# ---- design 1 ----
==> design_1/placement.png <==
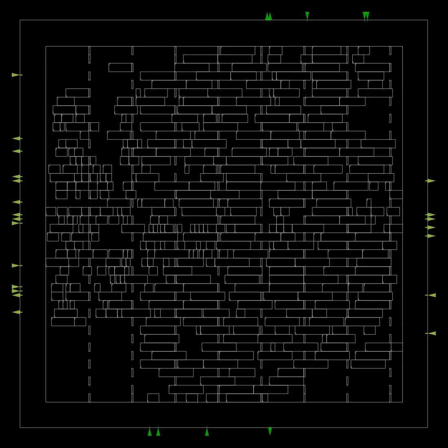

[src/rtl/uart_rx_buffer.sv]
// rtl/uart_rx_buffer.sv - UART receive capture FSM feeding a show-ahead byte FIFO with sticky overrun.
module uart_rx_buffer #(
  parameter int DEPTH  = 16,
  parameter int ADDR_W = 4
) (
  input  logic              clk,
  input  logic              reset,
  input  logic              rx_busy,
  input  logic [7:0]        rx_data,
  output logic              clr_buffer,
  input  logic              rd_en,
  output logic [7:0]        dout,
  output logic              empty,
  output logic              full,
  output logic [ADDR_W:0]   count,
  output logic              overrun,
  input  logic              ovr_clr
);

  typedef enum logic [1:0] {IDLE, BUSY, CLEAR} state_t;

  localparam logic [ADDR_W:0] FULL_COUNT = (ADDR_W + 1)'(DEPTH);

  state_t              state, state_next;
  logic                push;
  logic                push_ok, pop_ok, ovr_set;
  logic [ADDR_W-1:0]   wr_ptr, rd_ptr;
  logic [7:0]          mem [DEPTH];

  always_ff @(posedge clk) begin
    if (reset) begin
      state      <= IDLE;
      clr_buffer <= 1'b0;
    end else begin
      state      <= state_next;
      clr_buffer <= (state_next == CLEAR);
    end
  end

  // A push happens only on the busy->idle transition seen from BUSY.
  always_comb begin
    state_next = state;
    push       = 1'b0;
    case (state)
      IDLE:    if (rx_busy) state_next = BUSY;
      BUSY:    if (!rx_busy) begin
                 push       = 1'b1;
                 state_next = CLEAR;
               end
      CLEAR:   state_next = IDLE;
      default: state_next = IDLE;
    endcase
  end

  assign empty   = (count == '0);
  assign full    = (count == FULL_COUNT);
  assign pop_ok  = rd_en && !empty;
  // When full, a push is accepted only if a pop frees the slot in the same cycle.
  assign push_ok = push && (!full || pop_ok);
  assign ovr_set = push && full && !pop_ok;
  assign dout    = mem[rd_ptr];

  always_ff @(posedge clk) begin
    if (!reset && push_ok) mem[wr_ptr] <= rx_data;
  end

  always_ff @(posedge clk) begin
    if (reset) begin
      wr_ptr  <= '0;
      rd_ptr  <= '0;
      count   <= '0;
      overrun <= 1'b0;
    end else begin
      if (push_ok) wr_ptr <= wr_ptr + ADDR_W'(1);
      if (pop_ok)  rd_ptr <= rd_ptr + ADDR_W'(1);
      case ({push_ok, pop_ok})
        2'b10:   count <= count + (ADDR_W + 1)'(1);
        2'b01:   count <= count - (ADDR_W + 1)'(1);
        default: count <= count;
      endcase
      if (ovr_set)      overrun <= 1'b1;
      else if (ovr_clr) overrun <= 1'b0;
    end
  end

endmodule

[config.mk]
export PLATFORM = sky130hd
export DESIGN_NAME = uart_rx_buffer
export DESIGN_NICKNAME = d
export VERILOG_FILES = /design/src/rtl/uart_rx_buffer.sv
export SDC_FILE = /design/constraint.sdc
export NUM_CORES = 1
export LEC_CHECK = 0
export CAP_MARGIN = 5
export CORE_MARGIN = 8
export CORE_UTILIZATION = 45
export DETAILED_ROUTE_END_ITERATION = 8
export MAX_ROUTING_LAYER = met4
export SETUP_SLACK_MARGIN = 0.15
export SYNTH_ARGS = -nofsm -noshare
export SYNTH_HDL_FRONTEND = slang
export SYNTH_SLANG_ARGS = --single-unit
[constraint.sdc]
create_clock -name clk -period 2.9 [get_ports clk]
set_clock_uncertainty 0.15 [all_clocks]
set_input_delay 0.58 -clock clk [delete_from_list [all_inputs] [get_ports clk]]
set_output_delay 0.58 -clock clk [all_outputs]
set_load 0.02 [all_outputs]
# ---- design 2 ----
--- src/rtl/prog_loader_pkg.sv ---
// Shared definitions for the boot-time program loader: default parameters,
// FSM state encoding (listed in frame field order) and the byte-acceptance helper.
package prog_loader_pkg;

  localparam int         PROG_CTR_WID_DEF = 10;
  localparam logic [7:0] SYNC_BYTE_DEF    = 8'hA5;

  // Frame order on the wire: SYNC, LEN_LO, LEN_HI, {DATA_LO, DATA_HI} x N, [CKSUM]
  typedef enum logic [3:0] {
    ST_IDLE    = 4'd0,
    ST_SYNC    = 4'd1,
    ST_LEN_LO  = 4'd2,
    ST_LEN_HI  = 4'd3,
    ST_DATA_LO = 4'd4,
    ST_DATA_HI = 4'd5,
`ifdef PROG_LOADER_CKSUM_EN
    ST_CKSUM   = 4'd6,
`endif
    ST_DONE    = 4'd7,
    ST_ERROR   = 4'd8
  } state_t;

  // Where the frame goes once the last data word (or an empty length) has been seen
`ifdef PROG_LOADER_CKSUM_EN
  localparam state_t ST_AFTER_DATA = ST_CKSUM;
`else
  localparam state_t ST_AFTER_DATA = ST_DONE;
`endif

  function automatic logic accepts_bytes(input state_t s);
    logic ok;
    case (s)
      ST_SYNC, ST_LEN_LO, ST_LEN_HI, ST_DATA_LO, ST_DATA_HI: ok = 1'b1;
`ifdef PROG_LOADER_CKSUM_EN
      ST_CKSUM: ok = 1'b1;
`endif
      default: ok = 1'b0;
    endcase
    return ok;
  endfunction

endpackage

--- src/rtl/prog_loader_cksum.sv ---
// Running XOR accumulator over the length and data bytes of a load frame.
// Only instantiated when PROG_LOADER_CKSUM_EN is defined.
module prog_loader_cksum (
  input  logic       clk,
  input  logic       reset,
  input  logic       clear,
  input  logic       en,
  input  logic [7:0] data,
  output logic [7:0] value
);

  logic [7:0] acc_reg;

  always_ff @(posedge clk or negedge reset) begin
    if (!reset) begin
      acc_reg <= 8'h00;
    end else if (clear) begin
      acc_reg <= 8'h00;
    end else if (en) begin
      acc_reg <= acc_reg ^ data;
    end
  end

  assign value = acc_reg;

endmodule

--- src/rtl/prog_loader.sv ---
// Boot-time program loader: parses SYNC/LEN/DATA[/CKSUM] byte frames into 16-bit
// instruction memory writes and holds the core in reset until a clean load.
// Optional checksum byte enabled by defining PROG_LOADER_CKSUM_EN.
module prog_loader
  import prog_loader_pkg::*;
#(
  parameter int         PROG_CTR_WID = PROG_CTR_WID_DEF,
  parameter logic [7:0] SYNC_BYTE    = SYNC_BYTE_DEF
) (
  input  logic                    clk,
  input  logic                    reset,
  input  logic [7:0]              s_data,
  input  logic                    s_valid,
  output logic                    s_ready,
  input  logic                    start,
  output logic                    imem_wr_en,
  output logic [PROG_CTR_WID-1:0] imem_wr_addr,
  output logic [15:0]             imem_wr_data,
  output logic                    proc_rst_n,
  output logic                    load_done,
  output logic                    load_err
);

  // Word index needs one extra bit so a completely full memory can be counted
  localparam int          IDX_WID  = PROG_CTR_WID + 1;
  localparam logic [16:0] CAPACITY = 17'(1) << PROG_CTR_WID;

  state_t                  state_reg, state_next;
  logic [15:0]             len_reg, len_next;
  logic [IDX_WID-1:0]      idx_reg, idx_next;
  logic [7:0]              lo_reg, lo_next;
  logic                    s_ready_reg;
  logic                    wr_en_reg, wr_en_next;
  logic [PROG_CTR_WID-1:0] wr_addr_reg, wr_addr_next;
  logic [15:0]             wr_data_reg, wr_data_next;
  logic                    done_reg, err_reg, proc_rst_n_reg;
  logic                    accept;
  logic                    restart;
  logic [15:0]             len_rx;

  assign accept = s_valid & s_ready_reg;
  assign len_rx = {s_data, len_reg[7:0]};

`ifdef PROG_LOADER_CKSUM_EN
  logic       cksum_en;
  logic [7:0] cksum_value;

  assign cksum_en = accept & (state_reg inside {ST_LEN_LO, ST_LEN_HI, ST_DATA_LO, ST_DATA_HI});

  prog_loader_cksum u_cksum (
    .clk   (clk),
    .reset (reset),
    .clear (restart),
    .en    (cksum_en),
    .data  (s_data),
    .value (cksum_value)
  );
`endif

  always_comb begin
    state_next   = state_reg;
    len_next     = len_reg;
    idx_next     = idx_reg;
    lo_next      = lo_reg;
    wr_en_next   = 1'b0;
    wr_addr_next = wr_addr_reg;
    wr_data_next = wr_data_reg;
    restart      = 1'b0;
    case (state_reg)
      ST_IDLE, ST_DONE, ST_ERROR: begin
        if (start) begin
          state_next   = ST_SYNC;
          restart      = 1'b1;
          idx_next     = '0;
          wr_addr_next = '0;
        end
      end
      ST_SYNC: begin
        if (accept && s_data == SYNC_BYTE) state_next = ST_LEN_LO;
      end
      ST_LEN_LO: begin
        if (accept) begin
          len_next[7:0] = s_data;
          state_next    = ST_LEN_HI;
        end
      end
      ST_LEN_HI: begin
        if (accept) begin
          len_next = len_rx;
          idx_next = '0;
          if ({1'b0, len_rx} > CAPACITY)  state_next = ST_ERROR;
          else if (len_rx == 16'd0)       state_next = ST_AFTER_DATA;
          else                            state_next = ST_DATA_LO;
        end
      end
      ST_DATA_LO: begin
        if (accept) begin
          lo_next    = s_data;
          state_next = ST_DATA_HI;
        end
      end
      ST_DATA_HI: begin
        if (accept) begin
          wr_en_next   = 1'b1;
          wr_addr_next = idx_reg[PROG_CTR_WID-1:0];
          wr_data_next = {s_data, lo_reg};
          idx_next     = idx_reg + IDX_WID'(1);
          if (17'(idx_reg) + 17'd1 == {1'b0, len_reg}) state_next = ST_AFTER_DATA;
          else                                          state_next = ST_DATA_LO;
        end
      end
`ifdef PROG_LOADER_CKSUM_EN
      ST_CKSUM: begin
        if (accept) state_next = (s_data == cksum_value) ? ST_DONE : ST_ERROR;
      end
`endif
      default: state_next = ST_IDLE;
    endcase
  end

  // Flags and handshake are registered from the next state so they line up with it
  always_ff @(posedge clk or negedge reset) begin
    if (!reset) begin
      state_reg      <= ST_IDLE;
      len_reg        <= 16'd0;
      idx_reg        <= '0;
      lo_reg         <= 8'h00;
      s_ready_reg    <= 1'b0;
      wr_en_reg      <= 1'b0;
      wr_addr_reg    <= '0;
      wr_data_reg    <= 16'h0000;
      done_reg       <= 1'b0;
      err_reg        <= 1'b0;
      proc_rst_n_reg <= 1'b0;
    end else begin
      state_reg      <= state_next;
      len_reg        <= len_next;
      idx_reg        <= idx_next;
      lo_reg         <= lo_next;
      s_ready_reg    <= accepts_bytes(state_next);
      wr_en_reg      <= wr_en_next;
      wr_addr_reg    <= wr_addr_next;
      wr_data_reg    <= wr_data_next;
      done_reg       <= (state_next == ST_DONE);
      err_reg        <= (state_next == ST_ERROR);
      proc_rst_n_reg <= (state_next == ST_DONE);
    end
  end

  assign s_ready      = s_ready_reg;
  assign imem_wr_en   = wr_en_reg;
  assign imem_wr_addr = wr_addr_reg;
  assign imem_wr_data = wr_data_reg;
  assign load_done    = done_reg;
  assign load_err     = err_reg;
  assign proc_rst_n   = proc_rst_n_reg;

endmodule
--- config.mk ---
export PLATFORM = sky130hd
export DESIGN_NAME = prog_loader
export DESIGN_NICKNAME = d
export VERILOG_FILES = /design/src/rtl/prog_loader_pkg.sv /design/src/rtl/prog_loader_cksum.sv /design/src/rtl/prog_loader.sv
export SDC_FILE = /design/constraint.sdc
export NUM_CORES = 1
export LEC_CHECK = 0
export CAP_MARGIN = 30
export CELL_PAD_IN_SITES_DETAIL_PLACEMENT = 0
export CELL_PAD_IN_SITES_GLOBAL_PLACEMENT = 1
export CORE_MARGIN = 2
export CORE_UTILIZATION = 43
export CTS_CLUSTER_SIZE = 25
export DETAILED_ROUTE_END_ITERATION = 7
export HOLD_SLACK_MARGIN = 0.1
export PLACE_DENSITY_LB_ADDON = 0.1
export SLEW_MARGIN = 0
export SYNTH_ARGS = -nofsm -noshare
export SYNTH_HDL_FRONTEND = slang
export SYNTH_SLANG_ARGS = --single-unit
--- constraint.sdc ---
create_clock -name clk -period 3.33 [get_ports clk]
set_clock_uncertainty 0.05 [all_clocks]
set_input_delay 0.333 -clock clk [delete_from_list [all_inputs] [get_ports clk]]
set_output_delay 0.333 -clock clk [all_outputs]
set_load 0.02 [all_outputs]
==> design_1/placement_by_type.png <==
Scale: 4 px per um.
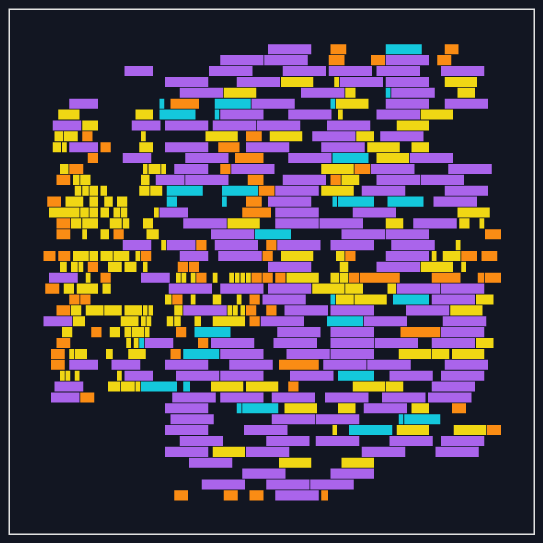
- cyan: clock drivers and dummy loads (cells 30)
- orange: remaining buffers and delay cells (cells 74)
- purple: sequential cells (cells 149)
- yellow: combinational and other logic (cells 164)
Design Area, Final: 7410 um^2
num rows: 42
final core occ: 0.566
flop share of the area: 0.576

Notes on design_1/placement.png above:
# Taps: 176
Seq cells: 149
core area: 13,100 um^2
Filler Cells Inserted: 1,000
Final Non-Filler Cells: 593

==> deck_impl_summary.md, design 1 <==
Key Metrics from the Run

Clock tree
  • Clock Sinks: 149

Drt
  • Met2 WL: 6320 um
  • DR top layer: met4

Yosys
  • Max-area cell share: 0.647
  • Yosys warnings: 0
  • Post-Syn Nets: between 300 and 400
  • Synthesized instance count: 332

Run status
  • Status: complete, no violations

Finish
  • Dominant kind of cell: registers
  • Comb gates: between 150 and 200
  • Clock buffers: 22
  • Final clock-cell share: 0.0682

STA
  • Slew Viols, Final: 0
  • RSZ-0062 raised after global routing: yes
  • Slew @ Worst Pin: a little under 0.7 ns
  • Fin crit period: between 2 and 3 ns

Setup path
  • FF-to-FF path depth: 7
  • Setup CP Type: register to output pin
  • CP startpoint kind: register
  • Worst r2r src: count[0]

Global routing
  • Met1 Use GR: 0.214
  • Number of global-route vias before repair: 3,386

Power
  • Flop pwr share: 0.406
  • Clock power share: 0.322
  • Pwr top: registers

Place
  • Placed cell count: between 500 and 600
## design 1: worst max-delay path, cell delays in order, from the launching register on
cell,delay (ns)
dfxtp_4,0.37
buf_6,0.10
buf_12,0.11
buf_16,0.13
mux4_2,0.53
a22oi_2,0.17
nand2_1,0.08
buf_2,0.16
## design 1: worst max path at each step
| stage | startpoint | to | slack, ns | depth (start not counted) |
|---|---|---|---|---|
| 2_1_floorplan | rx_busy | mem[0][0] | 0.19 | 5 |
| 3_3_place_gp | register | dout[1] | 0.09 | 5 |
| 3_5_place_dp | register | dout[1] | 0.07 | 5 |
| 4_1_cts | register | dout[0] | 0.07 | 7 |
| 5_1_grt | register | dout[0] | 0.03 | 7 |
| 6_report | register | dout[0] | 0.10 | 7 |
## design 1: sequential cells by signal, indices dropped and copies added (netlist names), named ones only
name	count
mem	128
count	5
wr_ptr	4
overrun	1
rd_ptr	4
clr_buffer	1
state	2
## design 1: logic make-up after synthesis
logic type / share of synthesized area
XOR/XNOR: 0.00885
multiplexers: 0.129
AND-OR/OR-AND: 0.0462
flip-flops: 0.718
AND/OR/NAND/NOR: 0.0664
adder cells (fa/ha/maj): 0.0126
buffers and inverters: 0.0188
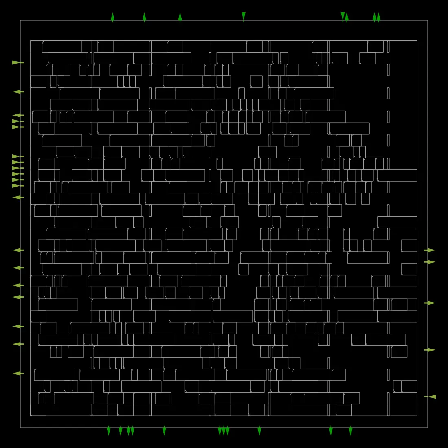
(design_2/placement.png)
flop share of the area: 0.416
num rows: 32

==> deck_impl_summary.md, design 2 <==
Key Metrics from the Run

Run status
  • Status: complete, no violations

Finish
  • Inverters: 2
  • ANT cells: 0
  • Filler Cells Inserted: ~730
  • Logic area: roughly 1600 um^2
  • Most frequent logic cell in the layout: dfrtp_1
  • Clock buffers: 9
  • Nets: roughly 400
  • Seq cells: ~70
  • Synth-to-layout area growth: 18.1%

Setup path
  • CP startpoint kind: register

STA
  • RSZ-0062 raised after global routing: no
  • Sum of negative setup slack: 0 ns
  • Hold Slack: 0.390 ns
  • Final Cycle Share: 0.776
  • Final Hold Fails: 0
  • Setup violators final: 0

Yosys
  • Netlist Area Pre-Place: about 3500 um^2
  • Post-synth seq share: 0.491
  • Post-Syn Nets: 371

Power
  • Int Pwr: roughly 0.0012 W
  • LEAKAGE: 1.87 nW

Global routing
  • Global-route wire length before repair: 13,900 um
design 2: layer usage:
metal | up-vias | wire length, um | track usage
met5 | - | 0 | 0
met4 | 0 | 121 | 0.0725
met3 | 11 | 381 | 0.0479
li1 | 1336 | - | -
met2 | 70 | 3920 | 0.317
met1 | 1370 | 3910 | 0.283
design 2: synth_stat cells (all sizes together) (2+ instances only):
cell type  number  area (um^2)
or4             3         22.5
clkbuf         13         48.8
o31ai           3         22.5
or3             3         18.8
nand4           5         31.3
a32oi           3         26.3
a31oi           3         18.8
buf            15          108
a22o           11         96.3
and4            2         20.0
nand2          66          248
and3            5         36.3
a32o            2         20.0
nor3            9         50.1
xor2            3         26.3
o21ai          24          120
nor2           20         75.1
mux2           24          270
nand2b          8         50.1
and2            5         31.3
a21oi           9         45.0
dfrtp          69         1730
o41ai           3         26.3
nor4            5         31.3
nand3          11         72.6
xnor2           5         43.8
o2111ai         2         17.5
nor2b           5         31.3
design 2: metrics by stage:
step,setup slack [ns],utilization,cell area [um^2]
3_3_place_gp,0.738,0.506,3950
2_1_floorplan,1.01,-,3520
5_1_grt,0.512,0.532,4150
3_5_place_dp,0.742,0.506,3950
6_report,0.744,0.532,4150
4_1_cts,0.735,0.532,4150

==> notes/layouts.md <==
Pictures saved along the way, in no particular order.

Cell sizes after repair.
(a)
Scale: 3 px per um.
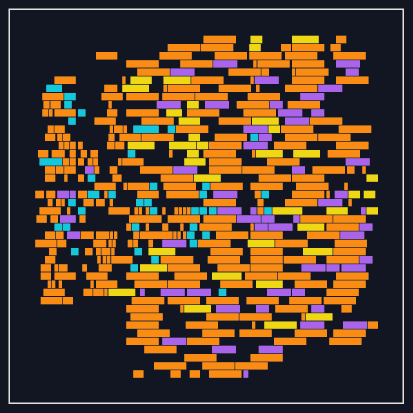
(b)
Scale: 4 px per um.
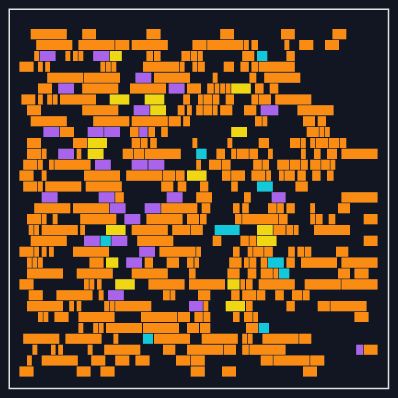
(b): design 2
(a): design 1
- largest die: (a)
- most cells: (a)

Key to (a):
- purple: _2 cells (cells 56)
- yellow: _6 and larger (cells 37)
- orange: _0 and _1 cells (cells 286)
- cyan: _3 and _4 cells (cells 38)


# ---- design 3 ----
==> design_3/layer_met3.png <==
Scale: 2 px per um. Cells faint in the background.
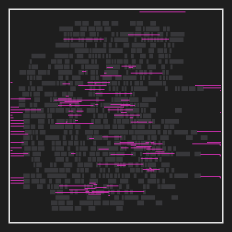

File: src/rtl/sm_accum.sv
// sm_accum: sign-magnitude term accumulator.
// Converts each sign-magnitude term to two's complement and sums groups of
// cfg_len terms into a saturating accumulator. Each group total is returned
// through a valid/ready handshake.
module sm_accum #(
    parameter int DATA_W = 16,
    parameter int ACC_W  = 24,
    parameter int LEN_W  = 8
) (
    input  logic                    clk,
    input  logic                    rst_n,
    input  logic [LEN_W-1:0]        cfg_len,
    input  logic                    in_valid,
    output logic                    in_ready,
    input  logic [DATA_W-1:0]       in_magnitude,
    input  logic                    in_sign,
    output logic                    out_valid,
    input  logic                    out_ready,
    output logic signed [ACC_W-1:0] out_data,
    output logic                    out_sat,
    output logic                    busy
);

    localparam logic [1:0] IDLE   = 2'd0;
    localparam logic [1:0] ACCUM  = 2'd1;
    localparam logic [1:0] OUTPUT = 2'd2;

    logic [1:0]              state;
    logic signed [ACC_W-1:0] acc;
    logic [LEN_W-1:0]        cnt;
    logic [LEN_W-1:0]        len;
    logic                    sat;

    logic                    accept;
    logic signed [ACC_W-1:0] term;
    logic [ACC_W:0]          add_r;
    logic [LEN_W-1:0]        first_len;
    logic [LEN_W-1:0]        cnt_nxt;

    // Sign-magnitude to two's complement; negative zero naturally maps to 0.
    function automatic logic signed [ACC_W-1:0] to_term(
        input logic [DATA_W-1:0] mag,
        input logic              neg
    );
        logic signed [DATA_W:0] t;
        t = $signed({1'b0, mag});
        if (neg) begin
            t = -t;
        end
        return ACC_W'(t);
    endfunction

    // Saturating add. Result bit ACC_W flags that clamping happened;
    // the low ACC_W bits are the (possibly clamped) sum.
    function automatic logic [ACC_W:0] sat_add(
        input logic signed [ACC_W-1:0] a,
        input logic signed [ACC_W-1:0] b
    );
        logic signed [ACC_W:0] s;
        logic [ACC_W:0]        r;
        s = (ACC_W+1)'(a) + (ACC_W+1)'(b);
        if (s[ACC_W] != s[ACC_W-1]) begin
            r[ACC_W] = 1'b1;
            if (s[ACC_W]) begin
                r[ACC_W-1:0] = {1'b1, {(ACC_W-1){1'b0}}};
            end else begin
                r[ACC_W-1:0] = {1'b0, {(ACC_W-1){1'b1}}};
            end
        end else begin
            r = {1'b0, s[ACC_W-1:0]};
        end
        return r;
    endfunction

    // Output and ready signals are pure decodes of the registered state,
    // so in_ready never depends combinationally on out_ready.
    always_comb begin
        in_ready  = (state == IDLE) || (state == ACCUM);
        out_valid = (state == OUTPUT);
        busy      = (state != IDLE);
        out_data  = acc;
        out_sat   = sat;
        accept    = in_valid && in_ready;
        term      = to_term(in_magnitude, in_sign);
        add_r     = sat_add(acc, term);
        first_len = (cfg_len == '0) ? LEN_W'(1) : cfg_len;
        cnt_nxt   = cnt + LEN_W'(1);
    end

    // Group FSM: first beat latches the length, later beats accumulate,
    // OUTPUT holds the result until the downstream handshake.
    always_ff @(posedge clk) begin
        if (!rst_n) begin
            state <= IDLE;
            acc   <= '0;
            cnt   <= '0;
            len   <= '0;
            sat   <= 1'b0;
        end else begin
            case (state)
                IDLE: begin
                    if (accept) begin
                        len   <= first_len;
                        acc   <= term;
                        sat   <= 1'b0;
                        cnt   <= LEN_W'(1);
                        state <= (first_len == LEN_W'(1)) ? OUTPUT : ACCUM;
                    end
                end
                ACCUM: begin
                    if (accept) begin
                        acc <= $signed(add_r[ACC_W-1:0]);
                        sat <= sat | add_r[ACC_W];
                        cnt <= cnt_nxt;
                        if (cnt_nxt == len) begin
                            state <= OUTPUT;
                        end
                    end
                end
                OUTPUT: begin
                    if (out_ready) begin
                        state <= IDLE;
                    end
                end
                default: begin
                    state <= IDLE;
                end
            endcase
        end
    end

endmodule
File: config.mk
export PLATFORM = sky130hd
export DESIGN_NAME = sm_accum
export DESIGN_NICKNAME = d
export VERILOG_FILES = /design/src/rtl/sm_accum.sv
export SDC_FILE = /design/constraint.sdc
export NUM_CORES = 1
export LEC_CHECK = 0
export CAP_MARGIN = 20
export CORE_MARGIN = 4
export CORE_UTILIZATION = 40
export CTS_CLUSTER_SIZE = 24
export DETAILED_ROUTE_END_ITERATION = 8
export GPL_TIMING_DRIVEN = 0
export PLACE_DENSITY = 0.72
export RECOVER_POWER = 100
export SYNTH_ARGS = -nofsm -noshare
export SYNTH_HDL_FRONTEND = slang
export SYNTH_SLANG_ARGS = --single-unit
File: constraint.sdc
create_clock -name clk -period 6.5 [get_ports clk]
set_input_delay 1.95 -clock clk [delete_from_list [all_inputs] [get_ports clk]]
set_output_delay 1.95 -clock clk [all_outputs]
set_load 0.01 [all_outputs]
# ---- design 4 ----
[src/rtl/alu_seq.sv]
// Multi-cycle ALU: single-cycle add/sub/logic/shift ops plus iterative
// shift-add multiply and restoring divide behind a start/busy/done handshake.
module alu_seq #(
  parameter int unsigned WIDTH = 16
) (
  input  logic             clk,
  input  logic             rst,
  input  logic             start,
  input  logic [3:0]       opcode,
  input  logic             ar_flag,
  input  logic [WIDTH-1:0] src1,
  input  logic [WIDTH-1:0] src2,
  output logic             busy,
  output logic             done,
  output logic [WIDTH-1:0] out,
  output logic [WIDTH-1:0] out_hi,
  output logic [3:0]       flags,
  output logic             dz
);

  typedef enum logic [1:0] {IDLE, ITER, FINISH} state_t;
  typedef enum logic [3:0] {
    OP_ADD = 4'd3, OP_SUB, OP_MUL, OP_DIV, OP_AND, OP_OR, OP_XOR, OP_SHL, OP_SHR
  } op_t;

  localparam int unsigned      CW         = $clog2(WIDTH + 1);
  localparam logic [CW-1:0]    COUNT_INIT = CW'(WIDTH);
  localparam logic [WIDTH-1:0] W_AMT      = WIDTH'(WIDTH);

  state_t state, state_next;
  logic [CW-1:0]    count;
  logic [WIDTH-1:0] acc, lo, opnd;
  logic             is_div;
  logic             iter_op;

  logic [WIDTH:0]   mul_sum, div_shift, div_trial;
  logic [WIDTH-1:0] acc_next, lo_next;

  logic [WIDTH:0]   add_w, sub_w, shl_w, shr_w;
  logic [WIDTH-1:0] res_out, res_hi;
  logic             res_o, res_c;

  assign iter_op = (opcode == OP_MUL) || (opcode == OP_DIV);
  assign busy    = (state != IDLE);

  always_ff @(posedge clk) begin
    if (rst) state <= IDLE;
    else     state <= state_next;
  end

  always_comb begin
    state_next = state;
    unique case (state)
      IDLE:    if (start && iter_op) state_next = ITER;
      ITER:    if (count == CW'(1)) state_next = FINISH;
      FINISH:  state_next = IDLE;
      default: state_next = IDLE;
    endcase
  end

  // acc:lo forms the double-width shift register for both algorithms:
  // product high:low for MUL, partial remainder:quotient/dividend for DIV.
  always_comb begin
    mul_sum   = lo[0] ? ({1'b0, acc} + {1'b0, opnd}) : {1'b0, acc};
    div_shift = {acc, lo[WIDTH-1]};
    div_trial = div_shift - {1'b0, opnd};
    if (is_div) begin
      if (div_shift >= {1'b0, opnd}) begin
        acc_next = div_trial[WIDTH-1:0];
        lo_next  = {lo[WIDTH-2:0], 1'b1};
      end else begin
        acc_next = div_shift[WIDTH-1:0];
        lo_next  = {lo[WIDTH-2:0], 1'b0};
      end
    end else begin
      acc_next = mul_sum[WIDTH:1];
      lo_next  = {mul_sum[0], lo[WIDTH-1:1]};
    end
  end

  always_comb begin
    add_w   = {1'b0, src1} + {1'b0, src2};
    sub_w   = {1'b0, src1} - {1'b0, src2};
    shl_w   = {1'b0, src1} << src2;
    if (ar_flag) shr_w = $signed({src1, 1'b0}) >>> src2;
    else         shr_w = {src1, 1'b0} >> src2;
    res_out = '0;
    res_hi  = '0;
    res_o   = 1'b0;
    res_c   = 1'b0;
    if (state == FINISH) begin
      res_out = lo;
      res_hi  = acc;
      res_c   = !is_div && (acc != '0);
    end else begin
      case (opcode)
        OP_ADD: begin
          res_out = add_w[WIDTH-1:0];
          res_c   = add_w[WIDTH];
          res_o   = (src1[WIDTH-1] == src2[WIDTH-1]) && (add_w[WIDTH-1] != src1[WIDTH-1]);
        end
        OP_SUB: begin
          res_out = sub_w[WIDTH-1:0];
          res_c   = sub_w[WIDTH];
          res_o   = (src1[WIDTH-1] != src2[WIDTH-1]) && (sub_w[WIDTH-1] != src1[WIDTH-1]);
        end
        OP_AND: res_out = src1 & src2;
        OP_OR:  res_out = src1 | src2;
        OP_XOR: res_out = src1 ^ src2;
        // The extra bit of the widened shift captures the last bit shifted out.
        OP_SHL: begin
          if (src2 <= W_AMT) begin
            res_out = shl_w[WIDTH-1:0];
            res_c   = shl_w[WIDTH];
          end
        end
        OP_SHR: begin
          if (src2 <= W_AMT) begin
            res_out = shr_w[WIDTH:1];
            res_c   = shr_w[0];
          end else if (ar_flag) begin
            res_out = {WIDTH{src1[WIDTH-1]}};
          end
        end
        default: ;
      endcase
    end
  end

  always_ff @(posedge clk) begin
    if (rst) begin
      done   <= 1'b0;
      out    <= '0;
      out_hi <= '0;
      flags  <= '0;
      dz     <= 1'b0;
      acc    <= '0;
      lo     <= '0;
      opnd   <= '0;
      is_div <= 1'b0;
      count  <= '0;
    end else begin
      done <= 1'b0;
      unique case (state)
        IDLE: begin
          if (start) begin
            if (iter_op) begin
              acc    <= '0;
              lo     <= src1;
              opnd   <= src2;
              is_div <= (opcode == OP_DIV);
              count  <= COUNT_INIT;
            end else begin
              out    <= res_out;
              out_hi <= res_hi;
              flags  <= {res_o, res_c, res_out[WIDTH-1], res_out == '0};
              dz     <= 1'b0;
              done   <= 1'b1;
            end
          end
        end
        ITER: begin
          acc   <= acc_next;
          lo    <= lo_next;
          count <= count - CW'(1);
        end
        FINISH: begin
          out    <= res_out;
          out_hi <= res_hi;
          flags  <= {res_o, res_c, res_out[WIDTH-1], res_out == '0};
          dz     <= is_div && (opnd == '0);
          done   <= 1'b1;
        end
        default: ;
      endcase
    end
  end

endmodule

[config.mk]
export PLATFORM = sky130hd
export DESIGN_NAME = alu_seq
export DESIGN_NICKNAME = d
export VERILOG_FILES = /design/src/rtl/alu_seq.sv
export SDC_FILE = /design/constraint.sdc
export NUM_CORES = 1
export LEC_CHECK = 0
export CAP_MARGIN = 20
export CELL_PAD_IN_SITES_DETAIL_PLACEMENT = 1
export CELL_PAD_IN_SITES_GLOBAL_PLACEMENT = 1
export CORE_MARGIN = 2
export CORE_UTILIZATION = 41
export DETAILED_ROUTE_END_ITERATION = 8
export PLACE_DENSITY = 0.85
export SETUP_SLACK_MARGIN = 0.02
export SLEW_MARGIN = 10
export SYNTH_ARGS = -nofsm -noshare
export SYNTH_HDL_FRONTEND = slang
export SYNTH_SLANG_ARGS = --single-unit
[constraint.sdc]
create_clock -name clk -period 3.9 [get_ports clk]
set_input_delay 0.975 -clock clk [delete_from_list [all_inputs] [get_ports clk]]
set_output_delay 0.975 -clock clk [all_outputs]
set_load 0.01 [all_outputs]
# ---- design 5 ----
--- src/rtl/alu_share_if.sv ---
// Bundle of requester, ALU and response signals around the shared-ALU controller.
// The controller takes the slave view; requesters, ALU and response consumer take the master view.
interface alu_share_if #(
  parameter int unsigned Width = 8
);
  logic             req0_valid;
  logic             req0_ready;
  logic [Width-1:0] req0_data1;
  logic [Width-1:0] req0_data2;
  logic [2:0]       req0_select;

  logic             req1_valid;
  logic             req1_ready;
  logic [Width-1:0] req1_data1;
  logic [Width-1:0] req1_data2;
  logic [2:0]       req1_select;

  logic [Width-1:0] alu_data1;
  logic [Width-1:0] alu_data2;
  logic [2:0]       alu_select;
  logic [Width-1:0] alu_result;

  logic             rsp_valid;
  logic             rsp_ready;
  logic             rsp_id;
  logic [Width-1:0] rsp_result;
  logic             rsp_err;

  modport master (
    output req0_valid, req0_data1, req0_data2, req0_select,
    output req1_valid, req1_data1, req1_data2, req1_select,
    output alu_result, rsp_ready,
    input  req0_ready, req1_ready,
    input  alu_data1, alu_data2, alu_select,
    input  rsp_valid, rsp_id, rsp_result, rsp_err
  );

  modport slave (
    input  req0_valid, req0_data1, req0_data2, req0_select,
    input  req1_valid, req1_data1, req1_data2, req1_select,
    input  alu_result, rsp_ready,
    output req0_ready, req1_ready,
    output alu_data1, alu_data2, alu_select,
    output rsp_valid, rsp_id, rsp_result, rsp_err
  );
endinterface

--- src/rtl/alu_share_ctrl.sv ---
// Round-robin controller sharing one ALU between two requesters, one tagged response channel.
// Optional ALU_SHARE_BYPASS_EN: accept a new request in the same cycle a response is taken.
module alu_share_ctrl #(
  parameter int unsigned Width   = 8,
  parameter int unsigned AluWait = 2
) (
  input logic        clk_i,
  input logic        rst_ni,
  alu_share_if.slave bus
);

  localparam int unsigned CntW = (AluWait > 1) ? $clog2(AluWait) : 1;
  localparam logic [CntW-1:0] CntInit = CntW'(AluWait - 1);

  typedef enum logic [1:0] {StIdle, StExec, StResp} state_e;

  state_e           state_q, state_d;
  logic [Width-1:0] alu_data1_q, alu_data1_d;
  logic [Width-1:0] alu_data2_q, alu_data2_d;
  logic [2:0]       alu_select_q, alu_select_d;
  logic             last_grant_q, last_grant_d;
  logic [CntW-1:0]  cnt_q, cnt_d;
  logic             rsp_valid_q, rsp_valid_d;
  logic             rsp_id_q, rsp_id_d;
  logic [Width-1:0] rsp_result_q, rsp_result_d;
  logic             rsp_err_q, rsp_err_d;

  logic winner;
  logic grant_ok;
  logic accept;
  logic req0_ready;
  logic req1_ready;
  logic reserved;

  always_comb begin
    state_d      = state_q;
    alu_data1_d  = alu_data1_q;
    alu_data2_d  = alu_data2_q;
    alu_select_d = alu_select_q;
    last_grant_d = last_grant_q;
    cnt_d        = cnt_q;
    rsp_valid_d  = rsp_valid_q;
    rsp_id_d     = rsp_id_q;
    rsp_result_d = rsp_result_q;
    rsp_err_d    = rsp_err_q;

    // On a tie the requester that was not granted last time wins.
    winner   = bus.req1_valid & (~bus.req0_valid | ~last_grant_q);
    grant_ok = (state_q == StIdle);
`ifdef ALU_SHARE_BYPASS_EN
    grant_ok = grant_ok | ((state_q == StResp) & bus.rsp_ready);
`endif
    accept     = grant_ok & (bus.req0_valid | bus.req1_valid);
    req0_ready = grant_ok & bus.req0_valid & ~winner;
    req1_ready = grant_ok & bus.req1_valid & winner;
    reserved   = alu_select_q[2];

    unique case (state_q)
      StIdle: ;
      StExec: begin
        if (cnt_q != '0) begin
          cnt_d = cnt_q - CntW'(1);
        end else begin
          rsp_result_d = reserved ? '0 : bus.alu_result;
          rsp_err_d    = reserved;
          rsp_id_d     = last_grant_q;
          rsp_valid_d  = 1'b1;
          state_d      = StResp;
        end
      end
      StResp: begin
        if (bus.rsp_ready) begin
          rsp_valid_d = 1'b0;
          state_d     = StIdle;
        end
      end
      default: state_d = StIdle;
    endcase

    // Covers both the idle accept and the bypass accept out of StResp.
    if (accept) begin
      alu_data1_d  = winner ? bus.req1_data1  : bus.req0_data1;
      alu_data2_d  = winner ? bus.req1_data2  : bus.req0_data2;
      alu_select_d = winner ? bus.req1_select : bus.req0_select;
      last_grant_d = winner;
      cnt_d        = CntInit;
      state_d      = StExec;
    end
  end

  always_ff @(posedge clk_i or negedge rst_ni) begin
    if (!rst_ni) begin
      state_q      <= StIdle;
      alu_data1_q  <= '0;
      alu_data2_q  <= '0;
      alu_select_q <= 3'b000;
      last_grant_q <= 1'b1;
      cnt_q        <= '0;
      rsp_valid_q  <= 1'b0;
      rsp_id_q     <= 1'b0;
      rsp_result_q <= '0;
      rsp_err_q    <= 1'b0;
    end else begin
      state_q      <= state_d;
      alu_data1_q  <= alu_data1_d;
      alu_data2_q  <= alu_data2_d;
      alu_select_q <= alu_select_d;
      last_grant_q <= last_grant_d;
      cnt_q        <= cnt_d;
      rsp_valid_q  <= rsp_valid_d;
      rsp_id_q     <= rsp_id_d;
      rsp_result_q <= rsp_result_d;
      rsp_err_q    <= rsp_err_d;
    end
  end

  assign bus.req0_ready = req0_ready;
  assign bus.req1_ready = req1_ready;
  assign bus.alu_data1  = alu_data1_q;
  assign bus.alu_data2  = alu_data2_q;
  assign bus.alu_select = alu_select_q;
  assign bus.rsp_valid  = rsp_valid_q;
  assign bus.rsp_id     = rsp_id_q;
  assign bus.rsp_result = rsp_result_q;
  assign bus.rsp_err    = rsp_err_q;

endmodule
--- src/flat_wrapper.sv ---
// flat-port wrapper written by rule: the top's interface ports become plain ports
module alu_share_ctrl_flat 
#(
  parameter int unsigned Width   = 8,
  parameter int unsigned AluWait = 2
)
  (clk_i, rst_ni, bus_req0_valid, bus_req0_data1, bus_req0_data2, bus_req0_select, bus_req1_valid, bus_req1_data1, bus_req1_data2, bus_req1_select, bus_alu_result, bus_rsp_ready, bus_req0_ready, bus_req1_ready, bus_alu_data1, bus_alu_data2, bus_alu_select, bus_rsp_valid, bus_rsp_id, bus_rsp_result, bus_rsp_err);
  alu_share_if #(.Width(Width)) bus_i ();
  input logic clk_i;
  input logic rst_ni;
  input wire logic [$bits(bus_i.req0_valid)-1:0] bus_req0_valid;
  input wire logic [$bits(bus_i.req0_data1)-1:0] bus_req0_data1;
  input wire logic [$bits(bus_i.req0_data2)-1:0] bus_req0_data2;
  input wire logic [$bits(bus_i.req0_select)-1:0] bus_req0_select;
  input wire logic [$bits(bus_i.req1_valid)-1:0] bus_req1_valid;
  input wire logic [$bits(bus_i.req1_data1)-1:0] bus_req1_data1;
  input wire logic [$bits(bus_i.req1_data2)-1:0] bus_req1_data2;
  input wire logic [$bits(bus_i.req1_select)-1:0] bus_req1_select;
  input wire logic [$bits(bus_i.alu_result)-1:0] bus_alu_result;
  input wire logic [$bits(bus_i.rsp_ready)-1:0] bus_rsp_ready;
  output wire logic [$bits(bus_i.req0_ready)-1:0] bus_req0_ready;
  output wire logic [$bits(bus_i.req1_ready)-1:0] bus_req1_ready;
  output wire logic [$bits(bus_i.alu_data1)-1:0] bus_alu_data1;
  output wire logic [$bits(bus_i.alu_data2)-1:0] bus_alu_data2;
  output wire logic [$bits(bus_i.alu_select)-1:0] bus_alu_select;
  output wire logic [$bits(bus_i.rsp_valid)-1:0] bus_rsp_valid;
  output wire logic [$bits(bus_i.rsp_id)-1:0] bus_rsp_id;
  output wire logic [$bits(bus_i.rsp_result)-1:0] bus_rsp_result;
  output wire logic [$bits(bus_i.rsp_err)-1:0] bus_rsp_err;
  assign bus_i.req0_valid = bus_req0_valid;
  assign bus_i.req0_data1 = bus_req0_data1;
  assign bus_i.req0_data2 = bus_req0_data2;
  assign bus_i.req0_select = bus_req0_select;
  assign bus_i.req1_valid = bus_req1_valid;
  assign bus_i.req1_data1 = bus_req1_data1;
  assign bus_i.req1_data2 = bus_req1_data2;
  assign bus_i.req1_select = bus_req1_select;
  assign bus_i.alu_result = bus_alu_result;
  assign bus_i.rsp_ready = bus_rsp_ready;
  assign bus_req0_ready = bus_i.req0_ready;
  assign bus_req1_ready = bus_i.req1_ready;
  assign bus_alu_data1 = bus_i.alu_data1;
  assign bus_alu_data2 = bus_i.alu_data2;
  assign bus_alu_select = bus_i.alu_select;
  assign bus_rsp_valid = bus_i.rsp_valid;
  assign bus_rsp_id = bus_i.rsp_id;
  assign bus_rsp_result = bus_i.rsp_result;
  assign bus_rsp_err = bus_i.rsp_err;
  alu_share_ctrl #(.Width(Width), .AluWait(AluWait)) u_core (.clk_i(clk_i), .rst_ni(rst_ni), .bus(bus_i));
endmodule
--- config.mk ---
export PLATFORM = sky130hd
export DESIGN_NAME = alu_share_ctrl_flat
export DESIGN_NICKNAME = d
export VERILOG_FILES = /design/src/rtl/alu_share_if.sv /design/src/rtl/alu_share_ctrl.sv /design/src/flat_wrapper.sv
export SDC_FILE = /design/constraint.sdc
export NUM_CORES = 1
export LEC_CHECK = 0
export CORE_ASPECT_RATIO = 0.75
export CORE_UTILIZATION = 40
export CTS_BUF_LIST = sky130_fd_sc_hd__clkbuf_4
export CTS_CLUSTER_DIAMETER = 150
export CTS_CLUSTER_SIZE = 25
export DETAILED_ROUTE_END_ITERATION = 7
export HOLD_SLACK_MARGIN = 0.02
export PLACE_DENSITY = 0.94
export SLEW_MARGIN = 25
export SYNTH_ARGS = -nofsm -noshare
export SYNTH_HDL_FRONTEND = slang
export SYNTH_SLANG_ARGS = --single-unit
--- constraint.sdc ---
create_clock -name clk_i -period 1.82 [get_ports clk_i]
set_input_delay 0.364 -clock clk_i [delete_from_list [all_inputs] [get_ports clk_i]]
set_output_delay 0.364 -clock clk_i [all_outputs]
set_load 0.05 [all_outputs]
# ---- design 6 ----
**config.mk**
```make
export PLATFORM = sky130hd
export DESIGN_NAME = regfile_wb_scheduler
export DESIGN_NICKNAME = d
export VERILOG_FILES = /design/src/rtl/regfile_wb_scheduler_pkg.sv /design/src/rtl/regfile_wb_scheduler_rr_arbiter2.sv /design/src/rtl/regfile_wb_scheduler.sv
export SDC_FILE = /design/constraint.sdc
export NUM_CORES = 1
export LEC_CHECK = 0
export CAP_MARGIN = 20
export CORE_AREA = 2 2 163 165
export CTS_CLUSTER_DIAMETER = 40
export DETAILED_ROUTE_END_ITERATION = 6
export DIE_AREA = 0 0 165 167
export PLACE_DENSITY_LB_ADDON = 0.3
export SYNTH_ARGS = -nofsm -noshare
export SYNTH_HDL_FRONTEND = slang
export SYNTH_SLANG_ARGS = --single-unit
```
**constraint.sdc**
```tcl
create_clock -name clk -period 9.5 [get_ports clk]
set_input_delay 2.85 -clock clk [delete_from_list [all_inputs] [get_ports clk]]
set_output_delay 2.85 -clock clk [all_outputs]
set_load 0.01 [all_outputs]
```
**src/rtl/regfile_wb_scheduler_pkg.sv**
```systemverilog
// Shared sizing constants and writeback request types for the register-file
// writeback scheduler.
package regfile_wb_scheduler_pkg;

  localparam int unsigned RegisterSize   = 8;
  localparam int unsigned VecSize        = 16;
  localparam int unsigned ScalarQuantity = 16;
  localparam int unsigned VectorQuantity = 4;
  localparam int unsigned SelectionBits  = 4;
  localparam int unsigned DataWidth      = RegisterSize * VecSize;
  localparam int unsigned VecIdxBits     = $clog2(VectorQuantity);

  typedef logic [DataWidth-1:0] vec_data_t;

  typedef struct packed {
    logic [SelectionBits-1:0] rnum;
    logic                     is_vec;
    vec_data_t                data;
  } wb_req_t;

endpackage

```
**src/rtl/regfile_wb_scheduler_rr_arbiter2.sv**
```systemverilog
// Two-way round-robin arbiter: the requester that was not granted last wins
// a tie; the pointer moves only when a grant is issued.
module regfile_wb_scheduler_rr_arbiter2 (
  input  logic       clk,
  input  logic       reset,
  input  logic [1:0] valid,
  output logic [1:0] grant,
  output logic       gnt_idx
);

  logic last_q;

  always_comb begin
    grant    = 2'b00;
    grant[0] = valid[0] & (~valid[1] | last_q);
    grant[1] = valid[1] & (~valid[0] | ~last_q);
  end

  assign gnt_idx = grant[1];

  // Reset value 1 makes source 0 the winner of the first tie.
  always_ff @(posedge clk or negedge reset) begin
    if (!reset) begin
      last_q <= 1'b1;
    end else if (|grant) begin
      last_q <= grant[1];
    end
  end

endmodule

```
**src/rtl/regfile_wb_scheduler.sv**
```systemverilog
// Owns the register-file write port: arbitrates ALU/MEM writeback, registers
// the write stage, and keeps the scalar/vector busy scoreboard for decode.
module regfile_wb_scheduler
  import regfile_wb_scheduler_pkg::*;
(
  input  logic                     clk,
  input  logic                     reset,
  input  logic [1:0]               wbValid,
  output logic [1:0]               wbReady,
  input  logic [SelectionBits-1:0] wbReg0,
  input  logic [SelectionBits-1:0] wbReg1,
  input  logic [1:0]               wbIsVec,
  input  logic [DataWidth-1:0]     wbData0,
  input  logic [DataWidth-1:0]     wbData1,
  input  logic                     resvEn,
  input  logic [SelectionBits-1:0] resvReg,
  input  logic                     resvIsVec,
  input  logic [SelectionBits-1:0] qSel1,
  input  logic [SelectionBits-1:0] qSel2,
  input  logic                     qIsVec1,
  input  logic                     qIsVec2,
  output logic                     hazard1,
  output logic                     hazard2,
  output logic                     resvErr,
  output logic                     regWrEnSc,
  output logic                     regWrEnVec,
  output logic [SelectionBits-1:0] regToWrite,
  output logic [DataWidth-1:0]     dataIn
);

  logic [1:0] valid_gated;
  logic [1:0] grant;
  logic       gnt_idx;
  logic       transfer;
  wb_req_t    sel_req;

  // Holding reset low must also force wbReady to 0, so no transfer occurs.
  assign valid_gated = wbValid & {2{reset}};

  regfile_wb_scheduler_rr_arbiter2 u_arb (
    .clk     (clk),
    .reset   (reset),
    .valid   (valid_gated),
    .grant   (grant),
    .gnt_idx (gnt_idx)
  );

  assign wbReady  = grant;
  assign transfer = |grant;

  always_comb begin
    if (gnt_idx) begin
      sel_req = '{rnum: wbReg1, is_vec: wbIsVec[1], data: wbData1};
    end else begin
      sel_req = '{rnum: wbReg0, is_vec: wbIsVec[0], data: wbData0};
    end
  end

  logic                     en_sc_q, en_vec_q;
  logic [SelectionBits-1:0] addr_q;
  vec_data_t                data_q;

  always_ff @(posedge clk or negedge reset) begin
    if (!reset) begin
      en_sc_q  <= 1'b0;
      en_vec_q <= 1'b0;
      addr_q   <= '0;
      data_q   <= '0;
    end else begin
      en_sc_q  <= transfer & ~sel_req.is_vec;
      en_vec_q <= transfer & sel_req.is_vec;
      if (transfer) begin
        addr_q <= sel_req.rnum;
        data_q <= sel_req.data;
      end
    end
  end

  assign regWrEnSc  = en_sc_q;
  assign regWrEnVec = en_vec_q;
  assign regToWrite = addr_q;
  assign dataIn     = data_q;

  logic [ScalarQuantity-1:0] busy_sc_q, busy_sc_d, clr_sc;
  logic [VectorQuantity-1:0] busy_vec_q, busy_vec_d, clr_vec;
  logic [VecIdxBits-1:0]     wr_vidx, resv_vidx;
  logic                      resv_conflict;
  logic                      resv_err_q;

  assign wr_vidx   = addr_q[VecIdxBits-1:0];
  assign resv_vidx = resvReg[VecIdxBits-1:0];

  // Clear is applied before set so a same-edge reservation survives and a
  // bit being retired this edge does not count as a WAW conflict.
  always_comb begin
    clr_sc  = '0;
    clr_vec = '0;
    if (en_sc_q)  clr_sc[addr_q]   = 1'b1;
    if (en_vec_q) clr_vec[wr_vidx] = 1'b1;
    busy_sc_d     = busy_sc_q & ~clr_sc;
    busy_vec_d    = busy_vec_q & ~clr_vec;
    resv_conflict = 1'b0;
    if (resvEn) begin
      if (resvIsVec) begin
        resv_conflict         = busy_vec_d[resv_vidx];
        busy_vec_d[resv_vidx] = 1'b1;
      end else begin
        resv_conflict       = busy_sc_d[resvReg];
        busy_sc_d[resvReg]  = 1'b1;
      end
    end
  end

  always_ff @(posedge clk or negedge reset) begin
    if (!reset) begin
      busy_sc_q  <= '0;
      busy_vec_q <= '0;
      resv_err_q <= 1'b0;
    end else begin
      busy_sc_q  <= busy_sc_d;
      busy_vec_q <= busy_vec_d;
      resv_err_q <= resv_err_q | resv_conflict;
    end
  end

  assign resvErr = resv_err_q;
  assign hazard1 = qIsVec1 ? busy_vec_q[qSel1[VecIdxBits-1:0]] : busy_sc_q[qSel1];
  assign hazard2 = qIsVec2 ? busy_vec_q[qSel2[VecIdxBits-1:0]] : busy_sc_q[qSel2];

endmodule

```
==> design_3/placement.png <==
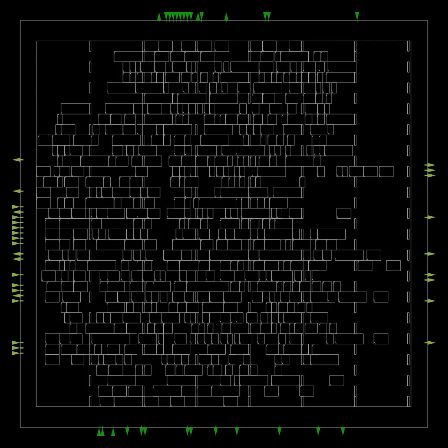
Filler Cells Inserted: 937
# Taps: 129
Final Non-Filler Cells: 695

## Picture notes: design_3/layer_met3.png
- main direction: horizontal
- wire length on this layer: 796 um
- nets with wire on the layer: 80
- longest straight run: 26.4 um
- share of all routed wire: 6.7%

==> deck_impl_summary.md, design 3 <==
Key Metrics from the Run

Run status
  • Status: complete, no violations

Yosys
  • Synth cell count leaders: nand2_1 (62), a21oi_1 (59), dfxtp_1 (43)
  • Post-synthesis xor/xnor area fraction: 0.105
  • Ys async rst share: 0
  • # Cells Yosys: around 500

Global routing
  • Initial antenna violation count: 0

Drt
  • Post-route ant nets: 0
  • Drt drc: 0

Power
  • Peak supply drop: slightly below 0.1 mV
  • Pwr top: combinational logic

Finish
  • ANT cells: 0
  • Most frequent cells in the layout: nand2_1 (62), a21oi_1 (58), dfxtp_1 (43), nor2_1 (35), o21ai_0 (33)

Floorplanning
  • Die height: ~110 um

Place
  • Buffers added on ports: between 50 and 60

Clock tree
  • Late-Pin Clk Latency: 0.31 ns
  • CTS root buf: clkbuf_8
-- design 3: worst paths after layout --
check,depth (start not counted),from,to
max,15,in_magnitude[4],out_data[19]
min,2,len[5],len[5]
max reg2reg,11,out_data[0],out_data[6]
min reg2reg,2,len[5],len[5]
-- design 3: layer usage --
layer	vias up	global-route usage	routed length [um]
li1	1993	-	-
met1	1961	0.270	5280
met2	163	0.346	5490
met3	28	0.0328	795
met5	-	0	0
met4	0	0.0712	251
-- design 3: critical path, stage by stage --
cell and delay, ns:
clkdlybuf4s50_1 0.50, nor4_4 0.41, nand3_2 0.15, or4_4 0.45, o41ai_4 0.36, inv_1 0.26
ha_1 0.41, a21oi_1 0.21, o21ai_0 0.15, a311oi_2 0.36, o211a_1 0.24, buf_2 0.25
o22ai_1 0.16, a211oi_4 0.41, o22ai_1 0.14
-- design 3: final cells by class --
| class | count | area (um^2) |
|---|---|---|
| Fill cell | 937 | 4550 |
| Multi-Input combinational cell | 424 | 2840 |
| Sequential cell | 43 | 861 |
| Timing Repair Buffer | 57 | 581 |
| Tap cell | 129 | 161 |
| Buffer | 23 | 113 |
| Clock buffer | 6 | 72.6 |
| Clock inverter | 2 | 60.1 |
| Inverter | 11 | 41.3 |
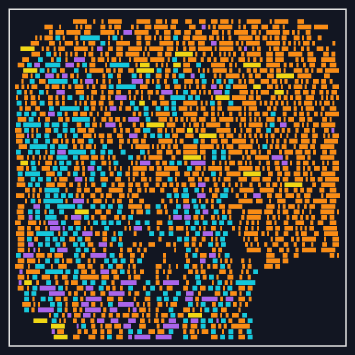
(design_4/sizes.png)
Scale: 2 px per um.
- cyan: _3 and _4 cells (cells 327)
- yellow: _6 and larger (cells 25)
- purple: _2 cells (cells 93)
- orange: _0 and _1 cells (cells 1,325)
nonclk buf count: 389
synth-to-layout area growth: 34.9%

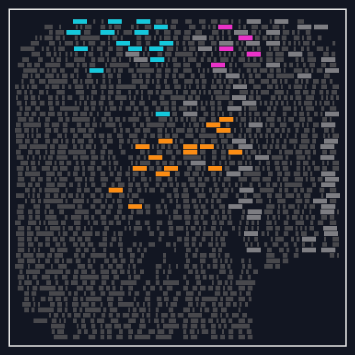
(design_4/flops_by_reg.png)
Scale: 2 px per um.
- magenta: count (sequential cells 5)
- orange: lo (sequential cells 16; where centre)
- cyan: out (sequential cells 15)
- not coloured: 57

==> deck_impl_summary.md, design 4 <==
Key Metrics from the Run

Floorplanning
  • Num ports: 79
  • Num rows: 59

Place
  • Placed cell count: 2,084
  • Hpwl dp: ~42,000 um
  • Gp weighted congestion: 1.01

Finish
  • Final Non-Filler Cells: around 2,100
  • Dominant kind of cell: logic gates
  • Clock buffers: 11
  • Filler Cells Inserted: about 3,200
  • Logic area: 8740 um^2

STA
  • Fin crit period: 3.86 ns
  • Sum of negative setup slack: 0 ns
  • Final Hold Fails: 0

Run status
  • Status: complete, no violations

Global routing
  • Global-route wire length before repair: 84,400 um
  • Gr usage total: 0.383

Clock tree
  • CTS root buf: clkbuf_16
  • CTS buffer count: 9
  • Late-Pin Clk Latency: approximately 0.36 ns

Drt
  • DR WL/cell: 26.4 um

Worst hold path
  • Hold Crit Class: register to register

Yosys
  • Registers, synthesis: just over 90

Setup path
  • Flop2flop setup slack: 0.31 ns
design 4: registers in the layout, indices dropped and copies added, names as in the netlist:
name	cells
opnd	16
lo	16
out	15
state	2
is_div	1
dz	1
acc	16
flags	4
out_hi	16
done	1
count	5
design 4: how the worst max path moves through the flow:
stage | start | endpoint | slack, ns | depth (start not counted)
after floorplan | src2[1] | flags[0] | 0.02 | 14
after global placement | src1[9] | flags[0] | -0.53 | 11
after detailed placement | src1[9] | flags[0] | -0.67 | 11
after CTS | src1[9] | flags[0] | 0.02 | 11
after global routing | src1[4] | flags[0] | -0.04 | 12
final | src1[4] | flags[0] | 0.04 | 12
design 4: power by group through the flow:
stage / sequential, W / combinational, W / clock (W)
final: 0.00102 / 0.00147 / 0.000885
after global routing: 0.00102 / 0.00155 / 0.000916
after CTS: 0.00101 / 0.00138 / 0.000881
after detailed placement: 0.00103 / 0.00134 / 0
after global placement: 0.00103 / 0.00129 / 0
after floorplan: 0.00103 / 0.000712 / 0
design 4: cells by family after synthesis:
logic type,synth area share
buffers and inverters,0.0737
xor gates and xnor gates,0.0239
AOI/OAI and AO/OA,0.313
DFF,0.170
adders and majority gates,0.101
and+or+nand+nor,0.227
muxes,0.0919
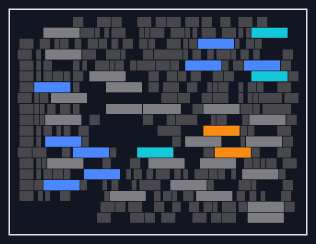
(design_5/flops_by_reg.png)
Scale: 4 px per um.
- blue: u_core.bus.alu_data1 (sequential cells 8)
- orange: u_core.state_q (sequential cells 2)
- cyan: u_core.bus.alu_select (sequential cells 3)
- not coloured: 21

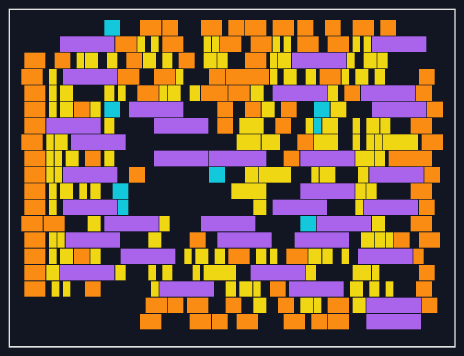
(design_5/placement_by_type.png)
Scale: 6 px per um.
- cyan: clock drivers and dummy loads (cells 8)
- purple: sequential cells (cells 34)
- orange: remaining buffers and delay cells (cells 90)
- yellow: combinational and other logic (cells 123)
num rows: 19
flop share of the area: 0.346
core area: 3680 um^2
Design Area, Final: 2470 um^2
final core occ: 0.669

==> deck_impl_summary.md, design 5 <==
Key Metrics from the Run

Yosys
  • Distinct cells, synth: 27
  • Yosys chip area: 1560 um^2
  • Ys flop type: dfrtp_1
  • Ys async rst share: 1.00
  • Registers, synthesis: 34
  • Adder Area Share: 0
  • Synth cell count leaders: nand2_1 (48), dfrtp_1 (33), a21oi_1 (20)

Finish
  • Most frequent cells in the layout: clkdlybuf4s50_1 (48), nand2_1 (47), buf_4 (38), dfrtp_1 (33), a21oi_1 (20)
  • Reg area: 852 um^2
  • ANT cells: 0

Global routing
  • Initial antenna violation count: 0
  • Gr usage total: 0.213

Clock tree
  • CTS-repair resized insts: 2
  • Max clock buf depth: 2
  • CTS root buf: clkbuf_4

Drt
  • Met3 routed WL: ~190 um

Run status
  • Status: complete, no violations

STA
  • Setup violators final: 0
  • Final setup margin: between 0.05 and 0.06 ns

Power
  • P_comb: ~0.0029 W
  • Pwr top: combinational logic

Job
  • Tool warnings: 27

Place
  • Buffers added on ports: approximately 82
## design 5: state kept, by name, indices dropped and copies added, names as in the netlist
register,cells
u_core.last_grant_q,1
u_core.bus.rsp_err,1
u_core.bus.rsp_id,1
u_core.bus.rsp_result,8
u_core.state_q,2
u_core.bus.alu_select,3
u_core.bus.alu_data2,8
u_core.cnt_q,1
u_core.bus.rsp_valid,1
u_core.bus.alu_data1,8
## design 5: per-layer routing
layer,global-route usage,vias to the layer above
li1,-,747
met1,0.261,702
met2,0.356,46
met3,0.0634,5
met4,0.0659,0
met5,0,-
## design 5: worst max-delay path by stage
stage / to / slack [ns] / cells past startpoint
after floorplan: bus_req1_ready / 0.06 / 3
after global placement: bus_req1_ready / -0.004 / 4
after detailed placement: bus_req1_ready / -0.03 / 4
after CTS: bus_req0_ready / 0.0007 / 5
after global routing: bus_req0_ready / -0.02 / 5
final: bus_req0_ready / 0.05 / 5
## design 5: through the flow
step           hold slack [ns]  total power [W]
6_report                0.0865          0.00466
3_5_place_dp             0.466          0.00425
3_3_place_gp             0.464          0.00418
4_1_cts                  0.100          0.00467
2_1_floorplan           0.0684          0.00331
5_1_grt                  0.134          0.00494
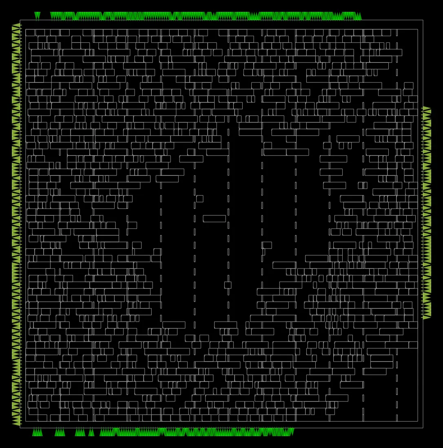
(design_6/placement.png)
Filler Cells Inserted: 2,422
final core occ: 0.490
# Taps: 335
flop share of the area: 0.309
Final Non-Filler Cells: 1,464

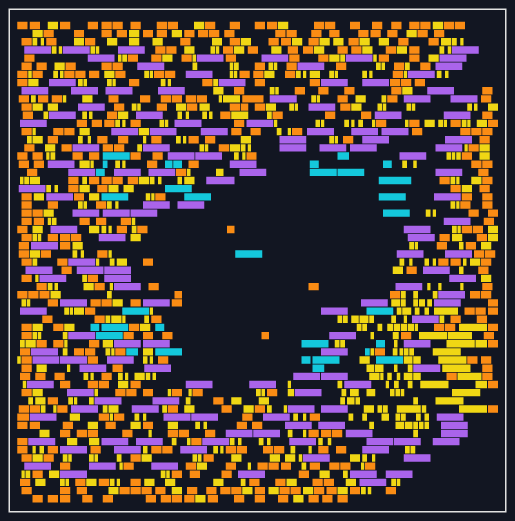
(design_6/placement_by_type.png)
Scale: 3 px per um.
- orange: remaining buffers and delay cells (cells 429)
- yellow: combinational and other logic (cells 509)
- cyan: clock drivers and dummy loads (cells 32)
- purple: sequential cells (cells 156)
core area: 25,800 um^2
Design Area, Final: 12,600 um^2

==> deck_impl_summary.md, design 6 <==
Key Metrics from the Run

Yosys
  • Adder Area Share: 0
  • AO/OA Area Share: 0.133
  • Distinct cells, synth: 30
  • Ys flop type: dfrtp_1
  • Registers, synthesis: ~160
  • Netlist Area Pre-Place: approximately 7500 um^2

Floorplanning
  • Num rows: slightly below 60

Global routing
  • Global-route wire length before repair: approximately 40,000 um
  • M3 GR Usage: 0.0735
  • GR Util met2: 0.336

Power
  • Comb power frac: 0.275
  • Clk pwr: ~0.00068 W

Finish
  • Fraction of layout instances using a drive strength above 1: 0.0435

Run status
  • Status: complete, no violations

Worst hold path
  • Hold Crit Class: register to register

Setup path
  • Setup CP Type: input pin to output pin

STA
  • Setup violators final: 0
  • Final Cycle Share: 0.854
  • Hold Slack: about 0.48 ns
design 6: area by class of cell:
class	instances	area [um^2]
inverter	7	26.3
clock inverter	15	151
tap	335	419
timing repair buffer	429	4300
fill	2422	13100
antenna	3	7.51
multi-input combinational	502	3400
clock buffer	17	425
sequential	156	3910
design 6: worst max-delay path, cell delays in order:
cell and delay (ns):
clkdlybuf4s50_1 0.62, mux4_1 0.59, mux4_2 0.47, mux2_2 0.27, clkdlybuf4s50_1 0.47
design 6: metrics by stage:
step                instance area (um^2)   util  power, W  instances
global route                       12600  0.490   0.00223       1464
finish                             12600  0.490   0.00211       1464
floorplan                           7530      -   0.00107        717
detailed placement                 12000  0.467   0.00145       1429
global placement                   12000  0.467   0.00144       1429
CTS                                12600  0.490   0.00215       1461
design 6: path summary, 6_finish.rpt:
check | from | end | depth (start not counted)
setup / recovery | qSel1[0] | hazard1 | 5
min in group asynchronous | reset | dataIn[65] | 1
hold / removal | dataIn[40] | dataIn[40] | 2
max in group asynchronous | reset | busy_sc_q[15] | 2
setup reg to reg | u_arb.last_q | dataIn[72] | 6
hold reg to reg | dataIn[40] | dataIn[40] | 2

# ---- design 7 ----
==> design_7/flops_by_reg.png <==
Scale: 6 px per um.
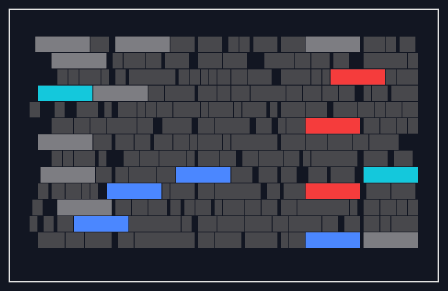

<file path="config.mk">
export PLATFORM = sky130hd
export DESIGN_NAME = control_unit
export DESIGN_NICKNAME = d
export VERILOG_FILES = /design/src/rtl/ctrl_pkg.sv /design/src/rtl/control_decode.sv /design/src/rtl/control_unit.sv
export SDC_FILE = /design/constraint.sdc
export NUM_CORES = 1
export LEC_CHECK = 0
export CORE_ASPECT_RATIO = 0.6
export CORE_MARGIN = 3
export CORE_UTILIZATION = 42
export CTS_CLUSTER_SIZE = 24
export DETAILED_ROUTE_END_ITERATION = 7
export GPL_TIMING_DRIVEN = 1
export PLACE_DENSITY = 0.81
export SYNTH_ARGS = -nofsm -noshare
export SYNTH_HDL_FRONTEND = slang
export SYNTH_SLANG_ARGS = --single-unit
</file>
<file path="constraint.sdc">
create_clock -name clk -period 0.92 [get_ports clk]
set_input_delay 0.276 -clock clk [delete_from_list [all_inputs] [get_ports clk]]
set_output_delay 0.276 -clock clk [all_outputs]
set_load 0.005 [all_outputs]
</file>
<file path="src/rtl/ctrl_pkg.sv">
// ctrl_pkg: encodings and control-word type shared by the control_unit decode stage.
package ctrl_pkg;
    localparam logic [5:0] OP_SPECIAL = 6'b000000;
    localparam logic [5:0] OP_REGIMM  = 6'b000001;
    localparam logic [5:0] OP_J       = 6'b000010;
    localparam logic [5:0] OP_JAL     = 6'b000011;
    localparam logic [5:0] OP_BEQ     = 6'b000100;
    localparam logic [5:0] OP_BNE     = 6'b000101;
    localparam logic [5:0] OP_BLEZ    = 6'b000110;
    localparam logic [5:0] OP_BGTZ    = 6'b000111;
    localparam logic [5:0] OP_ADDIU   = 6'b001001;
    localparam logic [5:0] OP_SLTI    = 6'b001010;
    localparam logic [5:0] OP_SLTIU   = 6'b001011;
    localparam logic [5:0] OP_ANDI    = 6'b001100;
    localparam logic [5:0] OP_ORI     = 6'b001101;
    localparam logic [5:0] OP_XORI    = 6'b001110;
    localparam logic [5:0] OP_LUI     = 6'b001111;
    localparam logic [5:0] OP_LW      = 6'b100011;
    localparam logic [5:0] OP_SW      = 6'b101011;

    localparam logic [5:0] F_SLL     = 6'b000000;
    localparam logic [5:0] F_SRL     = 6'b000010;
    localparam logic [5:0] F_SRA     = 6'b000011;
    localparam logic [5:0] F_JR      = 6'b001000;
    localparam logic [5:0] F_SYSCALL = 6'b001100;
    localparam logic [5:0] F_MFHI    = 6'b010000;
    localparam logic [5:0] F_MFLO    = 6'b010010;
    localparam logic [5:0] F_MULT    = 6'b011000;
    localparam logic [5:0] F_ADDU    = 6'b100001;
    localparam logic [5:0] F_SUBU    = 6'b100011;
    localparam logic [5:0] F_AND     = 6'b100100;
    localparam logic [5:0] F_OR      = 6'b100101;
    localparam logic [5:0] F_XOR     = 6'b100110;
    localparam logic [5:0] F_NOR     = 6'b100111;
    localparam logic [5:0] F_SLT     = 6'b101010;
    localparam logic [5:0] F_SLTU    = 6'b101011;

    localparam logic [4:0] RT_BLTZ = 5'b00000;
    localparam logic [4:0] RT_BGEZ = 5'b00001;

    localparam logic [4:0] ALU_ADD  = 5'd0;
    localparam logic [4:0] ALU_SUB  = 5'd1;
    localparam logic [4:0] ALU_AND  = 5'd2;
    localparam logic [4:0] ALU_OR   = 5'd3;
    localparam logic [4:0] ALU_XOR  = 5'd4;
    localparam logic [4:0] ALU_NOR  = 5'd5;
    localparam logic [4:0] ALU_SLT  = 5'd6;
    localparam logic [4:0] ALU_SLTU = 5'd7;
    localparam logic [4:0] ALU_SLL  = 5'd8;
    localparam logic [4:0] ALU_SRL  = 5'd9;
    localparam logic [4:0] ALU_SRA  = 5'd10;
    localparam logic [4:0] ALU_MULT = 5'd11;

    localparam logic [3:0] BCU_NONE = 4'd0;
    localparam logic [3:0] BCU_EQ   = 4'd1;
    localparam logic [3:0] BCU_NE   = 4'd2;
    localparam logic [3:0] BCU_LTZ  = 4'd3;
    localparam logic [3:0] BCU_GEZ  = 4'd4;
    localparam logic [3:0] BCU_LEZ  = 4'd5;
    localparam logic [3:0] BCU_GTZ  = 4'd6;

    localparam logic [1:0] JMP_NONE = 2'b00;
    localparam logic [1:0] JMP_ABS  = 2'b01;
    localparam logic [1:0] JMP_REG  = 2'b10;

    localparam logic [1:0] MHL_NONE = 2'b00;
    localparam logic [1:0] MHL_HI   = 2'b01;
    localparam logic [1:0] MHL_LO   = 2'b10;
    localparam logic [1:0] MHL_WR   = 2'b11;

    typedef struct packed {
        logic       load_upper;
        logic [1:0] jump;
        logic       jal;
        logic       reg_write;
        logic       mem_to_reg;
        logic       mem_write;
        logic [4:0] alu_control;
        logic       alu_src;
        logic       reg_dst;
        logic       branch;
        logic [3:0] bcu_control;
        logic       syscall;
        logic [1:0] move_hi_lo;
    } ctrl_t;

    localparam ctrl_t CTRL_NOP = '0;

    // register-register ALU op writing rd
    function automatic ctrl_t rr_word(input logic [4:0] alu);
        ctrl_t c = CTRL_NOP;
        c.reg_write   = 1'b1;
        c.reg_dst     = 1'b1;
        c.alu_control = alu;
        return c;
    endfunction

    function automatic ctrl_t ri_word(input logic [4:0] alu);
        ctrl_t c = CTRL_NOP;
        c.reg_write   = 1'b1;
        c.alu_src     = 1'b1;
        c.alu_control = alu;
        return c;
    endfunction

    function automatic ctrl_t br_word(input logic [3:0] bcu, input logic [4:0] alu);
        ctrl_t c = CTRL_NOP;
        c.branch      = 1'b1;
        c.bcu_control = bcu;
        c.alu_control = alu;
        return c;
    endfunction
endpackage

</file>
<file path="src/rtl/control_decode.sv">
// control_decode: combinational opcode/funct/rt decoder; HI/LO ops only with CONTROL_UNIT_HILO_EN.
module control_decode
    import ctrl_pkg::*;
(
    input  logic [5:0] op_code,
    input  logic [5:0] funct_code,
    input  logic [4:0] rt,
    output ctrl_t      ctrl
);
    always_comb begin
        ctrl = CTRL_NOP;
        case (op_code)
            OP_SPECIAL: case (funct_code)
                F_ADDU:    ctrl = rr_word(ALU_ADD);
                F_SUBU:    ctrl = rr_word(ALU_SUB);
                F_AND:     ctrl = rr_word(ALU_AND);
                F_OR:      ctrl = rr_word(ALU_OR);
                F_XOR:     ctrl = rr_word(ALU_XOR);
                F_NOR:     ctrl = rr_word(ALU_NOR);
                F_SLT:     ctrl = rr_word(ALU_SLT);
                F_SLTU:    ctrl = rr_word(ALU_SLTU);
                F_SLL:     ctrl = rr_word(ALU_SLL);
                F_SRL:     ctrl = rr_word(ALU_SRL);
                F_SRA:     ctrl = rr_word(ALU_SRA);
                F_JR:      ctrl.jump = JMP_REG;
                F_SYSCALL: ctrl.syscall = 1'b1;
`ifdef CONTROL_UNIT_HILO_EN
                F_MULT: begin
                    ctrl.alu_control = ALU_MULT;
                    ctrl.move_hi_lo  = MHL_WR;
                end
                F_MFHI: begin
                    ctrl = rr_word(ALU_ADD);
                    ctrl.move_hi_lo = MHL_HI;
                end
                F_MFLO: begin
                    ctrl = rr_word(ALU_ADD);
                    ctrl.move_hi_lo = MHL_LO;
                end
`endif
                default: ctrl = CTRL_NOP;
            endcase
            OP_REGIMM: ctrl = (rt == RT_BLTZ) ? br_word(BCU_LTZ, ALU_ADD) :
                              (rt == RT_BGEZ) ? br_word(BCU_GEZ, ALU_ADD) : CTRL_NOP;
            OP_ADDIU: ctrl = ri_word(ALU_ADD);
            OP_ANDI:  ctrl = ri_word(ALU_AND);
            OP_ORI:   ctrl = ri_word(ALU_OR);
            OP_XORI:  ctrl = ri_word(ALU_XOR);
            OP_SLTI:  ctrl = ri_word(ALU_SLT);
            OP_SLTIU: ctrl = ri_word(ALU_SLTU);
            OP_LUI: begin
                ctrl = ri_word(ALU_ADD);
                ctrl.load_upper = 1'b1;
            end
            OP_LW: begin
                ctrl = ri_word(ALU_ADD);
                ctrl.mem_to_reg = 1'b1;
            end
            OP_SW: begin
                ctrl.mem_write = 1'b1;
                ctrl.alu_src   = 1'b1;
            end
            OP_J: ctrl.jump = JMP_ABS;
            OP_JAL: begin
                ctrl.jump      = JMP_ABS;
                ctrl.jal       = 1'b1;
                ctrl.reg_write = 1'b1;
            end
            OP_BEQ:  ctrl = br_word(BCU_EQ, ALU_SUB);
            OP_BNE:  ctrl = br_word(BCU_NE, ALU_SUB);
            OP_BLEZ: ctrl = br_word(BCU_LEZ, ALU_ADD);
            OP_BGTZ: ctrl = br_word(BCU_GTZ, ALU_ADD);
            default: ctrl = CTRL_NOP;
        endcase
    end
endmodule

</file>
<file path="src/rtl/control_unit.sv">
// control_unit: decode-stage control word registered into ID/EX with stall/flush.
// Optional HI/LO decode enabled by defining CONTROL_UNIT_HILO_EN.
module control_unit
    import ctrl_pkg::*;
(
    input  logic       clk,
    input  logic       rst_n,
    input  logic       stall,
    input  logic       flush,
    input  logic [5:0] op_code,
    input  logic [5:0] funct_code,
    input  logic [4:0] rt,
    output logic       load_upper,
    output logic [1:0] jump,
    output logic       jal,
    output logic       reg_write,
    output logic       mem_to_reg,
    output logic       mem_write,
    output logic [4:0] alu_control,
    output logic       alu_src,
    output logic       reg_dst,
    output logic       branch,
    output logic [3:0] bcu_control,
    output logic       syscall,
    output logic [1:0] move_hi_lo
);
    ctrl_t dec, ctrl_d, ctrl_q;

    control_decode u_decode (
        .op_code    (op_code),
        .funct_code (funct_code),
        .rt         (rt),
        .ctrl       (dec)
    );

    // flush wins over stall
    assign ctrl_d = flush ? CTRL_NOP : stall ? ctrl_q : dec;

    always_ff @(posedge clk or negedge rst_n) begin
        if (!rst_n)
            ctrl_q <= CTRL_NOP;
        else
            ctrl_q <= ctrl_d;
    end

    assign load_upper  = ctrl_q.load_upper;
    assign jump        = ctrl_q.jump;
    assign jal         = ctrl_q.jal;
    assign reg_write   = ctrl_q.reg_write;
    assign mem_to_reg  = ctrl_q.mem_to_reg;
    assign mem_write   = ctrl_q.mem_write;
    assign alu_control = ctrl_q.alu_control;
    assign alu_src     = ctrl_q.alu_src;
    assign reg_dst     = ctrl_q.reg_dst;
    assign branch      = ctrl_q.branch;
    assign bcu_control = ctrl_q.bcu_control;
    assign syscall     = ctrl_q.syscall;
    assign move_hi_lo  = ctrl_q.move_hi_lo;
endmodule

</file>
# ---- design 8 ----
## config.mk

```make
export PLATFORM = sky130hd
export DESIGN_NAME = mem_access_unit_flat
export DESIGN_NICKNAME = d
export VERILOG_FILES = /design/src/rtl/mem_access_unit_pkg.sv /design/src/rtl/mem_access_unit_if.sv /design/src/rtl/mem_load_align.sv /design/src/rtl/mem_access_unit.sv /design/src/flat_wrapper.sv
export SDC_FILE = /design/constraint.sdc
export NUM_CORES = 1
export LEC_CHECK = 0
export CAP_MARGIN = 20
export CORE_AREA = 4 4 144 119
export CTS_CLUSTER_DIAMETER = 40
export DETAILED_ROUTE_END_ITERATION = 10
export DIE_AREA = 0 0 148 123
export HOLD_SLACK_MARGIN = 0.02
export PLACE_DENSITY = 0.88
export SLEW_MARGIN = 20
export SYNTH_ARGS = -nofsm -noshare
export SYNTH_HDL_FRONTEND = slang
export SYNTH_HIERARCHICAL = 1
export SYNTH_SLANG_ARGS = --single-unit
```

## constraint.sdc

```tcl
create_clock -name clk -period 2.27 [get_ports clk]
set_clock_uncertainty 0.1 [all_clocks]
set_input_delay 0.3405 -clock clk [delete_from_list [all_inputs] [get_ports clk]]
set_output_delay 0.3405 -clock clk [all_outputs]
set_load 0.05 [all_outputs]
```

## src/rtl/mem_access_unit_pkg.sv

```systemverilog
// Shared types and helpers for the MEM-stage load/store unit: access-size
// encodings, FSM states, and byte-enable / store-lane / alignment helpers.
package mem_pkg;

  typedef enum logic [1:0] {
    MEMOP_WORD = 2'b00,
    MEMOP_HALF = 2'b01,
    MEMOP_BYTE = 2'b10,
    MEMOP_RSVD = 2'b11
  } mem_op_t;

  typedef enum logic [1:0] {
    ST_IDLE = 2'b00,
    ST_BUSY = 2'b01,
    ST_DONE = 2'b10
  } mau_state_t;

  localparam int CNT_W = 8;

  function automatic logic [3:0] byte_en(input mem_op_t op, input logic [1:0] lane);
    logic [3:0] be;
    case (op)
      MEMOP_BYTE: be = 4'b0001 << lane;
      MEMOP_HALF: be = 4'b0011 << {lane[1], 1'b0};
      default:    be = 4'b1111;
    endcase
    return be;
  endfunction

  function automatic logic [31:0] store_lanes(input mem_op_t op, input logic [31:0] data);
    logic [31:0] w;
    case (op)
      MEMOP_BYTE: w = {4{data[7:0]}};
      MEMOP_HALF: w = {2{data[15:0]}};
      default:    w = data;
    endcase
    return w;
  endfunction

  // Reserved size behaves as a word, so it carries the word alignment rule.
  function automatic logic is_misaligned(input mem_op_t op, input logic [1:0] lane);
    logic m;
    case (op)
      MEMOP_BYTE: m = 1'b0;
      MEMOP_HALF: m = lane[0];
      default:    m = (lane != 2'b00);
    endcase
    return m;
  endfunction

endpackage

```

## src/rtl/mem_access_unit_if.sv

```systemverilog
// Data-memory bus between the load/store unit (master) and memory (slave).
interface mem_access_unit_if;
  logic        dm_req;
  logic        dm_we;
  logic [31:0] dm_addr;
  logic [3:0]  dm_be;
  logic [31:0] dm_wdata;
  logic        dm_ack;
  logic [31:0] dm_rdata;

  modport master (
    output dm_req, dm_we, dm_addr, dm_be, dm_wdata,
    input  dm_ack, dm_rdata
  );

  modport slave (
    input  dm_req, dm_we, dm_addr, dm_be, dm_wdata,
    output dm_ack, dm_rdata
  );
endinterface

```

## src/rtl/mem_load_align.sv

```systemverilog
// Load formatter: picks the addressed byte/halfword out of the bus word and
// sign- or zero-extends it to 32 bits.
module mem_load_align
  import mem_pkg::*;
(
  input  logic [31:0] i_rdata,
  input  logic [1:0]  i_lane,
  input  mem_op_t     i_size,
  input  logic        i_ext,
  output logic [31:0] o_data
);

  logic [7:0]  w_byte;
  logic [15:0] w_half;

  // Lane select (little-endian) followed by extension.
  always_comb begin
    w_byte = 8'h00;
    w_half = 16'h0000;
    o_data = i_rdata;
    case (i_lane)
      2'b00:   w_byte = i_rdata[7:0];
      2'b01:   w_byte = i_rdata[15:8];
      2'b10:   w_byte = i_rdata[23:16];
      2'b11:   w_byte = i_rdata[31:24];
      default: w_byte = 8'h00;
    endcase
    if (i_lane[1]) begin
      w_half = i_rdata[31:16];
    end else begin
      w_half = i_rdata[15:0];
    end
    case (i_size)
      MEMOP_BYTE: o_data = {{24{i_ext & w_byte[7]}}, w_byte};
      MEMOP_HALF: o_data = {{16{i_ext & w_half[15]}}, w_half};
      default:    o_data = i_rdata;
    endcase
  end

endmodule

```

## src/rtl/mem_access_unit.sv

```systemverilog
// MEM-stage load/store unit: issues req/ack bus accesses, formats loads,
// stalls the pipeline while an access is outstanding, reports faults.
module mem_access_unit
  import mem_pkg::*;
#(
  parameter int TIMEOUT = 255
) (
  input  logic                     clk,
  input  logic                     rst,
  input  logic [31:0]              MEM_aluResult,
  input  logic [1:0]               MEM_MemOp,
  input  logic                     MEM_MemEXT,
  input  logic                     MEM_MemWrite,
  input  logic                     MEM_MemRead,
  input  logic [31:0]              MEM_rfOut2,
  input  logic [31:0]              MEM_PC,
  mem_access_unit_if.master        bus,
  output logic [31:0]              load_data,
  output logic                     mem_stall,
  output logic                     mem_done,
  output logic                     align_err,
  output logic                     bus_err,
  output logic [31:0]              err_pc
);

  localparam logic [CNT_W-1:0] LAST_CNT = CNT_W'(TIMEOUT - 1);

  mau_state_t       r_state;
  logic [CNT_W-1:0] r_cnt;
  logic             r_req;
  logic             r_we;
  logic [31:0]      r_addr;
  logic [3:0]       r_be;
  logic [31:0]      r_wdata;
  mem_op_t          r_size;
  logic             r_ext;
  logic [1:0]       r_lane;
  logic [31:0]      r_load;
  logic             r_done;
  logic             r_align_err;
  logic             r_bus_err;
  logic [31:0]      r_err_pc;

  logic             w_access;
  logic             w_misal;
  mem_op_t          w_op;
  logic [31:0]      w_fmt;

  assign w_access = MEM_MemRead | MEM_MemWrite;
  assign w_op     = mem_op_t'(MEM_MemOp);
  assign w_misal  = is_misaligned(w_op, MEM_aluResult[1:0]);

  // Stall covers the detect cycle and every BUSY cycle; DONE lets the pipe move.
  assign mem_stall = ((r_state == ST_IDLE) && w_access && !w_misal) ||
                     (r_state == ST_BUSY);

  mem_load_align u_align (
    .i_rdata (bus.dm_rdata),
    .i_lane  (r_lane),
    .i_size  (r_size),
    .i_ext   (r_ext),
    .o_data  (w_fmt)
  );

  // Access FSM with registered bus outputs, load result and fault reporting.
  always_ff @(posedge clk) begin
    if (!rst) begin
      r_state     <= ST_IDLE;
      r_cnt       <= '0;
      r_req       <= 1'b0;
      r_we        <= 1'b0;
      r_addr      <= 32'h0000_0000;
      r_be        <= 4'b0000;
      r_wdata     <= 32'h0000_0000;
      r_size      <= MEMOP_WORD;
      r_ext       <= 1'b0;
      r_lane      <= 2'b00;
      r_load      <= 32'h0000_0000;
      r_done      <= 1'b0;
      r_align_err <= 1'b0;
      r_bus_err   <= 1'b0;
      r_err_pc    <= 32'h0000_0000;
    end else begin
      r_done      <= 1'b0;
      r_align_err <= 1'b0;
      r_bus_err   <= 1'b0;
      case (r_state)
        ST_IDLE: begin
          if (w_access && w_misal) begin
            r_align_err <= 1'b1;
            r_err_pc    <= MEM_PC;
          end else if (w_access) begin
            r_req   <= 1'b1;
            r_we    <= MEM_MemWrite;
            r_addr  <= {MEM_aluResult[31:2], 2'b00};
            r_be    <= byte_en(w_op, MEM_aluResult[1:0]);
            r_wdata <= store_lanes(w_op, MEM_rfOut2);
            r_size  <= w_op;
            r_ext   <= MEM_MemEXT;
            r_lane  <= MEM_aluResult[1:0];
            r_cnt   <= '0;
            r_state <= ST_BUSY;
          end else begin
            r_state <= ST_IDLE;
          end
        end
        ST_BUSY: begin
          r_cnt <= r_cnt + CNT_W'(1);
          // An ack arriving on the last allowed cycle still wins over timeout.
          if (bus.dm_ack) begin
            r_req  <= 1'b0;
            r_done <= 1'b1;
            if (!r_we) begin
              r_load <= w_fmt;
            end else begin
              r_load <= r_load;
            end
            r_state <= ST_DONE;
          end else if (r_cnt == LAST_CNT) begin
            r_req     <= 1'b0;
            r_done    <= 1'b1;
            r_bus_err <= 1'b1;
            r_err_pc  <= MEM_PC;
            r_state   <= ST_DONE;
          end else begin
            r_state <= ST_BUSY;
          end
        end
        ST_DONE: begin
          r_state <= ST_IDLE;
        end
        default: begin
          r_state <= ST_IDLE;
        end
      endcase
    end
  end

  assign bus.dm_req   = r_req;
  assign bus.dm_we    = r_we;
  assign bus.dm_addr  = r_addr;
  assign bus.dm_be    = r_be;
  assign bus.dm_wdata = r_wdata;
  assign load_data    = r_load;
  assign mem_done     = r_done;
  assign align_err    = r_align_err;
  assign bus_err      = r_bus_err;
  assign err_pc       = r_err_pc;

endmodule

```

## src/flat_wrapper.sv

```systemverilog
// flat-port wrapper written by rule: the top's interface ports become plain ports
module mem_access_unit_flat import mem_pkg::*;
#(
  parameter int TIMEOUT = 255
)
  (clk, rst, MEM_aluResult, MEM_MemOp, MEM_MemEXT, MEM_MemWrite, MEM_MemRead, MEM_rfOut2, MEM_PC, load_data, mem_stall, mem_done, align_err, bus_err, err_pc, bus_dm_req, bus_dm_we, bus_dm_addr, bus_dm_be, bus_dm_wdata, bus_dm_ack, bus_dm_rdata);
  mem_access_unit_if bus_i ();
  input  logic clk;
  input  logic rst;
  input  logic [31:0] MEM_aluResult;
  input  logic [1:0] MEM_MemOp;
  input  logic MEM_MemEXT;
  input  logic MEM_MemWrite;
  input  logic MEM_MemRead;
  input  logic [31:0] MEM_rfOut2;
  input  logic [31:0] MEM_PC;
  output logic [31:0] load_data;
  output logic mem_stall;
  output logic mem_done;
  output logic align_err;
  output logic bus_err;
  output logic [31:0] err_pc;
  output wire logic [$bits(bus_i.dm_req)-1:0] bus_dm_req;
  output wire logic [$bits(bus_i.dm_we)-1:0] bus_dm_we;
  output wire logic [$bits(bus_i.dm_addr)-1:0] bus_dm_addr;
  output wire logic [$bits(bus_i.dm_be)-1:0] bus_dm_be;
  output wire logic [$bits(bus_i.dm_wdata)-1:0] bus_dm_wdata;
  input wire logic [$bits(bus_i.dm_ack)-1:0] bus_dm_ack;
  input wire logic [$bits(bus_i.dm_rdata)-1:0] bus_dm_rdata;
  assign bus_dm_req = bus_i.dm_req;
  assign bus_dm_we = bus_i.dm_we;
  assign bus_dm_addr = bus_i.dm_addr;
  assign bus_dm_be = bus_i.dm_be;
  assign bus_dm_wdata = bus_i.dm_wdata;
  assign bus_i.dm_ack = bus_dm_ack;
  assign bus_i.dm_rdata = bus_dm_rdata;
  mem_access_unit #(.TIMEOUT(TIMEOUT)) u_core (.clk(clk), .rst(rst), .MEM_aluResult(MEM_aluResult), .MEM_MemOp(MEM_MemOp), .MEM_MemEXT(MEM_MemEXT), .MEM_MemWrite(MEM_MemWrite), .MEM_MemRead(MEM_MemRead), .MEM_rfOut2(MEM_rfOut2), .MEM_PC(MEM_PC), .bus(bus_i), .load_data(load_data), .mem_stall(mem_stall), .mem_done(mem_done), .align_err(align_err), .bus_err(bus_err), .err_pc(err_pc));
endmodule
```

# ---- design 9 ----
**src/rtl/weighted_output_arbiter.sv**
```systemverilog
// rtl/weighted_output_arbiter.sv - packet output arbiter, fixed priority or weighted round robin
//
// Grants one of NUM_PORTS requesters and holds the grant until the packet ends.
// Optional starvation aging is compiled in with macro ARB_AGING_EN.
//
// Ports:
//   clk          clock, rising edge
//   reset        asynchronous active-high reset
//   i_req        per-port request, bit i = port i
//   i_weights    port i priority/weight at [i*PRI_W +: PRI_W]
//   i_mode       0 = fixed priority, 1 = weighted round robin (sampled in IDLE only)
//   i_pkt_end    granted packet completes this cycle; releases the grant
//   o_grant      index of the granted port (keeps last value when idle)
//   o_grant_vld  grant is valid and held
module weighted_output_arbiter #(
  parameter int NUM_PORTS = 16,
  parameter int PRI_W     = 3,
  parameter int AGE_LIMIT = 63,
  localparam int PORT_W   = $clog2(NUM_PORTS)
) (
  input  logic                       clk,
  input  logic                       reset,
  input  logic [NUM_PORTS-1:0]       i_req,
  input  logic [NUM_PORTS*PRI_W-1:0] i_weights,
  input  logic                       i_mode,
  input  logic                       i_pkt_end,
  output logic [PORT_W-1:0]          o_grant,
  output logic                       o_grant_vld
);

  typedef enum logic {S_IDLE, S_HOLD} state_t;

  state_t              r_state;
  state_t              w_state_nxt;
  logic [PORT_W-1:0]   r_grant;
  logic [PORT_W-1:0]   r_ptr;
  logic [PRI_W:0]      r_cred;

  logic                w_arb;
  logic [PORT_W-1:0]   w_fix_port;
  logic [PRI_W-1:0]    w_fix_wt;
  logic                w_fix_found;
  logic [PRI_W-1:0]    w_ptr_wt;
  logic [PORT_W-1:0]   w_wrr_port;
  logic [PORT_W-1:0]   w_cand;
  logic                w_wrr_found;
  logic [PRI_W:0]      w_wrr_cred;
  logic                w_aged_found;
  logic [PORT_W-1:0]   w_aged_port;

  assign w_arb       = (r_state == S_IDLE) && (|i_req);
  assign o_grant     = r_grant;
  assign o_grant_vld = (r_state == S_HOLD);

  // FSM state register
  always_ff @(posedge clk or posedge reset) begin
    if (reset) r_state <= S_IDLE;
    else       r_state <= w_state_nxt;
  end

  // FSM next state; pkt_end only matters while holding a grant
  always_comb begin
    w_state_nxt = r_state;
    case (r_state)
      S_IDLE:  if (|i_req)   w_state_nxt = S_HOLD;
      S_HOLD:  if (i_pkt_end) w_state_nxt = S_IDLE;
      default: w_state_nxt = S_IDLE;
    endcase
  end

  // Fixed priority: strict '>' keeps the lowest index on equal weights
  always_comb begin
    w_fix_port  = '0;
    w_fix_wt    = '0;
    w_fix_found = 1'b0;
    for (int i = 0; i < NUM_PORTS; i++) begin
      if (i_req[i] && (!w_fix_found || (i_weights[i*PRI_W +: PRI_W] > w_fix_wt))) begin
        w_fix_found = 1'b1;
        w_fix_wt    = i_weights[i*PRI_W +: PRI_W];
        w_fix_port  = PORT_W'(i);
      end
    end
  end

  // WRR: stay on ptr while it requests and has credit, else scan ptr+1.. wrapping to ptr
  always_comb begin
    w_ptr_wt = '0;
    for (int i = 0; i < NUM_PORTS; i++) begin
      if (PORT_W'(i) == r_ptr) w_ptr_wt = i_weights[i*PRI_W +: PRI_W];
    end
    w_wrr_port  = r_ptr;
    w_wrr_cred  = r_cred + 1'b1;
    w_wrr_found = 1'b0;
    w_cand      = '0;
    if (!(i_req[r_ptr] && (r_cred <= {1'b0, w_ptr_wt}))) begin
      w_wrr_cred = (PRI_W+1)'(1);
      for (int k = 1; k <= NUM_PORTS; k++) begin
        w_cand = PORT_W'((int'(r_ptr) + k) % NUM_PORTS);
        if (!w_wrr_found && i_req[w_cand]) begin
          w_wrr_found = 1'b1;
          w_wrr_port  = w_cand;
        end
      end
    end
  end

`ifdef ARB_AGING_EN
  localparam int AGE_W = $clog2(AGE_LIMIT + 1);

  logic [AGE_W-1:0] r_age [NUM_PORTS];

  // Lowest-index requester that has waited AGE_LIMIT cycles overrides both modes
  always_comb begin
    w_aged_found = 1'b0;
    w_aged_port  = '0;
    for (int i = 0; i < NUM_PORTS; i++) begin
      if (!w_aged_found && i_req[i] && (r_age[i] >= AGE_W'(AGE_LIMIT))) begin
        w_aged_found = 1'b1;
        w_aged_port  = PORT_W'(i);
      end
    end
  end

  // Ages count waiting cycles, saturating at AGE_LIMIT
  always_ff @(posedge clk or posedge reset) begin
    if (reset) begin
      for (int i = 0; i < NUM_PORTS; i++) r_age[i] <= '0;
    end else begin
      for (int i = 0; i < NUM_PORTS; i++) begin
        if (!i_req[i] || (o_grant_vld && (r_grant == PORT_W'(i))))
          r_age[i] <= '0;
        else if (r_age[i] < AGE_W'(AGE_LIMIT))
          r_age[i] <= r_age[i] + 1'b1;
      end
    end
  end
`else
  assign w_aged_found = 1'b0;
  assign w_aged_port  = '0;
`endif

  // Grant register plus WRR pointer/credit; fixed-mode wins leave ptr/cred alone
  always_ff @(posedge clk or posedge reset) begin
    if (reset) begin
      r_grant <= '0;
      r_ptr   <= '0;
      r_cred  <= '0;
    end else if (w_arb) begin
      if (w_aged_found) begin
        r_grant <= w_aged_port;
        if (i_mode) begin
          r_ptr  <= w_aged_port;
          r_cred <= (PRI_W+1)'(1);
        end
      end else if (i_mode) begin
        r_grant <= w_wrr_port;
        r_ptr   <= w_wrr_port;
        r_cred  <= w_wrr_cred;
      end else begin
        r_grant <= w_fix_port;
      end
    end
  end

endmodule

```
**config.mk**
```make
export PLATFORM = sky130hd
export DESIGN_NAME = weighted_output_arbiter
export DESIGN_NICKNAME = d
export VERILOG_FILES = /design/src/rtl/weighted_output_arbiter.sv
export SDC_FILE = /design/constraint.sdc
export NUM_CORES = 1
export LEC_CHECK = 0
export ABC_AREA = 1
export CAP_MARGIN = 10
export CELL_PAD_IN_SITES_DETAIL_PLACEMENT = 0
export CELL_PAD_IN_SITES_GLOBAL_PLACEMENT = 1
export CORE_MARGIN = 3
export CORE_UTILIZATION = 38
export DETAILED_ROUTE_END_ITERATION = 8
export PLACE_DENSITY = 0.87
export SLEW_MARGIN = 30
export SYNTH_ARGS = -nofsm -noshare
export SYNTH_HDL_FRONTEND = slang
export SYNTH_SLANG_ARGS = --single-unit
```
**constraint.sdc**
```tcl
create_clock -name clk -period 5 [get_ports clk]
set_input_delay 1 -clock clk [delete_from_list [all_inputs] [get_ports clk]]
set_output_delay 1 -clock clk [all_outputs]
set_load 0.03 [all_outputs]
```

## Gallery

Placement by cell class.
image #1
Scale: 3 px per um.
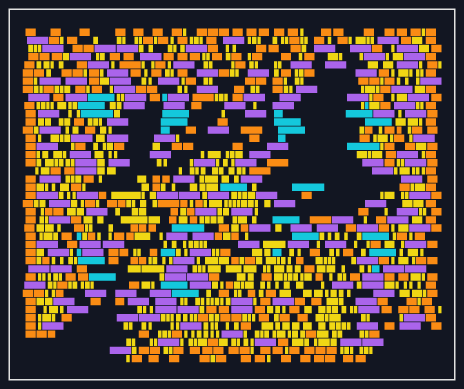
image #2
Scale: 4 px per um.
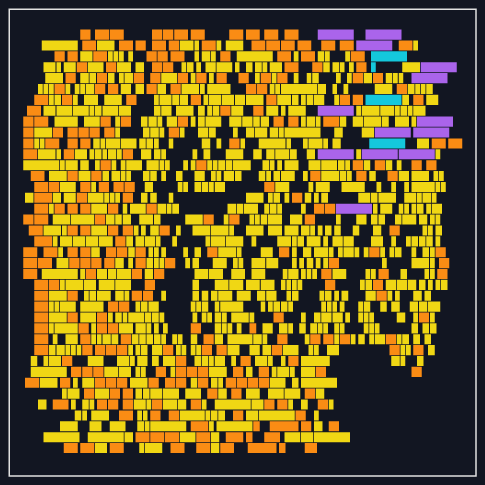
image #3
Scale: 6 px per um.
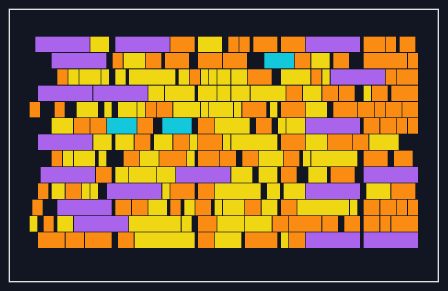
Image #2 is design 9.
Image #1 is design 8.
Image #3 is design 7.
The one with the most sequential cells is image #1.
The one with the largest die is image #1.

Key to image #3:
- yellow: combinational and other logic (cells 84)
- orange: remaining buffers and delay cells (cells 98)
- purple: sequential cells (cells 18)
- cyan: clock drivers (cells 3)

==> design_8/flops_by_reg.png <==
Scale: 2 px per um.
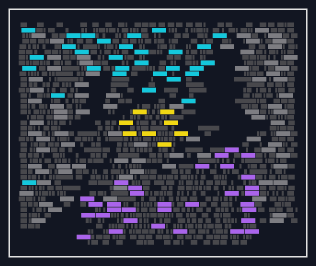
- purple: u_core/load_data (sequential cells 32)
- cyan: u_core/bus.dm_addr (sequential cells 30)
- yellow: u_core/r_cnt (sequential cells 8; where centre)
- not coloured: 80
Reg area: 3000 um^2

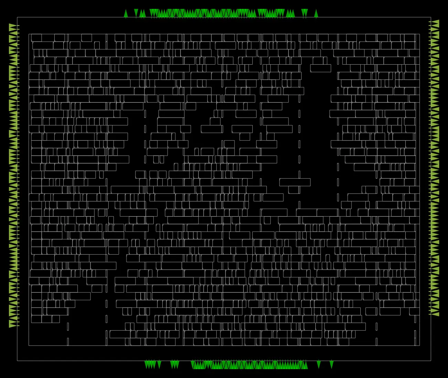
(design_8/placement.png)
core area: 15,600 um^2
final core occ: 0.659
flop share of the area: 0.292
Filler Cells Inserted: 1,281
num rows: 41

==> deck_impl_summary.md, design 8 <==
Key Metrics from the Run

Run status
  • Status: complete, no violations

Finish
  • ANT cells: 0
  • Fraction of layout instances using a drive strength above 1: 0.0878
  • Final clock-cell share: 0.0602

Clock tree
  • Setup bufs post-CTS: 0
  • CTS H-tree depth: 4

Drt
  • Violation count after the first detailed-route iteration: between 400 and 500
  • Post-route ant nets: 0

Setup path
  • Setup CP Type: input pin to output pin
  • Critical Path Fanout Max: 4

Yosys
  • Registers, synthesis: 150
  • Ys flop type: dfxtp_1
  • Adder Area Share: 0.0113
  • Yosys chip area: between 6000 and 7000 um^2
  • Max-area cell share: 0.453

Place
  • DP Worst Slack: -0.452 ns

Global routing
  • Grt ovf: 0

STA
  • Final Hold Fails: 0
[design 8: how the worst max path moves through the flow]
| stage | cells after the start | end | from | slack (ns) |
|---|---|---|---|---|
| 6_report | 7 | mem_stall | MEM_MemOp[0] | 0.1 |
| 2_1_floorplan | 7 | u_core/r_cnt[7] | MEM_MemOp[0] | 0.16 |
| 3_3_place_gp | 8 | u_core/err_pc[23] | MEM_MemOp[0] | -0.36 |
| 5_1_grt | 7 | mem_stall | MEM_MemOp[0] | 0.06 |
| 3_5_place_dp | 8 | u_core/err_pc[28] | MEM_MemOp[0] | -0.45 |
| 4_1_cts | 7 | mem_stall | MEM_MemOp[0] | 0.09 |
[design 8: flip-flops by register name, summed over array words and instances, names as in the netlist]
name and cells:
u_core/load_data 32, u_core/r_size 2, u_core/bus.dm_addr 30, u_core/bus.dm_req 1
u_core/r_state 2, u_core/err_pc 32, u_core/r_cnt 8, u_core/mem_done 1
u_core/bus.dm_wdata 32, u_core/r_lane 2, u_core/bus.dm_we 1, u_core/align_err 1
u_core/bus.dm_be 4, u_core/bus_err 1, u_core/r_ext 1
[design 8: critical path: cells and delay by family]
kind,cells,cell delay (ns)
buf+inv,4,0.65
compound gates,2,0.51
fa+ha+maj,1,0.22
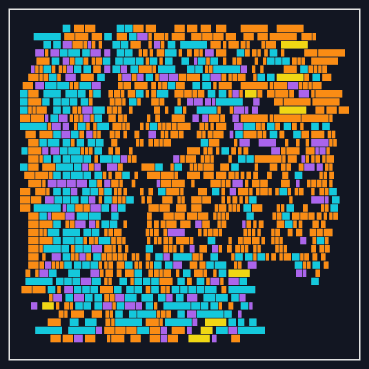
(design_9/sizes.png)
Scale: 3 px per um.
- purple: _2 cells (cells 128)
- yellow: _6 and larger (cells 9)
- orange: _0 and _1 cells (cells 652)
- cyan: _3 and _4 cells (cells 270)
synth-to-layout area growth: 69.9%
nonclk buf count: 284

==> deck_impl_summary.md, design 9 <==
Key Metrics from the Run

Yosys
  • AO/OA Area Share: 0.262
  • Ys flop type: dfrtp_1

Clock tree
  • CTS H-tree depth: 1
  • Post-CTS Hold Fix Bufs: 0
  • Max clock buf depth: 2

STA
  • Clock skew: 0.000663 ns
  • Setup violators final: 4
  • Final setup margin: -10.76 ns

Run status
  • Failing checks: negative setup slack
  • Status: finished with violations

Finish
  • Final core occ: 0.674
  • Design Area, Final: ~7900 um^2
  • Nets: between 1,000 and 1,500

Place
  • DP Worst Slack: -11.87 ns
  • Placed cell count: around 1,100

Setup path
  • FF-to-FF path depth: 27

Floorplanning
  • Core area: 11,700 um^2

Job
  • Max Cap Violations: 0
## design 9: final cells by class
| cell class | count | area, um^2 |
|---|---|---|
| multi-input cells | 647 | 4520 |
| fillers | 969 | 3810 |
| repair buffers | 284 | 2330 |
| inverters | 111 | 424 |
| flip-flops and latches | 13 | 325 |
| well taps | 143 | 179 |
| clock buffers | 4 | 78.8 |
## design 9: routing by layer
layer / part of all wire / vias up / GRT usage / wire length [um]
li1: - / 3206 / - / -
met1: 0.44 / 2999 / 0.327 / 7770
met2: 0.51 / 176 / 0.461 / 9090
met3: 0.040 / 29 / 0.00622 / 709
met4: 0.016 / 0 / 0.0363 / 277
met5: 0 / - / 0 / 0
## design 9: path summary, 6_finish.rpt
path | startpoint | endpoint | slack, ns
worst max-delay path | i_req[0] | o_grant[3] | -10.76
worst min-delay path | o_grant[1] | o_grant[1] | 0.51
worst max register to register | r_ptr[1] | o_grant[3] | 0.44
worst min register to register | o_grant[1] | o_grant[1] | 0.51
max in group asynchronous | reset | o_grant[2] | 3.57
min in group asynchronous | reset | r_cred[1] | 1.09
## design 9: state kept, by name (all words and copies together), names as in the netlist
| name | cells |
|---|---|
| o_grant | 4 |
| r_cred | 4 |
| r_ptr | 4 |
| o_grant_vld | 1 |
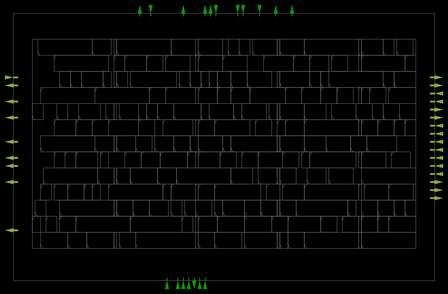
(design_7/placement.png)
Final Non-Filler Cells: 233
# Taps: 30
core area: 2290 um^2

## Picture notes: design_7/flops_by_reg.png
- cyan: jump (sequential cells 2)
- blue: alu_control (sequential cells 4)
- red: bcu_control (sequential cells 3)
- not coloured: 9

==> deck_impl_summary.md, design 7 <==
Key Metrics from the Run

Floorplanning
  • DIE AREA: around 3200 um^2

Setup path
  • Critical Path Fanout Max: 5
  • CP Capture Type: register
  • FF-to-FF path depth: 4

Yosys
  • Post-synthesis xor/xnor area fraction: 0.0163
  • Ys flop type: dfrtp_1

Drt
  • Drt pass-1 iters: 5
  • Drt drc: 0

STA
  • Final setup margin: -0.548 ns
  • Setup violators final: 36
  • Clock skew: 0 ns
  • Sum of negative setup slack: -7.92 ns

Clock tree
  • Clock Sinks: 18

Run status
  • Failing checks: negative setup slack
  • Status: finished with violations

Finish
  • Filler Cells Inserted: a little over 80
  • Nonclk buf count: ~98
  • Seq cells: 18
  • Logic area: between 700 and 800 um^2

Global routing
  • Gr usage total: 0.337
design 7: critical path, cell delays in order:
cell and delay [ns]:
buf_8 0.10, or4_4 0.55, nor4_4 0.29, o211ai_4 0.19
o21ai_1 0.22
design 7: repair_timing:
item                       4_1_cts  5_1_grt
cloned                           0        0
hold buffers                     0        0
pin swaps                       22       18
gates resized                  144       27
setup buffers                   18       11
setup endpoints to repair       36       36
design 7: metrics by stage:
| step | setup WS, ns | area [um^2] | util | instances |
|---|---|---|---|---|
| floorplan | -0.599 | 1160 | - | 114 |
| CTS | -0.503 | 1950 | 0.851 | 227 |
| finish | -0.548 | 2090 | 0.909 | 233 |
| global placement | -0.971 | 1750 | 0.764 | 207 |
| detailed placement | -1.03 | 1750 | 0.764 | 207 |
| global route | -0.547 | 2090 | 0.909 | 233 |
design 7: metal layers:
layer  wire, um  GRT usage  vias up
met3        695      0.107       56
met5          0          0        -
met1       1940      0.387      703
met4        414      0.221        0
met2       2390      0.557      168
li1           -          -      590

# ---- design 10 ----
--- src/rtl/ped_signal_ctrl.sv ---
// Pedestrian walk/don't-walk controller.
// Follows the vehicle lamp sequencer and serves requests at red entry.
module ped_signal_ctrl #(
  parameter int         WALK_CYCLES  = 6,
  parameter int         FLASH_CYCLES = 4,
  parameter logic [2:0] RED          = 3'b100,
  parameter logic [2:0] YELLOW       = 3'b010,
  parameter logic [2:0] GREEN        = 3'b001
) (
  input  logic       clk,
  input  logic       reset,
  input  logic [2:0] light,
  input  logic       ped_req,
  output logic       walk,
  output logic       dont_walk,
  output logic       req_pending,
  output logic [3:0] remaining,
  output logic       abort,
  output logic       fault
);

  typedef enum logic [1:0] {
    S_IDLE,
    S_WAIT_RED,
    S_WALK,
    S_FLASH
  } state_t;

  localparam logic [3:0] WALK_LAST  = 4'(WALK_CYCLES - 1);
  localparam logic [3:0] FLASH_LAST = 4'(FLASH_CYCLES - 1);

  state_t     r_state;
  state_t     w_state_nxt;
  logic [2:0] r_prev;
  logic       r_walk;
  logic       r_dw;
  logic       r_req;
  logic [3:0] r_rem;
  logic       r_abort;
  logic       r_fault;

  logic       w_walk_nxt;
  logic       w_dw_nxt;
  logic       w_req_nxt;
  logic [3:0] w_rem_nxt;
  logic       w_abort_nxt;
  logic       w_fault_nxt;

  logic w_red;
  logic w_red_entry;
  logic w_legal;
  logic w_pend;

  assign w_red       = (light == RED);
  assign w_red_entry = w_red && (r_prev != RED);
  assign w_legal     = (light == RED) || (light == YELLOW) ||
                       (light == GREEN);
  assign w_pend      = r_req | ped_req;

  always_ff @(posedge clk) begin
    if (reset) begin
      r_state <= S_IDLE;
      r_prev  <= RED;
      r_walk  <= 1'b0;
      r_dw    <= 1'b1;
      r_req   <= 1'b0;
      r_rem   <= 4'd0;
      r_abort <= 1'b0;
      r_fault <= 1'b0;
    end else begin
      r_state <= w_state_nxt;
      r_prev  <= light;
      r_walk  <= w_walk_nxt;
      r_dw    <= w_dw_nxt;
      r_req   <= w_req_nxt;
      r_rem   <= w_rem_nxt;
      r_abort <= w_abort_nxt;
      r_fault <= w_fault_nxt;
    end
  end

  always_comb begin
    w_state_nxt = r_state;
    unique case (r_state)
      S_IDLE: begin
        if (ped_req) w_state_nxt = S_WAIT_RED;
      end
      S_WAIT_RED: begin
        if (w_red_entry) w_state_nxt = S_WALK;
      end
      S_WALK: begin
        if (!w_red)
          w_state_nxt = w_pend ? S_WAIT_RED : S_IDLE;
        else if (r_rem == 4'd0)
          w_state_nxt = S_FLASH;
      end
      S_FLASH: begin
        if (!w_red || r_rem == 4'd0)
          w_state_nxt = w_pend ? S_WAIT_RED : S_IDLE;
      end
      default: w_state_nxt = S_IDLE;
    endcase
  end

  // Abort (light not red) wins over normal phase completion.
  always_comb begin
    w_walk_nxt  = 1'b0;
    w_dw_nxt    = 1'b1;
    w_rem_nxt   = 4'd0;
    w_abort_nxt = 1'b0;
    w_req_nxt   = r_req;
    w_fault_nxt = r_fault | ~w_legal;
    unique case (r_state)
      S_IDLE: begin
        w_req_nxt = w_pend;
      end
      S_WAIT_RED: begin
        w_req_nxt = ~w_red_entry;
        if (w_red_entry) begin
          w_walk_nxt = 1'b1;
          w_dw_nxt   = 1'b0;
          w_rem_nxt  = WALK_LAST;
        end
      end
      S_WALK: begin
        w_req_nxt = w_pend;
        if (!w_red) begin
          w_abort_nxt = 1'b1;
        end else if (r_rem == 4'd0) begin
          w_rem_nxt = FLASH_LAST;
        end else begin
          w_walk_nxt = 1'b1;
          w_dw_nxt   = 1'b0;
          w_rem_nxt  = r_rem - 4'd1;
        end
      end
      S_FLASH: begin
        w_req_nxt = w_pend;
        if (!w_red) begin
          w_abort_nxt = 1'b1;
        end else if (r_rem != 4'd0) begin
          w_dw_nxt  = ~r_dw;
          w_rem_nxt = r_rem - 4'd1;
        end
      end
      default: ;
    endcase
  end

  assign walk        = r_walk;
  assign dont_walk   = r_dw;
  assign req_pending = r_req;
  assign remaining   = r_rem;
  assign abort       = r_abort;
  assign fault       = r_fault;

endmodule

--- config.mk ---
export PLATFORM = sky130hd
export DESIGN_NAME = ped_signal_ctrl
export DESIGN_NICKNAME = d
export VERILOG_FILES = /design/src/rtl/ped_signal_ctrl.sv
export SDC_FILE = /design/constraint.sdc
export NUM_CORES = 1
export LEC_CHECK = 0
export ABC_AREA = 1
export CAP_MARGIN = 20
export CELL_PAD_IN_SITES_DETAIL_PLACEMENT = 1
export CELL_PAD_IN_SITES_GLOBAL_PLACEMENT = 2
export CORE_MARGIN = 2
export CORE_UTILIZATION = 30
export DETAILED_ROUTE_END_ITERATION = 7
export PLACE_DENSITY_LB_ADDON = 0.1
export SLEW_MARGIN = 10
export SYNTH_ARGS = -nofsm -noshare
export SYNTH_HDL_FRONTEND = slang
export SYNTH_SLANG_ARGS = --single-unit
export TNS_END_PERCENT = 100
--- constraint.sdc ---
create_clock -name clk -period 2.8 [get_ports clk]
set_input_delay 0.56 -clock clk [delete_from_list [all_inputs] [get_ports clk]]
set_output_delay 0.56 -clock clk [all_outputs]
set_load 0.005 [all_outputs]
# ---- design 11 ----
**src/rtl/pla_decode_sequencer.sv**
```systemverilog
// Sequences the combinational opcode PLA decoder: registered x-drive, settle wait, capture into output FIFO.
// Optional macro PLA_RESERVED_CHECK_EN adds sticky reserved_err for nonzero reserved outputs z[68:61].
module pla_decode_sequencer #(
    parameter int IN_W   = 17,
    parameter int OUT_W  = 69,
    parameter int SETTLE = 1,
    parameter int DEPTH  = 2
) (
    input  logic             clk,
    input  logic             rst,
    input  logic             in_valid,
    output logic             in_ready,
    input  logic [IN_W-1:0]  in_data,
    output logic [IN_W-1:0]  pla_x,
    input  logic [OUT_W-1:0] pla_z,
    output logic             out_valid,
    input  logic             out_ready,
    output logic [OUT_W-1:0] out_ctrl,
    output logic             out_illegal,
    output logic             busy
`ifdef PLA_RESERVED_CHECK_EN
    ,
    output logic             reserved_err
`endif
);

    localparam int PTR_W = $clog2(DEPTH);
    localparam int CNT_W = PTR_W + 1;

    localparam logic [1:0] S_IDLE = 2'd0;
    localparam logic [1:0] S_WAIT = 2'd1;
    localparam logic [1:0] S_CAP  = 2'd2;

    localparam logic [3:0]       SETTLE_M1 = 4'(SETTLE - 1);
    localparam logic [CNT_W-1:0] DEPTH_C   = CNT_W'(DEPTH);

    logic [1:0]       state_q, state_d;
    logic [3:0]       cnt_q, cnt_d;
    logic [IN_W-1:0]  pla_x_q, pla_x_d;
    logic [PTR_W-1:0] wr_ptr_q, wr_ptr_d;
    logic [PTR_W-1:0] rd_ptr_q, rd_ptr_d;
    logic [CNT_W-1:0] count_q, count_d;
    logic [OUT_W:0]   mem_q [DEPTH];
    logic [OUT_W:0]   head;
    logic             push;
    logic             pop;

    // Sequencer: one word in flight; acceptance gated on a free FIFO slot so CAP never overflows.
    always_comb begin
        state_d  = state_q;
        cnt_d    = cnt_q;
        pla_x_d  = pla_x_q;
        push     = 1'b0;
        in_ready = 1'b0;
        case (state_q)
            S_IDLE: begin
                in_ready = (count_q < DEPTH_C);
                if (in_valid && in_ready) begin
                    pla_x_d = in_data;
                    cnt_d   = SETTLE_M1;
                    state_d = S_WAIT;
                end
            end
            S_WAIT: begin
                if (cnt_q == 4'd0) begin
                    state_d = S_CAP;
                end else begin
                    cnt_d = cnt_q - 4'd1;
                end
            end
            S_CAP: begin
                push    = 1'b1;
                state_d = S_IDLE;
            end
            default: state_d = S_IDLE;
        endcase
    end

    assign out_valid = (count_q != '0);
    assign pop       = out_valid && out_ready;
    assign head      = mem_q[rd_ptr_q];

    always_comb begin
        wr_ptr_d = push ? wr_ptr_q + 1'b1 : wr_ptr_q;
        rd_ptr_d = pop ? rd_ptr_q + 1'b1 : rd_ptr_q;
        count_d  = count_q;
        case ({push, pop})
            2'b10:   count_d = count_q + 1'b1;
            2'b01:   count_d = count_q - 1'b1;
            default: count_d = count_q;
        endcase
    end

    always_ff @(posedge clk or posedge rst) begin
        if (rst) begin
            state_q  <= S_IDLE;
            cnt_q    <= 4'd0;
            pla_x_q  <= '0;
            wr_ptr_q <= '0;
            rd_ptr_q <= '0;
            count_q  <= '0;
        end else begin
            state_q  <= state_d;
            cnt_q    <= cnt_d;
            pla_x_q  <= pla_x_d;
            wr_ptr_q <= wr_ptr_d;
            rd_ptr_q <= rd_ptr_d;
            count_q  <= count_d;
        end
    end

    // Storage needs no reset: outputs are masked whenever the FIFO is empty.
    always_ff @(posedge clk) begin
        if (push) begin
            mem_q[wr_ptr_q] <= {~|pla_z, pla_z};
        end
    end

    assign pla_x       = pla_x_q;
    assign out_ctrl    = out_valid ? head[OUT_W-1:0] : '0;
    assign out_illegal = out_valid & head[OUT_W];
    assign busy        = (state_q != S_IDLE) || out_valid;

`ifdef PLA_RESERVED_CHECK_EN
    logic reserved_err_q, reserved_err_d;

    always_comb begin
        reserved_err_d = reserved_err_q | (push & (|pla_z[OUT_W-1 -: 8]));
    end

    always_ff @(posedge clk or posedge rst) begin
        if (rst) begin
            reserved_err_q <= 1'b0;
        end else begin
            reserved_err_q <= reserved_err_d;
        end
    end

    assign reserved_err = reserved_err_q;
`endif

endmodule

```
**config.mk**
```make
export PLATFORM = sky130hd
export DESIGN_NAME = pla_decode_sequencer
export DESIGN_NICKNAME = d
export VERILOG_FILES = /design/src/rtl/pla_decode_sequencer.sv
export SDC_FILE = /design/constraint.sdc
export NUM_CORES = 1
export LEC_CHECK = 0
export CAP_MARGIN = 20
export CELL_PAD_IN_SITES_DETAIL_PLACEMENT = 0
export CELL_PAD_IN_SITES_GLOBAL_PLACEMENT = 2
export CORE_UTILIZATION = 30
export CTS_CLUSTER_DIAMETER = 150
export CTS_CLUSTER_SIZE = 25
export DETAILED_ROUTE_END_ITERATION = 12
export PLACE_DENSITY_LB_ADDON = 0.1
export REMOVE_ABC_BUFFERS = 1
export SYNTH_ARGS = -nofsm -noshare
export SYNTH_HDL_FRONTEND = slang
export SYNTH_SLANG_ARGS = --single-unit
```
**constraint.sdc**
```tcl
create_clock -name clk -period 4.5 [get_ports clk]
set_clock_uncertainty 0.15 [all_clocks]
set_input_delay 0.675 -clock clk [delete_from_list [all_inputs] [get_ports clk]]
set_output_delay 0.675 -clock clk [all_outputs]
set_load 0.02 [all_outputs]
```
==> design_11/placement.png <==
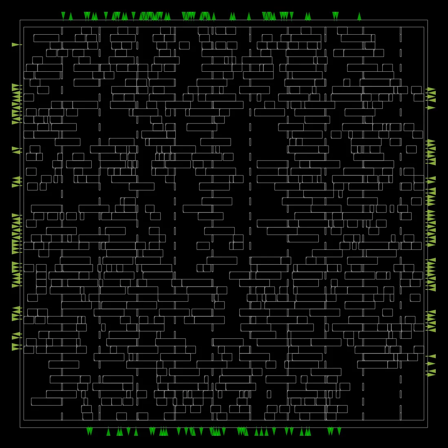
# Taps: 275
Final Non-Filler Cells: 879
final core occ: 0.440

==> deck_impl_summary.md, design 11 <==
Key Metrics from the Run

Power
  • Clk pwr: between 0.001 and 0.0015 W
  • P_comb: between 0.002 and 0.003 W
  • Int Pwr: roughly 0.004 W
  • Flop pwr share: 0.355

Clock tree
  • Worst-path clk slew: ~0.060 ns
  • CTS H-tree depth: 4

Run status
  • Status: complete, no violations

Global routing
  • Number of global-route vias before repair: 3,970

Yosys
  • # Cells Yosys: roughly 400
  • Synth area leader: edfxtp_1
  • Avg Inst Size Synth: between 15 and 20 um^2
  • Synthesized instance count: 402

Drt
  • Violation count after the first detailed-route iteration: approximately 140
  • Post-route ant nets: 0

Floorplanning
  • Pre-placement core utilization: 0.308
  • Core area: about 21,000 um^2
  • Num ports: 180

Finish
  • Design Area, Final: a little over 9000 um^2
  • Fraction of layout instances using a drive strength above 1: 0.0993

Setup path
  • Worst r2r src: count_q[0]
  • Worst Setup EP: out_ctrl[54]
## design 11: cell families after synthesis
group	count (synthesis)	synth area share
flip-flops	167	0.748
AND/OR/NAND/NOR	113	0.0798
buffers and inverters	22	0.0157
multiplexers	89	0.140
AND-OR/OR-AND	1	0.00115
XOR/XNOR	7	0.00940
adder cells (fa/ha/maj)	3	0.00575
## design 11: sequential cells by signal (all words and copies together), names as in the netlist
register / cells
mem_q: 140
rd_ptr_q: 1
wr_ptr_q: 1
state_q: 2
cnt_q: 4
count_q: 2
pla_x: 17
## design 11: final cells by class
type / instances / area [um^2]
sequential: 167 / 4880
multi-input combinational: 213 / 1560
inverter: 5 / 18.8
timing repair buffer: 187 / 1920
clock buffer: 19 / 433
fill: 1925 / 11900
clock inverter: 13 / 133
tap: 275 / 344
## design 11: worst reg2reg max path: stages (launching register included)
cell and delay (ns):
dfrtp_1 0.44, nor2_4 0.62, inv_1 0.15, and2_1 0.25
ha_1 0.33, nor2_1 0.15, xor2_1 0.16
## design 11: routing by layer
metal,vias up,wire (um),part of all wire,global-route usage
li1,1882,-,-,-
met1,1919,6930,0.45,0.187
met2,106,7400,0.48,0.222
met3,12,854,0.056,0.0363
met4,0,168,0.011,0.0536
met5,-,0,0,0
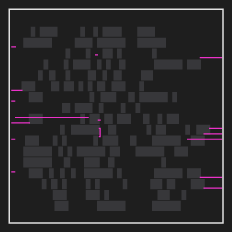
(design_10/layer_met3.png)
Scale: 4 px per um. Cells faint in the background.
- longest straight run: 18.2 um
- nets with wire on the layer: 13
- main direction: horizontal

==> deck_impl_summary.md, design 10 <==
Key Metrics from the Run

Run status
  • Status: complete, no violations

Yosys
  • Ys flop type: dfxtp_1
  • Registers, synthesis: 14
  • Post-synthesis xor/xnor area fraction: 0.0121

Floorplanning
  • Pre-placement core utilization: 0.323

Finish
  • Synth-to-layout area growth: 29.3%
  • ANT cells: 0
  • Nets: roughly 120
  • Design Area, Final: between 900 and 1000 um^2
  • Flop share of the area: 0.300
  • Inverters: 15
  • Non-clk buf share: 0.150

Drt
  • Post-route ant nets: 0
  • Drt drc: 0

Setup path
  • Worst EP required: 2.24 ns
  • Worst r2r src: r_state[0]
  • CP startpoint kind: register

Place
  • DP Worst Slack: 0.971 ns

Power
  • LEAKAGE: about 0.42 nW

Clock tree
  • Late-Pin Clk Latency: between 0.2 and 0.3 ns

Worst hold path
  • Hold depth: 2
==> design 10: power by group through the flow <==
stage	combinational [W]	clock [W]	sequential, W
CTS	0.000266	0.000157	0.000259
finish	0.000261	0.000152	0.000258
floorplan	0.000177	0	0.000257
detailed placement	0.000261	0	0.000264
global route	0.000298	0.000163	0.000262
global placement	0.000268	0	0.000262
==> design 10: routing by layer <==
layer	track usage	wire length [um]	vias to the layer above
met3	0.0169	61	4
met4	0.0897	34	0
li1	-	-	326
met1	0.190	823	266
met5	0	0	-
met2	0.215	719	16
==> design 10: worst min-delay path, cell delays in order, from the launching register on <==
cell and delay, ns:
dfxtp_1 0.32, nand2_1 0.06, o21ai_1 0.06
==> design 10: sequential cells by signal, indices dropped and copies added (netlist names) <==
register	count
abort	1
fault	1
req_pending	1
r_prev	3
r_state	2
walk	1
remaining	4
dont_walk	1
==> design 10: kinds of logic (layout without fill, tap and decap cells) <==
kind of cell	Yosys count	count (layout)
AOI/OAI and AO/OA	12	12
and+or+nand+nor	44	44
adders and majority gates	5	5
xor gates and xnor gates	1	1
DFF	14	14
buffers and inverters	15	33

==> layout pictures side by side <==
Placement by cell class.
panel A
Scale: 10 px per um.
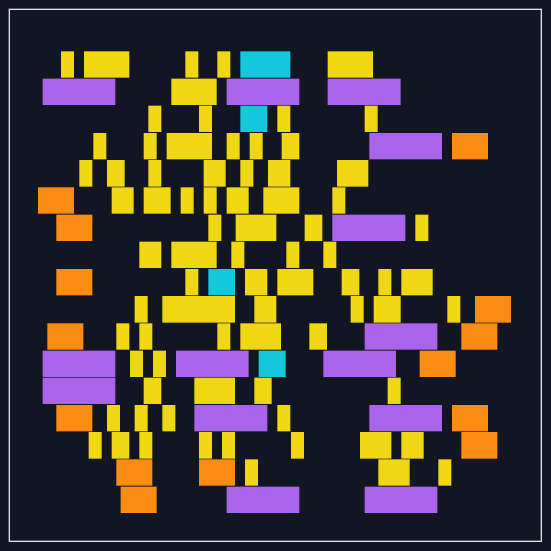
panel B
Scale: 3 px per um.
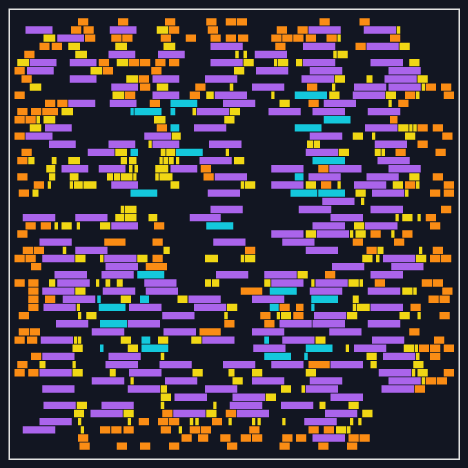
| from | picture |
|---|---|
| design 10 | panel A |
| design 11 | panel B |
The one with the largest die is panel B.
The one with the most cells is panel B.



## Gallery

Cell sizes after repair.
Plate I
Scale: 6 px per um.
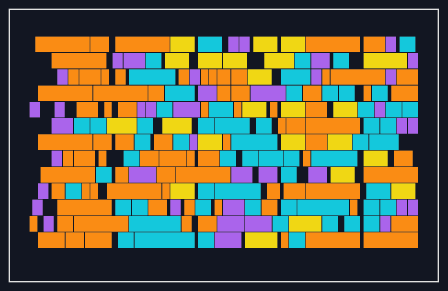
Plate II
Scale: 2 px per um.
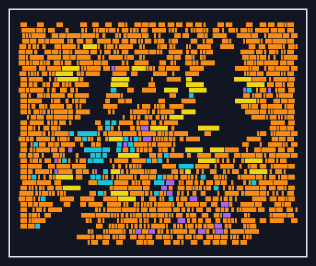
Plate III
Scale: 4 px per um.
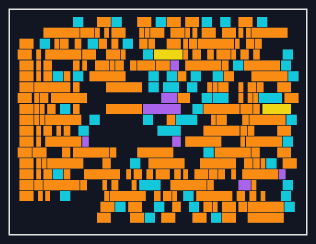
Plate IV
Scale: 8 px per um.
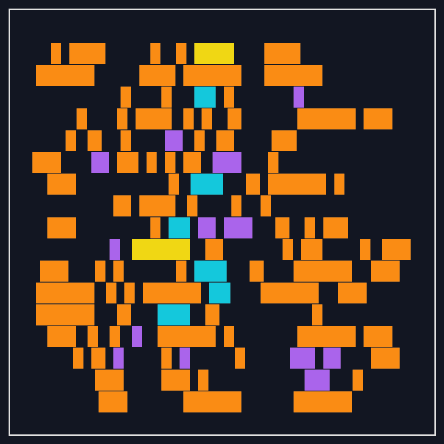
Plate V
Scale: 2 px per um.
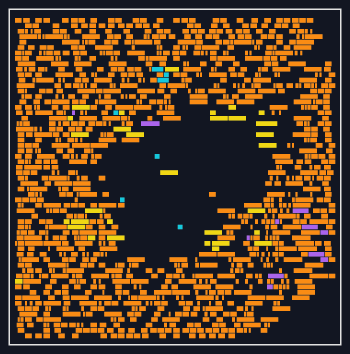
Plate VI
Scale: 4 px per um.
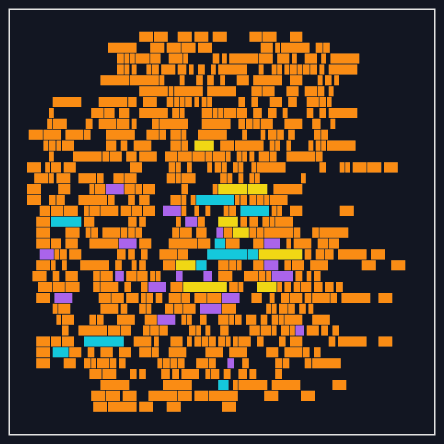
Design 3 is Plate VI.
Design 5 is Plate III.
Design 6 is Plate V.
Design 7 is Plate I.
Design 8 is Plate II.
Design 10 is Plate IV.
Of these, fewest cells: Plate IV
Of these, largest die: Plate V

Key to Plate VI:
- yellow: _6 and larger (cells 9)
- orange: _0 and _1 cells (cells 528)
- purple: _2 cells (cells 19)
- cyan: _3 and _4 cells (cells 10)


==> gallery <==
Sequential cells grouped by signal name.
picture 1
Scale: 4 px per um.
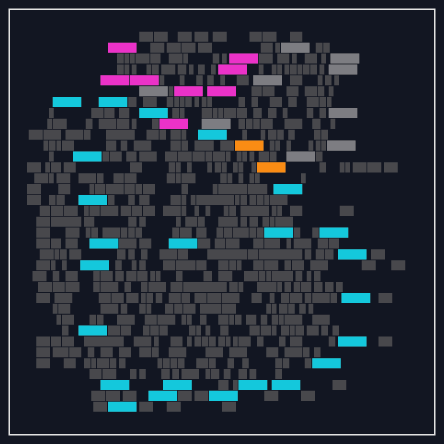
picture 2
Scale: 3 px per um.
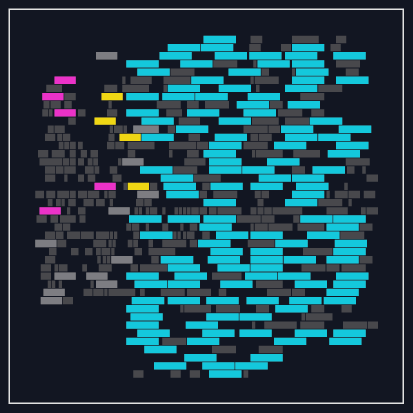
picture 3
Scale: 2 px per um.
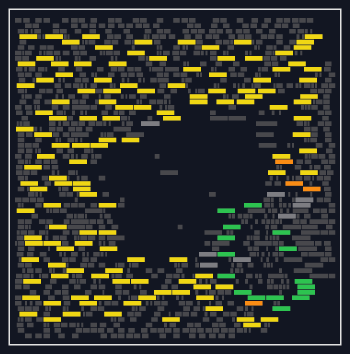
picture 4
Scale: 2 px per um.
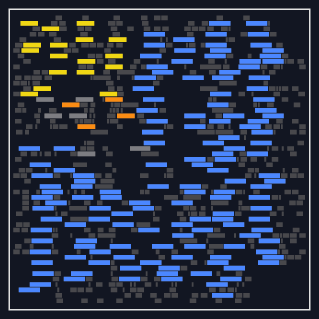
picture 5
Scale: 4 px per um.
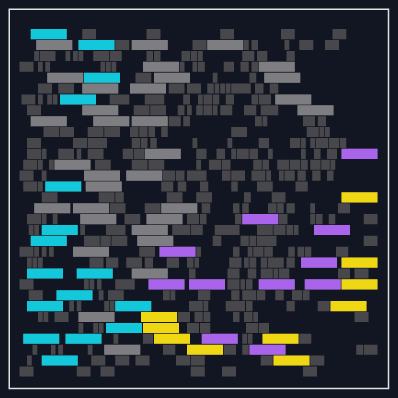
picture 6
Scale: 8 px per um.
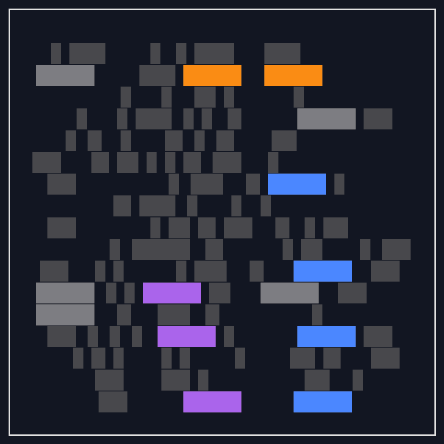
picture 6 -> design 10
picture 4 -> design 11
picture 2 -> design 1
picture 1 -> design 3
picture 5 -> design 2
picture 3 -> design 6
The one with the smallest die is picture 6.

Power figures rest on the tool's default switching activity, not on a simulated workload.
